# ---- sha256_msg_schedule ----
**sha256_msg_schedule: placed cells, one color a class**

Scale bar: 100 microns. Fill, decap, tap and diode cells in gray.
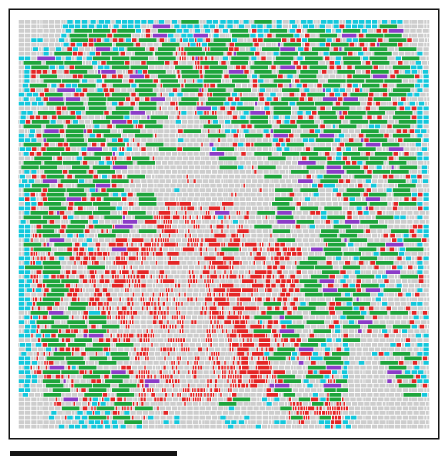

--- src/rtl/sha256_msg_schedule.sv ---
// SHA-256 message schedule: latches a 512-bit block and streams W_0..W_(ROUNDS-1),
// one word per adv_i, from a 16-word sliding window.
module sha256_msg_schedule #(
  parameter int ROUNDS = 64
) (
  input  logic         CLK,
  input  logic         RST,
  input  logic         start,
  input  logic [511:0] block_i,
  input  logic         adv_i,
  output logic [31:0]  w_o,
  output logic         w_valid,
  output logic [5:0]   round_o,
  output logic         busy,
  output logic         done
);

  typedef enum logic [1:0] {IDLE, RUN, DONE} state_e;

  localparam logic [5:0] LAST = 6'(ROUNDS - 1);

  state_e      state_q;
  logic [31:0] win_q [16];
  logic [5:0]  t_q;
  logic [31:0] w16_d;

  function automatic logic [31:0] rotr(input logic [31:0] x, input int n);
    return (x >> n) | (x << (32 - n));
  endfunction

  function automatic logic [31:0] sig0(input logic [31:0] x);
    return rotr(x, 7) ^ rotr(x, 18) ^ (x >> 3);
  endfunction

  function automatic logic [31:0] sig1(input logic [31:0] x);
    return rotr(x, 17) ^ rotr(x, 19) ^ (x >> 10);
  endfunction

  // win_q[j] holds W_(t+j); the new tail word is W_(t+16)
  assign w16_d = sig1(win_q[14]) + win_q[9] + sig0(win_q[1]) + win_q[0];

  always_ff @(posedge CLK) begin
    if (RST) begin
      state_q <= IDLE;
      for (int j = 0; j < 16; j++) win_q[j] <= '0;
      t_q     <= '0;
      w_valid <= 1'b0;
      busy    <= 1'b0;
      done    <= 1'b0;
    end else begin
      done <= 1'b0;
      case (state_q)
        IDLE: begin
          if (start) begin
            for (int j = 0; j < 16; j++) win_q[j] <= block_i[511-32*j -: 32];
            t_q     <= '0;
            state_q <= RUN;
            w_valid <= 1'b1;
            busy    <= 1'b1;
          end
        end
        RUN: begin
          if (adv_i) begin
            if (t_q == LAST) begin
              state_q <= DONE;
              w_valid <= 1'b0;
              done    <= 1'b1;
            end else begin
              for (int j = 0; j < 15; j++) win_q[j] <= win_q[j+1];
              win_q[15] <= w16_d;
              t_q       <= t_q + 6'd1;
            end
          end
        end
        DONE: begin
          state_q <= IDLE;
          busy    <= 1'b0;
        end
        default: state_q <= IDLE;
      endcase
    end
  end

  assign w_o     = win_q[0];
  assign round_o = t_q;

endmodule
--- config.mk ---
export PLATFORM = sky130hd
export DESIGN_NAME = sha256_msg_schedule
export DESIGN_NICKNAME = d
export VERILOG_FILES = /design/src/rtl/sha256_msg_schedule.sv
export SDC_FILE = /design/constraint.sdc
export NUM_CORES = 1
export LEC_CHECK = 0
export ABC_AREA = 1
export ABC_CLOCK_PERIOD_IN_PS = 7050
export CAP_MARGIN = 20
export CORE_MARGIN = 5
export CORE_UTILIZATION = 44
export DETAILED_ROUTE_END_ITERATION = 8
export PLACE_DENSITY = 0.73
export RECOVER_POWER = 100
export SKIP_LAST_GASP = 1
export SLEW_MARGIN = 20
export SYNTH_ARGS = -nofsm -noshare
export SYNTH_HDL_FRONTEND = slang
export SYNTH_SLANG_ARGS = --single-unit
--- constraint.sdc ---
create_clock -name CLK -period 7.05 [get_ports CLK]
set_input_delay 1.41 -clock CLK [delete_from_list [all_inputs] [get_ports CLK]]
set_output_delay 1.41 -clock CLK [all_outputs]
set_load 0.02 [all_outputs]
# ---- cache_refill_unit ----
### src/rtl/cache_pkg.sv
// Shared constants and state type for the cache refill path.
package cache_pkg;

    localparam int CACHE_LINE_SIZE    = 16;
    localparam int CACHE_LINE_BIT_NUM = CACHE_LINE_SIZE * 8;
    localparam int REFILL_BEATS       = 4;

    // Byte-offset bits inside a line and the mask that clears them.
    localparam int          LINE_OFFSET_W  = $clog2(CACHE_LINE_SIZE);
    localparam logic [31:0] LINE_ADDR_MASK = ~32'(CACHE_LINE_SIZE - 1);

    typedef enum logic [2:0] {
        IDLE = 3'd0,
        WB   = 3'd1,
        FILL = 3'd2,
        LOAD = 3'd3,
        DONE = 3'd4
    } refill_state_t;

endpackage

### src/rtl/refill_line_buf.sv
// Line buffer for the refill engine: collects read beats into the line
// presented to the cache, and slices one beat out of a victim line.
module refill_line_buf #(
    parameter int LINE_W = 128,
    parameter int BEAT_W = 32
) (
    input  logic              clk,
    input  logic              rst,
    input  logic              wr_en,
    input  logic [1:0]        wr_idx,
    input  logic [BEAT_W-1:0] wr_data,
    output logic [LINE_W-1:0] line_out,
    input  logic [LINE_W-1:0] rd_line_in,
    input  logic [1:0]        rd_idx,
    output logic [BEAT_W-1:0] rd_beat_out
);
    import cache_pkg::*;

    logic [LINE_W-1:0] line_q, line_d;

    // Merge the incoming beat into its slot; other slots keep their value.
    always_comb begin
        line_d = line_q;
        if (wr_en) begin
            line_d[int'(wr_idx)*BEAT_W +: BEAT_W] = wr_data;
        end
    end

    // Line storage with synchronous active-low clear.
    always_ff @(posedge clk) begin
        if (!rst) begin
            line_q <= '0;
        end else begin
            line_q <= line_d;
        end
    end

    assign line_out    = line_q;
    assign rd_beat_out = rd_line_in[int'(rd_idx)*BEAT_W +: BEAT_W];

endmodule

### src/rtl/cache_refill_unit.sv
// Refill / writeback engine between the cache set and a req/ack memory bus.
// Define CACHE_REFILL_WB_EN to build the dirty-victim writeback path; without
// it every miss is a plain four-beat fill (write-through cache build).
//
// state | meaning
// IDLE  | waiting for a miss request
// WB    | writing the latched victim line, one beat per ack
// FILL  | reading the missing line, one beat per ack
// LOAD  | one-cycle load strobe with the assembled line
// DONE  | one-cycle completion pulse
module cache_refill_unit #(
    parameter int ADDR_W     = 32,
    parameter int BEAT_W     = 32,
    parameter int LINE_BYTES = 16
) (
    input  logic                  clk,
    input  logic                  rst,
    input  logic                  miss_req_in,
    input  logic [ADDR_W-1:0]     miss_addr_in,
    input  logic                  miss_dirty_in,
    input  logic [ADDR_W-1:0]     wb_addr_in,
    input  logic [LINE_BYTES*8-1:0] wb_data_in,
    output logic [LINE_BYTES*8-1:0] ldata_out,
    output logic                  load_en_out,
    output logic                  begin_load_out,
    output logic                  busy_out,
    output logic                  done_out,
    output logic                  mem_req_out,
    output logic                  mem_we_out,
    output logic [ADDR_W-1:0]     mem_addr_out,
    output logic [BEAT_W-1:0]     mem_wdata_out,
    input  logic                  mem_ack_in,
    input  logic [BEAT_W-1:0]     mem_rdata_in
);
    import cache_pkg::*;

    localparam int LINE_W    = LINE_BYTES * 8;
    localparam int OFF_W     = $clog2(LINE_BYTES);
    localparam int BEAT_B    = BEAT_W / 8;
    localparam logic [1:0] LAST_BEAT = 2'(REFILL_BEATS - 1);

    refill_state_t     state_q, state_d;
    logic [1:0]        cnt_q, cnt_d;
    logic [ADDR_W-1:0] fill_base_q, fill_base_d;
    logic              beat_ack;
    logic              buf_wr_en;
    logic [BEAT_W-1:0] vic_beat;
    logic [LINE_W-1:0] vic_line;
    logic [ADDR_W-1:0] beat_off;

    assign beat_off = ADDR_W'(cnt_q) * ADDR_W'(BEAT_B);
    assign beat_ack = mem_req_out & mem_ack_in;

`ifdef CACHE_REFILL_WB_EN
    logic [ADDR_W-1:0] wb_base_q, wb_base_d;
    logic [LINE_W-1:0] vic_q, vic_d;
    logic              unused_off;

    assign unused_off = ^{miss_addr_in[OFF_W-1:0], wb_addr_in[OFF_W-1:0]};
    assign vic_line   = vic_q;

    // Victim address and data, captured only when a dirty miss is accepted.
    always_comb begin
        wb_base_d = wb_base_q;
        vic_d     = vic_q;
        if (state_q == IDLE && miss_req_in && miss_dirty_in) begin
            wb_base_d = {wb_addr_in[ADDR_W-1:OFF_W], OFF_W'(0)};
            vic_d     = wb_data_in;
        end
    end

    // Victim latches.
    always_ff @(posedge clk) begin
        if (!rst) begin
            wb_base_q <= '0;
            vic_q     <= '0;
        end else begin
            wb_base_q <= wb_base_d;
            vic_q     <= vic_d;
        end
    end
`else
    logic unused_wb;

    assign vic_line  = '0;
    assign unused_wb = ^{miss_addr_in[OFF_W-1:0], miss_dirty_in, wb_addr_in,
                         wb_data_in, vic_beat};
`endif

    // Next state, beat counter and fill address latch.
    always_comb begin
        state_d     = state_q;
        cnt_d       = cnt_q;
        fill_base_d = fill_base_q;
        case (state_q)
            IDLE: begin
                if (miss_req_in) begin
                    fill_base_d = {miss_addr_in[ADDR_W-1:OFF_W], OFF_W'(0)};
                    cnt_d       = '0;
`ifdef CACHE_REFILL_WB_EN
                    state_d     = miss_dirty_in ? WB : FILL;
`else
                    state_d     = FILL;
`endif
                end
            end
`ifdef CACHE_REFILL_WB_EN
            WB: begin
                if (beat_ack) begin
                    cnt_d = cnt_q + 2'd1;
                    if (cnt_q == LAST_BEAT) begin
                        state_d = FILL;
                    end
                end
            end
`endif
            FILL: begin
                if (beat_ack) begin
                    cnt_d = cnt_q + 2'd1;
                    if (cnt_q == LAST_BEAT) begin
                        state_d = LOAD;
                    end
                end
            end
            LOAD:    state_d = DONE;
            DONE:    state_d = IDLE;
            default: state_d = IDLE;
        endcase
    end

    // Control registers.
    always_ff @(posedge clk) begin
        if (!rst) begin
            state_q     <= IDLE;
            cnt_q       <= '0;
            fill_base_q <= '0;
        end else begin
            state_q     <= state_d;
            cnt_q       <= cnt_d;
            fill_base_q <= fill_base_d;
        end
    end

    // Bus and strobe outputs decoded from the registered state, so they are
    // glitch-free and already at their idle values while in reset.
    always_comb begin
        mem_req_out    = 1'b0;
        mem_we_out     = 1'b0;
        mem_addr_out   = '0;
        mem_wdata_out  = '0;
        load_en_out    = 1'b0;
        begin_load_out = 1'b0;
        done_out       = 1'b0;
        busy_out       = (state_q != IDLE);
        buf_wr_en      = 1'b0;
        case (state_q)
`ifdef CACHE_REFILL_WB_EN
            WB: begin
                mem_req_out   = 1'b1;
                mem_we_out    = 1'b1;
                mem_addr_out  = wb_base_q + beat_off;
                mem_wdata_out = vic_beat;
            end
`endif
            FILL: begin
                mem_req_out  = 1'b1;
                mem_addr_out = fill_base_q + beat_off;
                buf_wr_en    = mem_ack_in;
            end
            LOAD: begin
                load_en_out    = 1'b1;
                begin_load_out = 1'b1;
            end
            DONE:    done_out = 1'b1;
            default: ;
        endcase
    end

    refill_line_buf #(
        .LINE_W (LINE_W),
        .BEAT_W (BEAT_W)
    ) u_line_buf (
        .clk         (clk),
        .rst         (rst),
        .wr_en       (buf_wr_en),
        .wr_idx      (cnt_q),
        .wr_data     (mem_rdata_in),
        .line_out    (ldata_out),
        .rd_line_in  (vic_line),
        .rd_idx      (cnt_q),
        .rd_beat_out (vic_beat)
    );

endmodule

### config.mk
export PLATFORM = sky130hd
export DESIGN_NAME = cache_refill_unit
export DESIGN_NICKNAME = d
export VERILOG_FILES = /design/src/rtl/cache_pkg.sv /design/src/rtl/refill_line_buf.sv /design/src/rtl/cache_refill_unit.sv
export SDC_FILE = /design/constraint.sdc
export NUM_CORES = 1
export LEC_CHECK = 0
export CAP_MARGIN = 15
export CORE_AREA = 2 2 167 169
export CTS_CLUSTER_DIAMETER = 40
export DETAILED_ROUTE_END_ITERATION = 8
export DIE_AREA = 0 0 169 171
export SLEW_MARGIN = 20
export SYNTH_ARGS = -nofsm -noshare
export SYNTH_HDL_FRONTEND = slang
export SYNTH_SLANG_ARGS = --single-unit
### constraint.sdc
create_clock -name clk -period 2.26 [get_ports clk]
set_input_delay 0.226 -clock clk [delete_from_list [all_inputs] [get_ports clk]]
set_output_delay 0.226 -clock clk [all_outputs]
set_load 0.01 [all_outputs]
**sha256_msg_schedule: metal 1**

Supply wires on this layer in gray.
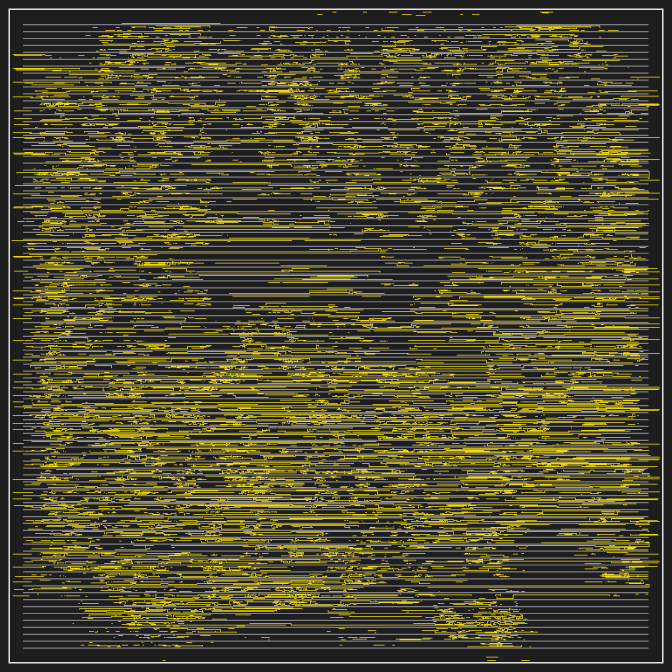
wire length on this layer: 37.9 mm
longest straight run: 110 microns
main direction: horizontal
nets with wire on the layer: 3082
met1 Use GR: 36.63%
routed wire length: 95840 microns

## Picture notes: 'placed cells, one color a class' of sha256_msg_schedule
[purple] clock drivers and dummy loads | cells: 103
[cyan] other buffers and delay cells | cells: 571
[green] flip-flops | cells: 523
[red] all other logic | cells: 1527
final instance area: 34340 sq um
Core Region: 60130 sq um
Placement Rows: 90
post-layout util: 57.10%
Seq area share: 45.42%

==> results.toml, sha256_msg_schedule <==
# flow metrics
[outcome]
status = "complete, but fails checks"
violations = "max-capacitance violations, max-slew violations"

[drt]
first_pass_iters = 7
vias = 19430

[final_timing]
max_slew_margin_pct = -93.41
drv_slew = 198
setup_slack_ps = 1499
max_freq_mhz = 180.1

[worst_setup_path]
cp.required_ps = 7400
crit_path_end = "win_q[0][258]"
path_max_fanout = 58

[run]
tool_warnings = 41
max_cap_viol_count = 5

[cells_and_area]
clkbuf_count = 67
buffers = 571
diodes = 14
clock_cell_area_share_pct = 5.473
nonClkBufAreaFrac_pct = 16.65

[synthesis]
syn_area_per_cell_sq_um = 12.12
ys_sh_xor_pct = 4.013
synth_flops = 523
synth-edff-count = 512
ys_top_logic_family = "AND-OR/OR-AND gates"

[pwr]
powerClk_uw = 3030
seqPwrFrac_pct = 34.1
p_comb_uw = 4930
power.internal_uw = 7331
switching_share_pct = 39.31
power_density_nw_per_um2 = 351.8

[global_routing]
grt_max_degree = 200
use_met3_pct = 8.010

[clock_network]
cts_tree = "built"
cts.sinks = 523
cts_setup_buffers = 0
ctsResizeCount = 0

[die]
die_w_microns = 256.0

[place]
gp_congestion = 0.9829

[min_path]
holdCritStartpoint = "busy"
sha256_msg_schedule: per-stage QoR:
step	std cells	cell area [sq um]	power, uW
2_1_floorplan	2196	26630	7151
3_3_place_gp	3403	32460	9036
3_5_place_dp	3403	32460	9028
4_1_cts	3506	34340	12090
5_1_grt	3515	34330	12760
6_report	3520	34340	12080
sha256_msg_schedule: flip-flops by register name, indices dropped and copies added (netlist names):
name / count
win_q: 512
busy: 1
w_valid: 1
round_o: 6
state_q: 2
done: 1
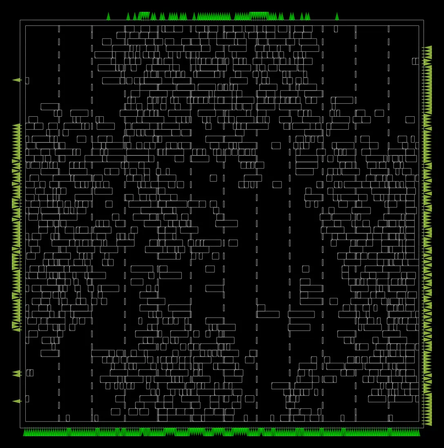
**Above:** cache_refill_unit (placed standard cells).
Placement Rows: 61
well tap count: 346
Seq area share: 31.83%
Seq Cell Count: 161
Fill cells: 2783

==> results.toml, cache_refill_unit <==
# flow metrics
[outcome]
status = "complete, no violations"

[worst_setup_path]
crit_path_end = "mem_addr_out[18]"
reg2reg_depth = 6
worstSetupEndpointType = "output port"
cp_cell_sequence = "nor3b_4, buf_4, clkbuf_16, and2_1, clkdlybuf4s50_1"
crit_buf_inv = 3
critPathMaxStageDelay_ps = 520

[synthesis]
synth.cell_area_sq_um = 6939
top_cells_by_count = "187 x nand2_1, 161 x dfxtp_1, 128 x nand4_1, 92 x o21ai_1, 64 x and2_1"
most_common_cell = "nand2_1"
aoi_share_pct = 12.57
yosysTopAreaCellShare_pct = 46.45
yosys_cells = 848
synth_top_flop_cell = "dfxtp_1"
yosysTopAreaCell = "dfxtp_1"
syn_area_per_cell_sq_um = 8.183

[place]
placedCellCount = 1372

[global_routing]
met2_usage_pct = 25.69
use_met1_pct = 22.50

[final_timing]
worst_slew_pin_slew_ps = 666.0

[pwr]
p_leak_uw = 0.003813
peakVddDrop_mv = 0.3895

[clock_network]
ctsResizeCount = 4
clkTransAtPathRegs_ps = 70
cts_hold_buf = 0

[drt]
ant_nets = 0

[cells_and_area]
nMultiInputCombCells = 599
drive_gt1_share_pct = 8.388

[min_path]
holdCritStartpoint = "rst"
-- cache_refill_unit: report_power, final --
group | switching, uW | total, uW | internal (uW)
sequential | 27.5 | 2920 | 2890
combinational | 389 | 683 | 294
clock | 1260 | 2840 | 1580
-- cache_refill_unit: worst min-delay path by stage --
stage                         endpoint
2_1_floorplan          fill_base_q[11]
3_3_place_gp   u_line_buf.line_out[46]
3_5_place_dp   u_line_buf.line_out[61]
4_1_cts        u_line_buf.line_out[34]
5_1_grt        u_line_buf.line_out[36]
6_report       u_line_buf.line_out[53]

==> screenshots <==
Routed metal per tile.
shot_01.png
34 x 34 tiles, from black (low) to pale yellow (high), scaled to the fullest tile. Values are wire area over tile area, all layers added.
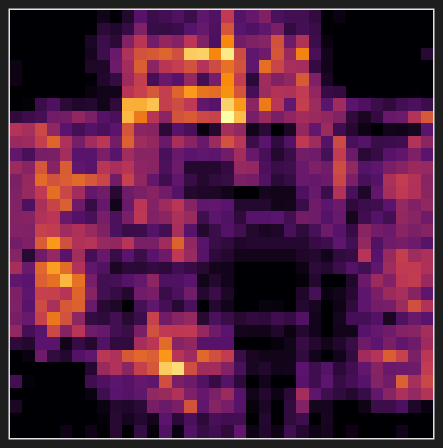
shot_02.png
26 x 26 tiles, from black (low) to pale yellow (high), scaled to the fullest tile. Values are wire area over tile area, all layers added.
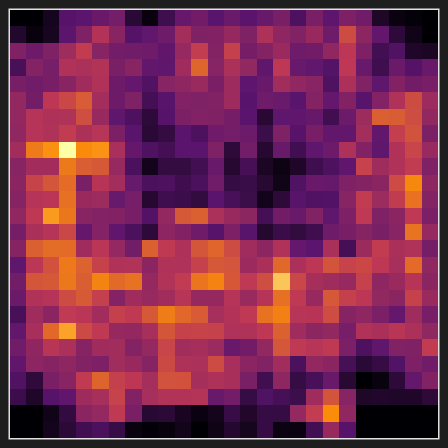
| from | picture |
|---|---|
| sha256_msg_schedule | shot_02.png |
| cache_refill_unit | shot_01.png |

Key to shot_01.png:
densest ninth of the die: top center
nearly empty tiles: 17%
fullest tile: 0.55
emptiest ninth of the die: upper right


# ---- seg_scan_decoder_flat ----
### src/rtl/seg_scan_decoder_if.sv
// seg_scan_decoder_if
//   Bundles the scanned display bus and the decoded result of one
//   seg_scan_decoder instance.
//
// Signals:
//   anode_vec   [3:0]  scanned anode bus [AN3 AN2 AN1 AN0] (raw polarity)
//   cathode_vec [6:0]  scanned cathode bus [CA..CG] (raw polarity)
//   err_clr            synchronous clear of the sticky error flags
//   min, sec    [5:0]  last good decoded minutes / seconds
//   frame_valid        one-cycle strobe when min/sec update
//   locked             frames are decoding cleanly
//   seg_err, seq_err   sticky error flags
//   state_dbg   [0:0]  current framing state (0 = hunting, 1 = collecting)
//
// Handshake: frame_valid is a pure one-cycle valid strobe with no ready.
// min/sec are stable from the strobe cycle until the next strobe, so a
// consumer may sample them on the strobe or at any later time.
//
// Modports:
//   master - display side / monitor host (drives the bus, reads results)
//   slave  - the decoder
interface seg_scan_decoder_if;
  logic [3:0] anode_vec;
  logic [6:0] cathode_vec;
  logic       err_clr;
  logic [5:0] min;
  logic [5:0] sec;
  logic       frame_valid;
  logic       locked;
  logic       seg_err;
  logic       seq_err;
  logic [0:0] state_dbg;

  modport master (
    output anode_vec, cathode_vec, err_clr,
    input  min, sec, frame_valid, locked, seg_err, seq_err, state_dbg
  );

  modport slave (
    input  anode_vec, cathode_vec, err_clr,
    output min, sec, frame_valid, locked, seg_err, seq_err, state_dbg
  );
endinterface

### src/rtl/seg_scan_decoder.sv
// seg_scan_decoder
//   Receive-side monitor for a multiplexed 4-digit 7-segment display.
//   Registers the scanned anode/cathode bus, decodes each segment pattern
//   back to a BCD digit, tracks the AN0..AN3 scan order and reassembles
//   one frame into binary min/sec. Framing and glyph errors are flagged
//   with sticky flags and drop the locked indication.
//
// Ports:
//   fast_clk  scan clock, all logic on its rising edge
//   rst_n     asynchronous active-low reset
//   bus       seg_scan_decoder_if.slave (scan bus in, decoded results out)
//
// Parameters:
//   ANODE_ACTIVE_LOW  1 = anode bus inverted at the input register
//   SEG_ACTIVE_LOW    1 = cathode bus inverted at the input register
//   MAX_HOLD          max consecutive repeats of one anode before timeout
module seg_scan_decoder #(
  parameter logic ANODE_ACTIVE_LOW = 1'b0,
  parameter logic SEG_ACTIVE_LOW   = 1'b0,
  parameter int   MAX_HOLD         = 15
) (
  input logic               fast_clk,
  input logic               rst_n,
  seg_scan_decoder_if.slave bus
);

  localparam logic [0:0] ST_HUNT    = 1'b0;
  localparam logic [0:0] ST_COLLECT = 1'b1;

  // Counter must hold MAX_HOLD+1 so the overflow compare is exact.
  localparam int            HW       = $clog2(MAX_HOLD + 2);
  localparam logic [HW-1:0] HOLD_LIM = HW'(MAX_HOLD);

  // Stage 0: input register, normalised to active-high.
  logic [3:0] an_q;
  logic [6:0] ca_q;

  // Stage 1 decode results.
  logic       pat_ok;
  logic [3:0] pat_dig;
  logic       is_onehot;
  logic [1:0] pos;

  // Framing state.
  logic [0:0]    state, state_n;
  logic [1:0]    exp_pos, exp_n;
  logic [1:0]    last_pos, last_n;
  logic [HW-1:0] hold_cnt, hold_n, hold_inc;
  logic [3:0]    dig [4];

  logic       cap, complete, seg_hit, seq_hit;
  logic [6:0] min_chk;
  logic [6:0] min_frame, sec_frame;

  // Output stage.
  logic       done;
  logic [5:0] min_r, sec_r;
  logic       fv_r, locked_r, seg_err_r, seq_err_r;

  always_ff @(posedge fast_clk or negedge rst_n) begin
    if (!rst_n) begin
      an_q <= '0;
      ca_q <= '0;
    end else begin
      an_q <= bus.anode_vec ^ {4{ANODE_ACTIVE_LOW}};
      ca_q <= bus.cathode_vec ^ {7{SEG_ACTIVE_LOW}};
    end
  end

  // Glyph decode; 0110111 is the driver's blank glyph and is rejected
  // along with every other unlisted pattern.
  always_comb begin
    pat_ok  = 1'b1;
    pat_dig = 4'd0;
    case (ca_q)
      7'b1111110: pat_dig = 4'd0;
      7'b0110000: pat_dig = 4'd1;
      7'b1101101: pat_dig = 4'd2;
      7'b1111001: pat_dig = 4'd3;
      7'b0110011: pat_dig = 4'd4;
      7'b1011011: pat_dig = 4'd5;
      7'b1011111: pat_dig = 4'd6;
      7'b1110000: pat_dig = 4'd7;
      7'b1111111: pat_dig = 4'd8;
      7'b1110011: pat_dig = 4'd9;
      default:    pat_ok  = 1'b0;
    endcase
  end

  always_comb begin
    is_onehot = 1'b1;
    pos       = 2'd0;
    case (an_q)
      4'b0001: pos = 2'd0;
      4'b0010: pos = 2'd1;
      4'b0100: pos = 2'd2;
      4'b1000: pos = 2'd3;
      default: is_onehot = 1'b0;
    endcase
  end

  // Minutes as they would be if the current sample closes the frame.
  assign min_chk   = {3'b000, pat_dig} * 7'd10 + {3'b000, dig[2]};
  assign min_frame = {3'b000, dig[3]} * 7'd10 + {3'b000, dig[2]};
  assign sec_frame = {3'b000, dig[1]} * 7'd10 + {3'b000, dig[0]};
  assign hold_inc  = hold_cnt + HW'(1);

  always_comb begin
    state_n  = state;
    exp_n    = exp_pos;
    last_n   = last_pos;
    hold_n   = hold_cnt;
    cap      = 1'b0;
    complete = 1'b0;
    seg_hit  = 1'b0;
    seq_hit  = 1'b0;
    case (state)
      ST_HUNT: begin
        hold_n = '0;
        if (an_q == 4'b0001 && pat_ok) begin
          cap     = 1'b1;
          exp_n   = 2'd1;
          last_n  = 2'd0;
          state_n = ST_COLLECT;
        end
      end
      default: begin
        if (!is_onehot) begin
          seq_hit = 1'b1;
        end else if (!pat_ok) begin
          seg_hit = 1'b1;
        end else if (pos == last_pos) begin
          // Same digit still being displayed: must be stable and bounded.
          if (pat_dig != dig[last_pos]) seq_hit = 1'b1;
          else if (hold_inc > HOLD_LIM) seq_hit = 1'b1;
          else hold_n = hold_inc;
        end else if (pos == exp_pos) begin
          // Closing digit: reject frames whose tens digits or minutes
          // cannot be a legal mm:ss value.
          if (pos == 2'd3 &&
              (dig[1] > 4'd5 || pat_dig > 4'd6 || min_chk > 7'd63)) begin
            seg_hit = 1'b1;
          end else begin
            cap      = 1'b1;
            hold_n   = '0;
            exp_n    = exp_pos + 2'd1;
            last_n   = pos;
            complete = (pos == 2'd3);
          end
        end else begin
          seq_hit = 1'b1;
        end
        if (seg_hit || seq_hit) begin
          state_n = ST_HUNT;
          hold_n  = '0;
          exp_n   = 2'd0;
          last_n  = 2'd0;
        end
      end
    endcase
  end

  always_ff @(posedge fast_clk or negedge rst_n) begin
    if (!rst_n) begin
      state    <= ST_HUNT;
      exp_pos  <= 2'd0;
      last_pos <= 2'd0;
      hold_cnt <= '0;
      for (int i = 0; i < 4; i++) dig[i] <= 4'd0;
    end else begin
      state    <= state_n;
      exp_pos  <= exp_n;
      last_pos <= last_n;
      hold_cnt <= hold_n;
      if (cap) dig[pos] <= pat_dig;
    end
  end

  // Output stage: a completed frame is published one edge after capture.
  // An error in that same edge still wins on locked.
  always_ff @(posedge fast_clk or negedge rst_n) begin
    if (!rst_n) begin
      done      <= 1'b0;
      min_r     <= '0;
      sec_r     <= '0;
      fv_r      <= 1'b0;
      locked_r  <= 1'b0;
      seg_err_r <= 1'b0;
      seq_err_r <= 1'b0;
    end else begin
      done <= complete;
      fv_r <= done;
      if (done) begin
        min_r <= min_frame[5:0];
        sec_r <= sec_frame[5:0];
      end
      if (seg_hit || seq_hit) locked_r <= 1'b0;
      else if (done)          locked_r <= 1'b1;
      seg_err_r <= seg_hit | (seg_err_r & ~bus.err_clr);
      seq_err_r <= seq_hit | (seq_err_r & ~bus.err_clr);
    end
  end

  assign bus.min         = min_r;
  assign bus.sec         = sec_r;
  assign bus.frame_valid = fv_r;
  assign bus.locked      = locked_r;
  assign bus.seg_err     = seg_err_r;
  assign bus.seq_err     = seq_err_r;
  assign bus.state_dbg   = state;

endmodule

### src/flat_wrapper.sv
// flat-port wrapper written by rule: the top's interface ports become plain ports
module seg_scan_decoder_flat 
#(
  parameter logic ANODE_ACTIVE_LOW = 1'b0,
  parameter logic SEG_ACTIVE_LOW   = 1'b0,
  parameter int   MAX_HOLD         = 15
)
  (fast_clk, rst_n, bus_anode_vec, bus_cathode_vec, bus_err_clr, bus_min, bus_sec, bus_frame_valid, bus_locked, bus_seg_err, bus_seq_err, bus_state_dbg);
  seg_scan_decoder_if bus_i ();
  input logic fast_clk;
  input logic rst_n;
  input wire logic [$bits(bus_i.anode_vec)-1:0] bus_anode_vec;
  input wire logic [$bits(bus_i.cathode_vec)-1:0] bus_cathode_vec;
  input wire logic [$bits(bus_i.err_clr)-1:0] bus_err_clr;
  output wire logic [$bits(bus_i.min)-1:0] bus_min;
  output wire logic [$bits(bus_i.sec)-1:0] bus_sec;
  output wire logic [$bits(bus_i.frame_valid)-1:0] bus_frame_valid;
  output wire logic [$bits(bus_i.locked)-1:0] bus_locked;
  output wire logic [$bits(bus_i.seg_err)-1:0] bus_seg_err;
  output wire logic [$bits(bus_i.seq_err)-1:0] bus_seq_err;
  output wire logic [$bits(bus_i.state_dbg)-1:0] bus_state_dbg;
  assign bus_i.anode_vec = bus_anode_vec;
  assign bus_i.cathode_vec = bus_cathode_vec;
  assign bus_i.err_clr = bus_err_clr;
  assign bus_min = bus_i.min;
  assign bus_sec = bus_i.sec;
  assign bus_frame_valid = bus_i.frame_valid;
  assign bus_locked = bus_i.locked;
  assign bus_seg_err = bus_i.seg_err;
  assign bus_seq_err = bus_i.seq_err;
  assign bus_state_dbg = bus_i.state_dbg;
  seg_scan_decoder #(.ANODE_ACTIVE_LOW(ANODE_ACTIVE_LOW), .SEG_ACTIVE_LOW(SEG_ACTIVE_LOW), .MAX_HOLD(MAX_HOLD)) u_core (.fast_clk(fast_clk), .rst_n(rst_n), .bus(bus_i));
endmodule
### config.mk
export PLATFORM = sky130hd
export DESIGN_NAME = seg_scan_decoder_flat
export DESIGN_NICKNAME = d
export VERILOG_FILES = /design/src/rtl/seg_scan_decoder_if.sv /design/src/rtl/seg_scan_decoder.sv /design/src/flat_wrapper.sv
export SDC_FILE = /design/constraint.sdc
export NUM_CORES = 1
export LEC_CHECK = 0
export ABC_AREA = 1
export ABC_CLOCK_PERIOD_IN_PS = 4000
export CAP_MARGIN = 0
export CORE_ASPECT_RATIO = 0.7
export CORE_MARGIN = 2
export CORE_UTILIZATION = 47
export CTS_CLUSTER_SIZE = 16
export DETAILED_ROUTE_END_ITERATION = 8
export GPL_ROUTABILITY_DRIVEN = 1
export PLACE_DENSITY_LB_ADDON = 0.2
export RECOVER_POWER = 25
export SETUP_SLACK_MARGIN = 0.1
export SLEW_MARGIN = 20
export SYNTH_ARGS = -nofsm -noshare
export SYNTH_HDL_FRONTEND = slang
export SYNTH_SLANG_ARGS = --single-unit
### constraint.sdc
create_clock -name fast_clk -period 4 [get_ports fast_clk]
set_clock_uncertainty 0.1 [all_clocks]
set_input_delay 0.6 -clock fast_clk [delete_from_list [all_inputs] [get_ports fast_clk]]
set_output_delay 0.6 -clock fast_clk [all_outputs]
set_load 0.01 [all_outputs]
# ---- fp_mult_collect ----
===== config.mk =====
export PLATFORM = sky130hd
export DESIGN_NAME = fp_mult_collect
export DESIGN_NICKNAME = d
export VERILOG_FILES = /design/src/rtl/fp_mult_collect.sv
export SDC_FILE = /design/constraint.sdc
export NUM_CORES = 1
export LEC_CHECK = 0
export CORE_MARGIN = 4
export CORE_UTILIZATION = 51
export DETAILED_ROUTE_END_ITERATION = 10
export DONT_BUFFER_PORTS = 1
export HOLD_SLACK_MARGIN = 0.05
export PLACE_DENSITY_LB_ADDON = 0.05
export SYNTH_ARGS = -nofsm -noshare
export SYNTH_HDL_FRONTEND = slang
export SYNTH_SLANG_ARGS = --single-unit

===== constraint.sdc =====
create_clock -name clk -period 3.1 [get_ports clk]
set_input_delay 0.62 -clock clk [delete_from_list [all_inputs] [get_ports clk]]
set_output_delay 0.62 -clock clk [all_outputs]
set_load 0.02 [all_outputs]

===== src/rtl/fp_mult_collect.sv =====
// rtl/fp_mult_collect.sv - FIFO collecting floating-point multiplier products with sticky status and error count
module fp_mult_collect #(
    parameter  int SIG_WIDTH = 17,
    parameter  int EXP_WIDTH = 6,
    parameter  int DEPTH     = 4,
    localparam int W         = SIG_WIDTH + EXP_WIDTH + 1,
    localparam int LW        = $clog2(DEPTH) + 1
) (
    input  logic          clk,
    input  logic          rst_n,
    input  logic          in_valid,
    output logic          in_ready,
    input  logic [W-1:0]  in_z,
    input  logic [7:0]    in_status,
    output logic          out_valid,
    input  logic          out_ready,
    output logic [W-1:0]  out_z,
    output logic [7:0]    out_status,
    input  logic          clr_sticky,
    output logic [7:0]    sticky,
    output logic [7:0]    err_count,
    output logic [LW-1:0] level
);

    localparam int PW = $clog2(DEPTH);

    // Canonical quiet NaN written in place of any product flagged invalid
    localparam logic [W-1:0] NAN_Z = {1'b0, {EXP_WIDTH{1'b1}}, 1'b1, {(SIG_WIDTH-1){1'b0}}};

    logic [PW-1:0] r_wptr;
    logic [PW-1:0] r_rptr;
    logic [LW-1:0] r_level;
    logic [5:0]    r_sticky;
    logic [7:0]    r_err_count;

    logic [W-1:0]  r_mem_z  [DEPTH];
    logic [7:0]    r_mem_st [DEPTH];

    logic          w_push;
    logic          w_pop;
    logic          w_counts;
    logic [W-1:0]  w_store_z;

    // Handshake qualification and the value actually written into storage
    always_comb begin
        in_ready  = (r_level != LW'(DEPTH));
        out_valid = (r_level != '0);
        w_push    = in_valid & in_ready;
        w_pop     = out_valid & out_ready;
        w_counts  = in_status[2] | in_status[4];
        w_store_z = in_status[2] ? NAN_Z : in_z;
    end

    // Storage array is not reset; only pointers and level define validity
    always_ff @(posedge clk) begin
        if (w_push) begin
            r_mem_z[r_wptr]  <= w_store_z;
            r_mem_st[r_wptr] <= in_status;
        end
    end

    // Pointer and occupancy tracking; pointers wrap naturally since DEPTH is a power of two
    always_ff @(posedge clk or negedge rst_n) begin
        if (!rst_n) begin
            r_wptr  <= '0;
            r_rptr  <= '0;
            r_level <= '0;
        end else begin
            if (w_push) begin
                r_wptr <= r_wptr + PW'(1);
            end
            if (w_pop) begin
                r_rptr <= r_rptr + PW'(1);
            end
            case ({w_push, w_pop})
                2'b10:   r_level <= r_level + LW'(1);
                2'b01:   r_level <= r_level - LW'(1);
                default: r_level <= r_level;
            endcase
        end
    end

    // Sticky status flags and saturating error count; a clear on a push edge keeps that push's contribution
    always_ff @(posedge clk or negedge rst_n) begin
        if (!rst_n) begin
            r_sticky    <= '0;
            r_err_count <= '0;
        end else if (clr_sticky) begin
            r_sticky    <= w_push ? in_status[5:0] : 6'd0;
            r_err_count <= (w_push && w_counts) ? 8'd1 : 8'd0;
        end else if (w_push) begin
            r_sticky <= r_sticky | in_status[5:0];
            if (w_counts && (r_err_count != 8'hFF)) begin
                r_err_count <= r_err_count + 8'd1;
            end
        end
    end

    // Head entry is presented only while the FIFO holds data, otherwise zero
    always_comb begin
        out_z      = out_valid ? r_mem_z[r_rptr]  : '0;
        out_status = out_valid ? r_mem_st[r_rptr] : 8'd0;
        sticky     = {2'b00, r_sticky};
        err_count  = r_err_count;
        level      = r_level;
    end

endmodule


# ---- temperature_scan_calc_flat ----
## config.mk

```make
export PLATFORM = sky130hd
export DESIGN_NAME = temperature_scan_calc_flat
export DESIGN_NICKNAME = d
export VERILOG_FILES = /design/src/rtl/temperature_scan_calc_pkg.sv /design/src/rtl/temperature_scan_calc_if.sv /design/src/rtl/temperature_scan_calc_mul.sv /design/src/rtl/temperature_scan_calc.sv /design/src/flat_wrapper.sv
export SDC_FILE = /design/constraint.sdc
export NUM_CORES = 1
export LEC_CHECK = 0
export CAP_MARGIN = 20
export CORE_MARGIN = 5
export CORE_UTILIZATION = 50
export DETAILED_ROUTE_END_ITERATION = 8
export GPL_ROUTABILITY_DRIVEN = 0
export PLACE_DENSITY = 0.83
export SLEW_MARGIN = 25
export SYNTH_ARGS = -nofsm -noshare
export SYNTH_HDL_FRONTEND = slang
export SYNTH_SLANG_ARGS = --single-unit
```

## constraint.sdc

```tcl
create_clock -name clk -period 9.1 [get_ports clk]
set_input_delay 1.82 -clock clk [delete_from_list [all_inputs] [get_ports clk]]
set_output_delay 1.82 -clock clk [all_outputs]
set_load 0.01 [all_outputs]
```

## src/rtl/temperature_scan_calc_pkg.sv

```systemverilog
// rtl/temperature_scan_calc_pkg.sv - FSM encoding, default widths and saturating add for the scan calculator
package temp_calc_pkg;

    typedef enum logic [2:0] {
        S_IDLE,
        S_MUL,
        S_ADD,
        S_OUT,
        S_DONE
    } state_t;

    localparam int DEF_CH       = 4;
    localparam int DEF_TEMP_W   = 8;
    localparam int DEF_COEF_W   = 4;
    localparam int DEF_SENSOR_W = 4;
    localparam int SAT_W        = 32;

    // Returns {saturated, result}; result is clipped to tempW bits of all-ones
    function automatic logic [SAT_W:0] sat_add(input logic [SAT_W-1:0] base,
                                               input logic [SAT_W-1:0] prod,
                                               input int unsigned      tempW);
        logic [SAT_W:0] sum;
        logic [SAT_W:0] maxVal;
        sum    = {1'b0, base} + {1'b0, prod};
        maxVal = ({{SAT_W{1'b0}}, 1'b1} << tempW) - {{SAT_W{1'b0}}, 1'b1};
        if (sum > maxVal) begin
            return {1'b1, maxVal[SAT_W-1:0]};
        end
        return {1'b0, sum[SAT_W-1:0]};
    endfunction

endpackage

```

## src/rtl/temperature_scan_calc_if.sv

```systemverilog
// rtl/temperature_scan_calc_if.sv - scan command/result bundle; alarm signals exist only with TEMP_ALARM_EN
interface temperature_scan_calc_if
    import temp_calc_pkg::*;
#(
    parameter int CH       = DEF_CH,
    parameter int TEMP_W   = DEF_TEMP_W,
    parameter int COEF_W   = DEF_COEF_W,
    parameter int SENSOR_W = DEF_SENSOR_W
);
    localparam int CH_W = (CH > 1) ? $clog2(CH) : 1;

    logic                   start;
    logic [CH*TEMP_W-1:0]   factoryBaseTemp;
    logic [CH*COEF_W-1:0]   factoryTempCoef;
    logic [CH*SENSOR_W-1:0] tempSensorValue;
    logic                   outReady;
    logic                   tempValid;
    logic [TEMP_W-1:0]      temperature;
    logic [CH_W-1:0]        tempChannel;
    logic                   saturated;
    logic                   busy;
    logic                   done;
`ifdef TEMP_ALARM_EN
    logic [TEMP_W-1:0]      alarmThreshold;
    logic                   alarm;
    logic [CH_W-1:0]        alarmChannel;

    modport master (
        output start, factoryBaseTemp, factoryTempCoef, tempSensorValue, outReady, alarmThreshold,
        input  tempValid, temperature, tempChannel, saturated, busy, done, alarm, alarmChannel
    );
    modport slave (
        input  start, factoryBaseTemp, factoryTempCoef, tempSensorValue, outReady, alarmThreshold,
        output tempValid, temperature, tempChannel, saturated, busy, done, alarm, alarmChannel
    );
`else
    modport master (
        output start, factoryBaseTemp, factoryTempCoef, tempSensorValue, outReady,
        input  tempValid, temperature, tempChannel, saturated, busy, done
    );
    modport slave (
        input  start, factoryBaseTemp, factoryTempCoef, tempSensorValue, outReady,
        output tempValid, temperature, tempChannel, saturated, busy, done
    );
`endif

endinterface

```

## src/rtl/temperature_scan_calc_mul.sv

```systemverilog
// rtl/temperature_scan_calc_mul.sv - iterative unsigned shift-add multiplier, one sensor bit per step
module temp_shift_add_mul #(
    parameter int COEF_W   = 4,
    parameter int SENSOR_W = 4,
    parameter int PROD_W   = COEF_W + SENSOR_W
) (
    input  logic                clk,
    input  logic                rst,
    input  logic                load,
    input  logic                step,
    input  logic [COEF_W-1:0]   coef,
    input  logic [SENSOR_W-1:0] sensor,
    output logic [PROD_W-1:0]   product,
    output logic                last
);
    localparam int BIT_W = (SENSOR_W > 1) ? $clog2(SENSOR_W) : 1;

    logic [BIT_W-1:0] bitIdx;

    assign last = (bitIdx == BIT_W'(SENSOR_W - 1));

    always_ff @(posedge clk or posedge rst) begin
        if (rst) begin
            product <= '0;
            bitIdx  <= '0;
        end else if (load) begin
            product <= '0;
            bitIdx  <= '0;
        end else if (step) begin
            if (sensor[bitIdx]) begin
                product <= product + (PROD_W'(coef) << bitIdx);
            end
            bitIdx <= last ? '0 : bitIdx + 1'b1;
        end
    end

endmodule

```

## src/rtl/temperature_scan_calc.sv

```systemverilog
// rtl/temperature_scan_calc.sv - sequential multi-channel base+coef*sensor scan; TEMP_ALARM_EN adds a sticky threshold alarm
module temperature_scan_calc
    import temp_calc_pkg::*;
#(
    parameter int CH       = DEF_CH,
    parameter int TEMP_W   = DEF_TEMP_W,
    parameter int COEF_W   = DEF_COEF_W,
    parameter int SENSOR_W = DEF_SENSOR_W
) (
    input  logic                    clk,
    input  logic                    rst,
    temperature_scan_calc_if.slave  bus
);
    localparam int CH_W   = (CH > 1) ? $clog2(CH) : 1;
    localparam int PROD_W = COEF_W + SENSOR_W;

    state_t              state;
    logic [CH_W-1:0]     ch;
    logic [TEMP_W-1:0]   baseSnap   [CH];
    logic [COEF_W-1:0]   coefSnap   [CH];
    logic [SENSOR_W-1:0] sensorSnap [CH];

    logic              load;
    logic              step;
    logic              last;
    logic              accept;
    logic              lastCh;
    logic [PROD_W-1:0] product;
    logic [SAT_W:0]    satRes;

    assign step   = (state == S_MUL);
    assign accept = (state == S_OUT) && bus.outReady;
    assign lastCh = (ch == CH_W'(CH - 1));
    assign load   = ((state == S_IDLE) && bus.start) || (accept && !lastCh);

    always_comb begin
        satRes = sat_add(SAT_W'(baseSnap[ch]), SAT_W'(product), TEMP_W);
    end

    temp_shift_add_mul #(
        .COEF_W   (COEF_W),
        .SENSOR_W (SENSOR_W)
    ) u_mul (
        .clk     (clk),
        .rst     (rst),
        .load    (load),
        .step    (step),
        .coef    (coefSnap[ch]),
        .sensor  (sensorSnap[ch]),
        .product (product),
        .last    (last)
    );

    always_ff @(posedge clk or posedge rst) begin
        if (rst) begin
            state           <= S_IDLE;
            ch              <= '0;
            bus.tempValid   <= 1'b0;
            bus.temperature <= '0;
            bus.tempChannel <= '0;
            bus.saturated   <= 1'b0;
            bus.busy        <= 1'b0;
            bus.done        <= 1'b0;
            for (int i = 0; i < CH; i++) begin
                baseSnap[i]   <= '0;
                coefSnap[i]   <= '0;
                sensorSnap[i] <= '0;
            end
`ifdef TEMP_ALARM_EN
            bus.alarm        <= 1'b0;
            bus.alarmChannel <= '0;
`endif
        end else begin
            bus.done <= 1'b0;
            case (state)
                S_IDLE: begin
                    if (bus.start) begin
                        for (int i = 0; i < CH; i++) begin
                            baseSnap[i]   <= bus.factoryBaseTemp[i*TEMP_W +: TEMP_W];
                            coefSnap[i]   <= bus.factoryTempCoef[i*COEF_W +: COEF_W];
                            sensorSnap[i] <= bus.tempSensorValue[i*SENSOR_W +: SENSOR_W];
                        end
                        ch       <= '0;
                        bus.busy <= 1'b1;
                        state    <= S_MUL;
`ifdef TEMP_ALARM_EN
                        bus.alarm        <= 1'b0;
                        bus.alarmChannel <= '0;
`endif
                    end
                end
                S_MUL: begin
                    if (last) begin
                        state <= S_ADD;
                    end
                end
                S_ADD: begin
                    bus.tempValid   <= 1'b1;
                    bus.temperature <= satRes[TEMP_W-1:0];
                    bus.saturated   <= satRes[SAT_W];
                    bus.tempChannel <= ch;
                    state           <= S_OUT;
`ifdef TEMP_ALARM_EN
                    // Only the first tripping channel of a scan is recorded
                    if (!bus.alarm && (satRes[TEMP_W-1:0] >= bus.alarmThreshold)) begin
                        bus.alarm        <= 1'b1;
                        bus.alarmChannel <= ch;
                    end
`endif
                end
                S_OUT: begin
                    if (bus.outReady) begin
                        bus.tempValid   <= 1'b0;
                        bus.temperature <= '0;
                        bus.tempChannel <= '0;
                        bus.saturated   <= 1'b0;
                        if (lastCh) begin
                            bus.done <= 1'b1;
                            state    <= S_DONE;
                        end else begin
                            ch    <= ch + 1'b1;
                            state <= S_MUL;
                        end
                    end
                end
                S_DONE: begin
                    bus.busy <= 1'b0;
                    state    <= S_IDLE;
                end
                default: state <= S_IDLE;
            endcase
        end
    end

endmodule

```

## src/flat_wrapper.sv

```systemverilog
// flat-port wrapper written by rule: the top's interface ports become plain ports
module temperature_scan_calc_flat import temp_calc_pkg::*;
#(
    parameter int CH       = DEF_CH,
    parameter int TEMP_W   = DEF_TEMP_W,
    parameter int COEF_W   = DEF_COEF_W,
    parameter int SENSOR_W = DEF_SENSOR_W
)
  (clk, rst, bus_start, bus_factoryBaseTemp, bus_factoryTempCoef, bus_tempSensorValue, bus_outReady, bus_tempValid, bus_temperature, bus_tempChannel, bus_saturated, bus_busy, bus_done);
  temperature_scan_calc_if #(.CH(CH), .TEMP_W(TEMP_W), .COEF_W(COEF_W), .SENSOR_W(SENSOR_W)) bus_i ();
  input  logic clk;
  input  logic rst;
  input wire logic [$bits(bus_i.start)-1:0] bus_start;
  input wire logic [$bits(bus_i.factoryBaseTemp)-1:0] bus_factoryBaseTemp;
  input wire logic [$bits(bus_i.factoryTempCoef)-1:0] bus_factoryTempCoef;
  input wire logic [$bits(bus_i.tempSensorValue)-1:0] bus_tempSensorValue;
  input wire logic [$bits(bus_i.outReady)-1:0] bus_outReady;
  output wire logic [$bits(bus_i.tempValid)-1:0] bus_tempValid;
  output wire logic [$bits(bus_i.temperature)-1:0] bus_temperature;
  output wire logic [$bits(bus_i.tempChannel)-1:0] bus_tempChannel;
  output wire logic [$bits(bus_i.saturated)-1:0] bus_saturated;
  output wire logic [$bits(bus_i.busy)-1:0] bus_busy;
  output wire logic [$bits(bus_i.done)-1:0] bus_done;
  assign bus_i.start = bus_start;
  assign bus_i.factoryBaseTemp = bus_factoryBaseTemp;
  assign bus_i.factoryTempCoef = bus_factoryTempCoef;
  assign bus_i.tempSensorValue = bus_tempSensorValue;
  assign bus_i.outReady = bus_outReady;
  assign bus_tempValid = bus_i.tempValid;
  assign bus_temperature = bus_i.temperature;
  assign bus_tempChannel = bus_i.tempChannel;
  assign bus_saturated = bus_i.saturated;
  assign bus_busy = bus_i.busy;
  assign bus_done = bus_i.done;
  temperature_scan_calc #(.CH(CH), .TEMP_W(TEMP_W), .COEF_W(COEF_W), .SENSOR_W(SENSOR_W)) u_core (.clk(clk), .rst(rst), .bus(bus_i));
endmodule
```

# ---- ones_comp_add_w ----
**config.mk**
```make
export PLATFORM = sky130hd
export DESIGN_NAME = ones_comp_add_w
export DESIGN_NICKNAME = d
export VERILOG_FILES = /design/src/rtl/ones_comp_checksum_checker_add_w.sv
export SDC_FILE = /design/constraint.sdc
export NUM_CORES = 1
export LEC_CHECK = 0
export CAP_MARGIN = 5
export CORE_AREA = 2 2 39 41
export DETAILED_ROUTE_END_ITERATION = 6
export DIE_AREA = 0 0 41 43
export GPL_TIMING_DRIVEN = 1
export PLACE_DENSITY_LB_ADDON = 0.08
export SLEW_MARGIN = 30
export SYNTH_ARGS = -nofsm -noshare
export SYNTH_HDL_FRONTEND = slang
export SYNTH_SLANG_ARGS = --single-unit
```
**constraint.sdc**
```tcl
create_clock -name vclk -period 2.7
set_input_delay 0.54 -clock vclk [all_inputs]
set_output_delay 0.54 -clock vclk [all_outputs]
set_load 0.1 [all_outputs]
```
**src/rtl/ones_comp_checksum_checker_add_w.sv**
```systemverilog
// Combinational WIDTH-bit ones' complement adder with end-around carry.
// A single fold is enough: the folded carry can never produce a second carry out.
module ones_comp_add_w #(
    parameter int unsigned WIDTH = 4
) (
    input  logic [WIDTH-1:0] a,
    input  logic [WIDTH-1:0] b,
    output logic [WIDTH-1:0] sum
);

    logic [WIDTH:0] raw;

    assign raw = {1'b0, a} + {1'b0, b};
    assign sum = raw[WIDTH-1:0] + WIDTH'(raw[WIDTH]);

endmodule

```

==> screenshots <==
Placed standard cells.
image #1
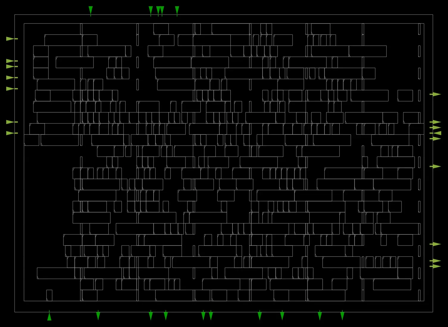
image #2
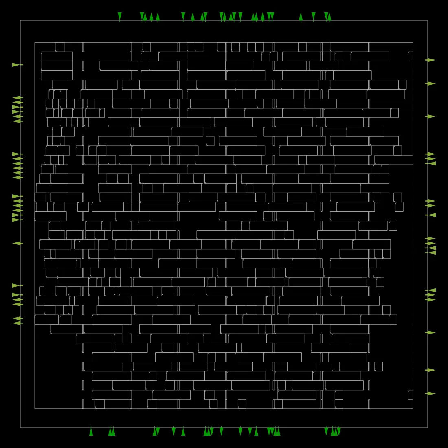
image #3
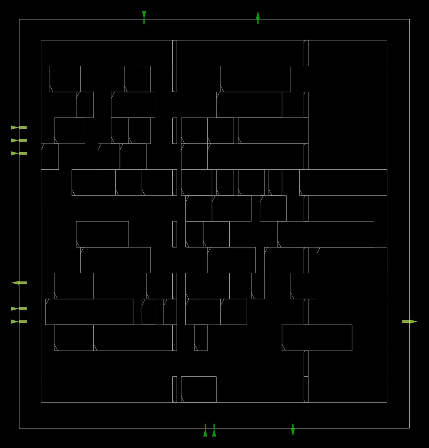
image #4
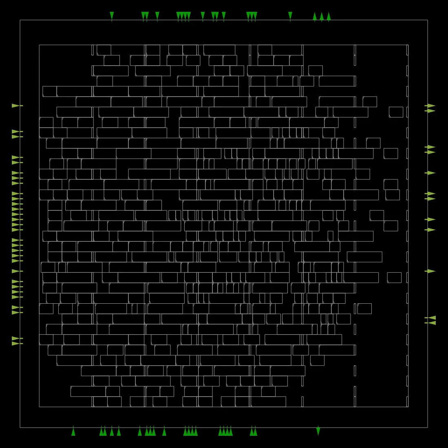
seg_scan_decoder_flat -> image #1
ones_comp_add_w -> image #3
fp_mult_collect -> image #2
temperature_scan_calc_flat -> image #4

**ones_comp_add_w: wiring by layer**

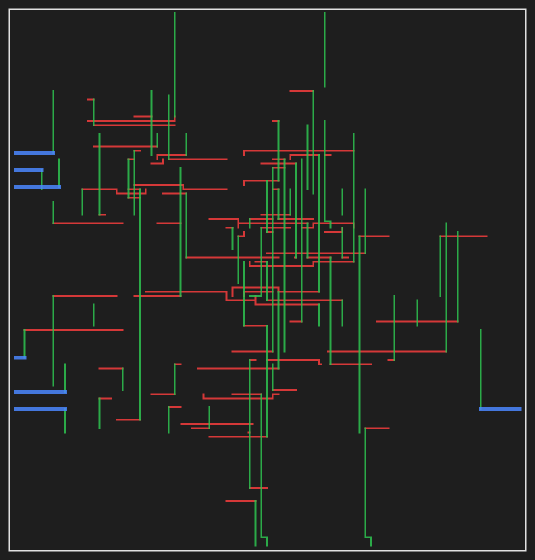
[green] met2 | wire length: 371 microns
[red] met1 | wire length: 258 microns
[blue] met3 | wire length: 20.1 microns
routed wire length: 649 microns
gr usage total: 8.800%

==> results.toml, ones_comp_add_w <==
# flow metrics
[cells_and_area]
instances_no_fill = 67
diodes = 0
finalInstanceArea_sq_um = 586.8

[die]
die-height_microns = 43
rows = 14

[pwr]
p_comb_uw = 294
p_seq_uw = 0
netSwitchingPower_uw = 165.9
power.group.top = "combinational logic"
p_comb_share_pct = 100.0

[worst_setup_path]
critPathKind = "in2out"
critPathMaxStageDelay_ps = 380
crit_buf_inv = 4
crit_path_end = "sum[3]"

[final_timing]
drv_slew = 0
setup_slack_ps = -246.3
holdWs_ps = 1591
setup_viol = 3

[outcome]
status = "complete, but fails checks"
violations = "negative setup slack"

[drt]
ant_nets = 0

[clock_network]
ctsResizeCount = 26

[synthesis]
syn_area_per_cell_sq_um = 8.527
[ones_comp_add_w: cell type report]
cell class	instances	area, sq um	share of cell area, %
multi-input combinational	23	295.3	50.32
timing repair buffer	24	256.5	43.71
inverter	4	15.01	2.559
tap	16	20.02	3.412
[ones_comp_add_w: placed cells by master, fill, tap and decap left out, types with 2 or more instances in the layout]
cell type,count
buf_4,10
buf_2,2
dlygate4sd2_1,2
buf_12,5
buf_6,3
inv_1,2
inv_2,2
ha_4,2
ha_1,3
clkdlybuf4s15_1,2
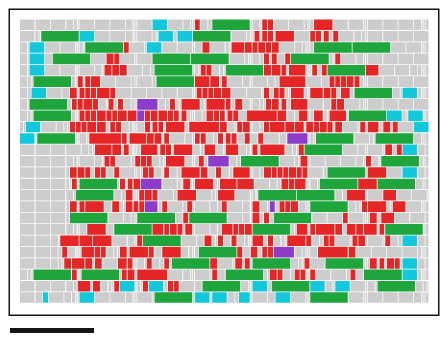
**Above:** seg_scan_decoder_flat (placed cells, one color a class).
Scale bar: 20 microns. Fill, decap, tap and diode cells in gray.
[purple] clock drivers and dummy loads | cells: 8
[green] flip-flops | cells: 54
[cyan] other buffers and delay cells | cells: 31
[red] all other logic | cells: 319
Core Region: 6663 sq um
final instance area: 3671 sq um
Placement Rows: 25
post-layout util: 55.10%

==> results.toml, seg_scan_decoder_flat <==
# flow metrics
[outcome]
status = "complete, but fails checks"
violations = "max-capacitance violations"

[cells_and_area]
top_regs = "u_core.dig x16, u_core.ca_q x7"
inverters = 55
regMostFlops = "u_core.dig"
nMultiInputCombCells = 264
seq-cell-share_pct = 36.81
drive_gt1_share_pct = 10.92
layout_top_cells = "91 x nand2_1, 54 x dfrtp_1, 49 x inv_1"
largest_reg_flops = 16

[drt]
wl_met3_microns = 258
drt-met1-wl_microns = 3329
wl_met2_microns = 2652
via_per_inst = 4.976

[synthesis]
area_leaders = "dfrtp_1 42%, nand2_1 11%, ha_1 7.8%"
synth_flops = 54
synth-edff-count = 0
ys_sh_xor_pct = 3.571
fp_nets = 414
yosys_cells = 377
most_common_cell = "nand2_1"

[die]
tap_cells = 94
dieArea_sq_um = 7468
core_util_floorplan_pct = 47.85

[final_timing]
rsz0062_at_grt = "no"
max_freq_mhz = 291.8
hold_viol = 0
fin_crit_ps = 3427
post-route-period-util_pct = 85.67

[worst_setup_path]
critPathKind = "reg2reg"
slowest_stage = "dfrtp_1"
path_max_fanout = 8
crit_path_end = "u_core.dig[7]"

[clock_network]
htree_levels = 2
cts_buffers = 5

[global_routing]
use_met1_pct = 28.37
met2_usage_pct = 26.87
grt_pass1_vias = 2293

[pwr]
pwr-share-clk_pct = 31.8
p_comb_uw = 84.4
power.group.top = "sequential cells"

[run]
max_cap_viol_count = 1

[place]
dpl_cell_area_sq_um = 3586
portBuffers = 30
seg_scan_decoder_flat: stage by stage:
stage               power [uW]  util, %  setup WS, ps  hold WS (ps)
finish                   954.4    55.10         573.4         376.1
global route              1004    55.10         297.1         418.1
CTS                      972.0    55.12         602.2         212.8
detailed placement       664.8    53.82         596.1         359.6
global placement         662.5    53.82         714.2         355.7
floorplan                627.8        -         930.5         204.4
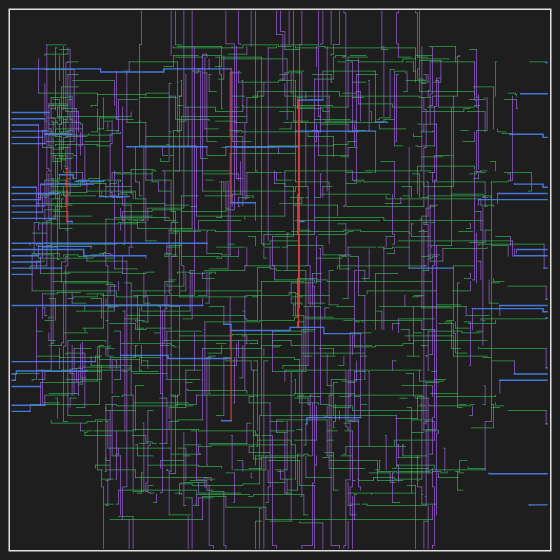
**Above:** fp_mult_collect (wiring by layer).
[green] met1 | wire length: 4370 microns
[purple] met2 | wire length: 5700 microns
[red] met4 | wire length: 110 microns
[blue] met3 | wire length: 651 microns
post-DR wirelength/cell: 21.58 microns
total vias in the final route: 2875

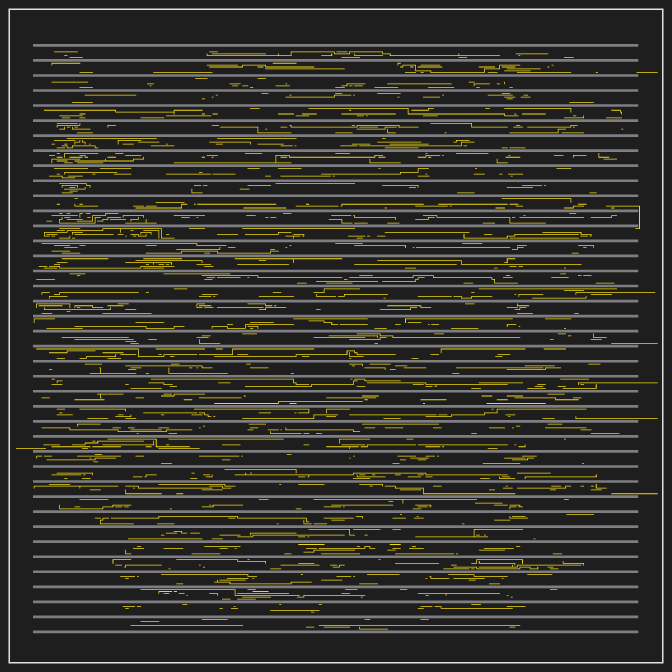
**Above:** fp_mult_collect (metal 1).
Supply wires on this layer in gray.
longest straight run: 36.3 microns
wire length on this layer: 4370 microns
nets with wire on the layer: 347
share of all routed wire: 40%
main direction: horizontal
met1 Use GR: 19.90%
routed wire length: 10830 microns

==> results.toml, fp_mult_collect <==
# flow metrics
[pwr]
p_seq_uw = 2900
power.internal_uw = 4589
netSwitchingPower_uw = 2222
pwr-share-clk_pct = 28.1

[synthesis]
yosys_cells = 331
top_cells_by_count = "128 x edfxtp_1, 37 x and2_1, 28 x mux4_2, 21 x dfrtp_1, 13 x nor2b_1"
synth.cell_area_sq_um = 6162
ys_top_logic_family = "multiplexers"
ys_seq_share_pct = 70.90

[global_routing]
use_met3_pct = 6.055
grt_pass1_wl_microns = 17220
antenna_found_initial = 0
met2_usage_pct = 27.96
grt_overflow = 0
grt_pass1_vias = 3004
grt_max_degree = 35

[cells_and_area]
instances_no_fill = 502
final_util_pct = 59.39
layout_top_cells = "128 x edfxtp_1, 33 x and2_1, 28 x mux4_2"
nFillCells = 899

[final_timing]
hold_viol = 0
max_slew_margin_pct = 36.13
post-route-period-util_pct = 86.92
drv_slew = 0
fin_crit_ps = 2695

[run]
tool_warnings = 29

[drt]
via_per_inst = 5.727
drc = 0
drt_iter0_drc = 168
first_pass_iters = 4

[outcome]
status = "complete, no violations"

[die]
die_w_microns = 117.9
rows = 39
dieArea_sq_um = 13910

[worst_setup_path]
crit_path_end = "out_z[8]"
cp.required_ps = 2480
cp_cell_sequence = "buf_4, mux4_2, and2_1"

[clock_network]
clkTransAtPathRegs_ps = 60
insertion_delay_ps = 410

[place]
gp_congestion = 0.7500
[fp_mult_collect: flip-flops by register name (all words and copies together), names as in the netlist]
signal	count
r_mem_z	96
r_mem_st	32
err_count	8
r_sticky	6
level	3
r_rptr	2
r_wptr	2
[fp_mult_collect: routing by layer]
metal,up-vias,routed length (microns)
li1,1310,-
met5,-,0
met1,1470,4366
met4,0,110
met3,11,651
met2,84,5702
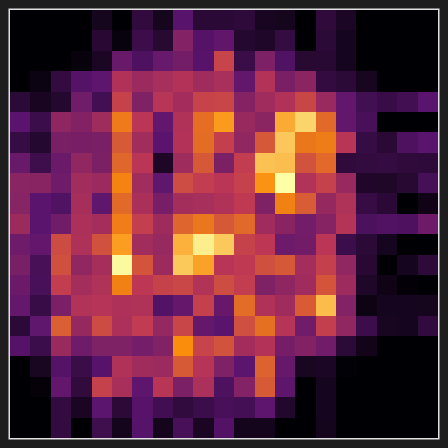
**Above:** temperature_scan_calc_flat (routed metal per tile).
21 x 21 tiles, from black (low) to pale yellow (high), scaled to the fullest tile. Values are wire area over tile area, all layers added.
densest ninth of the die: center
mean over tiles: 0.13
tiles over half the peak: 19%
nearly empty tiles: 17%
routed wire length: 9687 microns
post-DR wirelength/cell: 16.56 microns
total vias in the final route: 3183
gr usage total: 18.26%

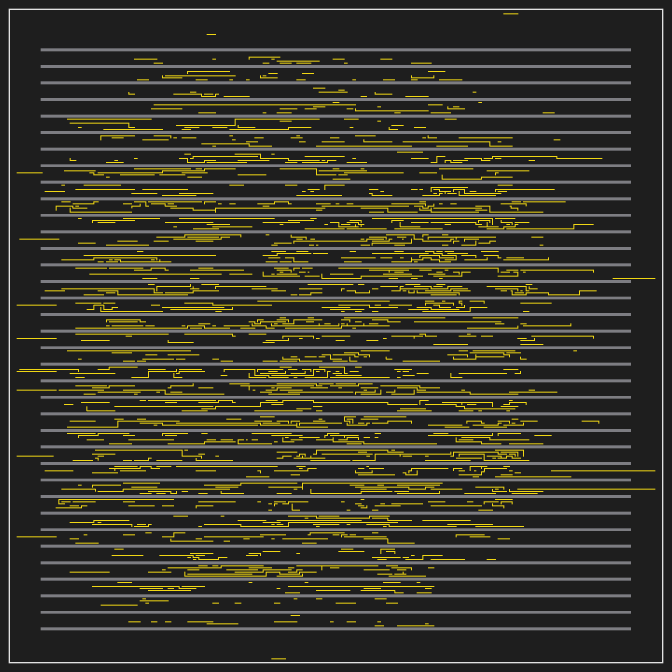
**Above:** temperature_scan_calc_flat (metal 1).
Supply wires on this layer in gray.
nets with wire on the layer: 476
wire length on this layer: 4300 microns
main direction: horizontal
met1 Use GR: 24.16%

==> results.toml, temperature_scan_calc_flat <==
# flow metrics
[outcome]
status = "complete, no violations"

[pwr]
p_seq_uw = 737

[synthesis]
synth-edff-count = 0
synth_cell_type_count = 50
yosys_cells = 373
top_cells_by_count = "93 x dfrtp_1, 61 x mux2_2, 26 x nand2_1, 19 x nor2_1"
synth.cell_area_sq_um = 4723
ys_sh_xor_pct = 1.483

[die]
core_sq_um = 9240

[drt]
first_pass_iters = 4

[clock_network]
clkTransAtPathRegs_ps = 90
ctsResizeCount = 0

[final_timing]
hold_viol = 0
drv_slew = 0

[worst_setup_path]
cp.required_ps = 9380
reg2reg_depth = 12

[cells_and_area]
largest_reg_flops = 32
temperature_scan_calc_flat: cell type report:
class | count | share of cell area [%]
Clock buffer | 11 | 2.252
Clock inverter | 5 | 1.437
Inverter | 9 | 0.6006
Multi-Input combinational cell | 253 | 38.57
Sequential cell | 93 | 39.90
Tap cell | 129 | 2.767
Timing Repair Buffer | 85 | 14.48
temperature_scan_calc_flat: metal layers:
layer  global-route usage [%]  share of wire [%]  routed length [microns]
met5                        0                  0                        0
met4                    5.936                1.9                      180
met3                    3.733                4.5                      433
met2                    30.16                 49                     4772
met1                    24.16                 44                     4301


## Gallery

Metal 1.
Supply wires on this layer in gray.
Plate I
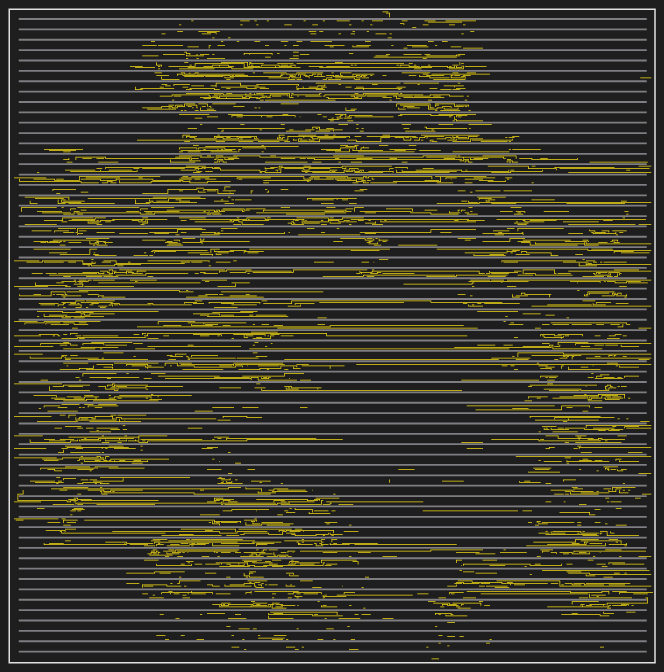
Plate II
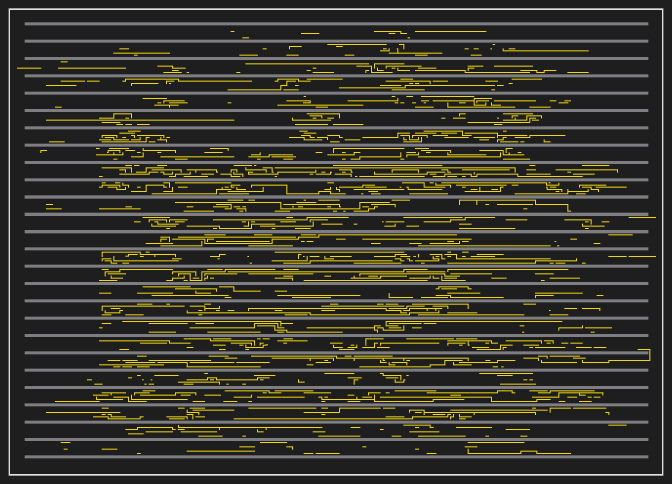
Plate III
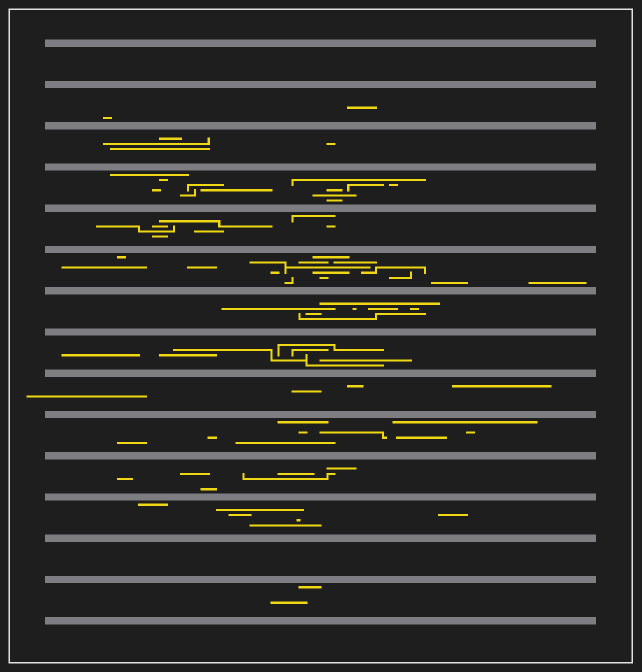
Plate III comes from ones_comp_add_w.
Plate I comes from cache_refill_unit.
Plate II comes from seg_scan_decoder_flat.


==> layout pictures side by side <==
Placed cells, one color a class.
(a)
Scale bar: 10 microns. Fill, decap, tap and diode cells in gray.
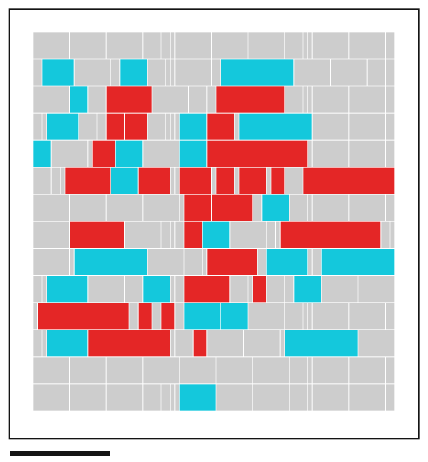
(b)
Scale bar: 50 microns. Fill, decap, tap and diode cells in gray.
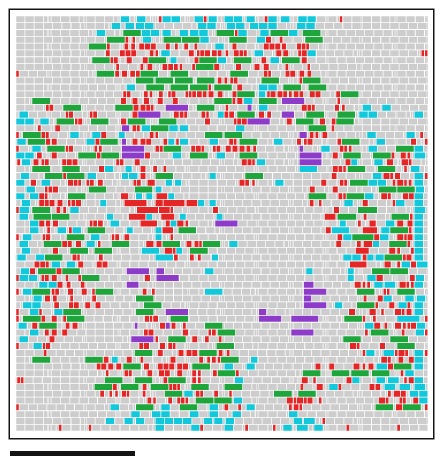
(c)
Scale bar: 20 microns. Fill, decap, tap and diode cells in gray.
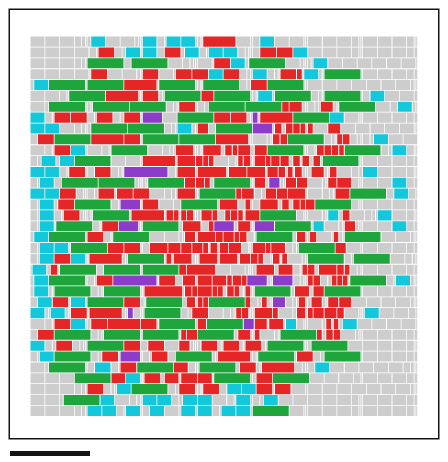
(d)
Scale bar: 20 microns. Fill, decap, tap and diode cells in gray.
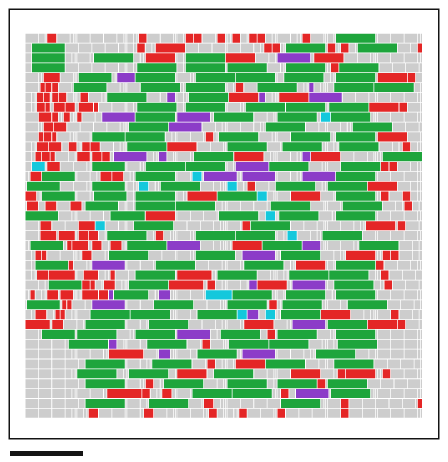
- (a) = ones_comp_add_w
- (c) = temperature_scan_calc_flat
- (b) = cache_refill_unit
- (d) = fp_mult_collect
The one with the fewest sequential cells is (a).

Power and IR drop assume default switching activity.
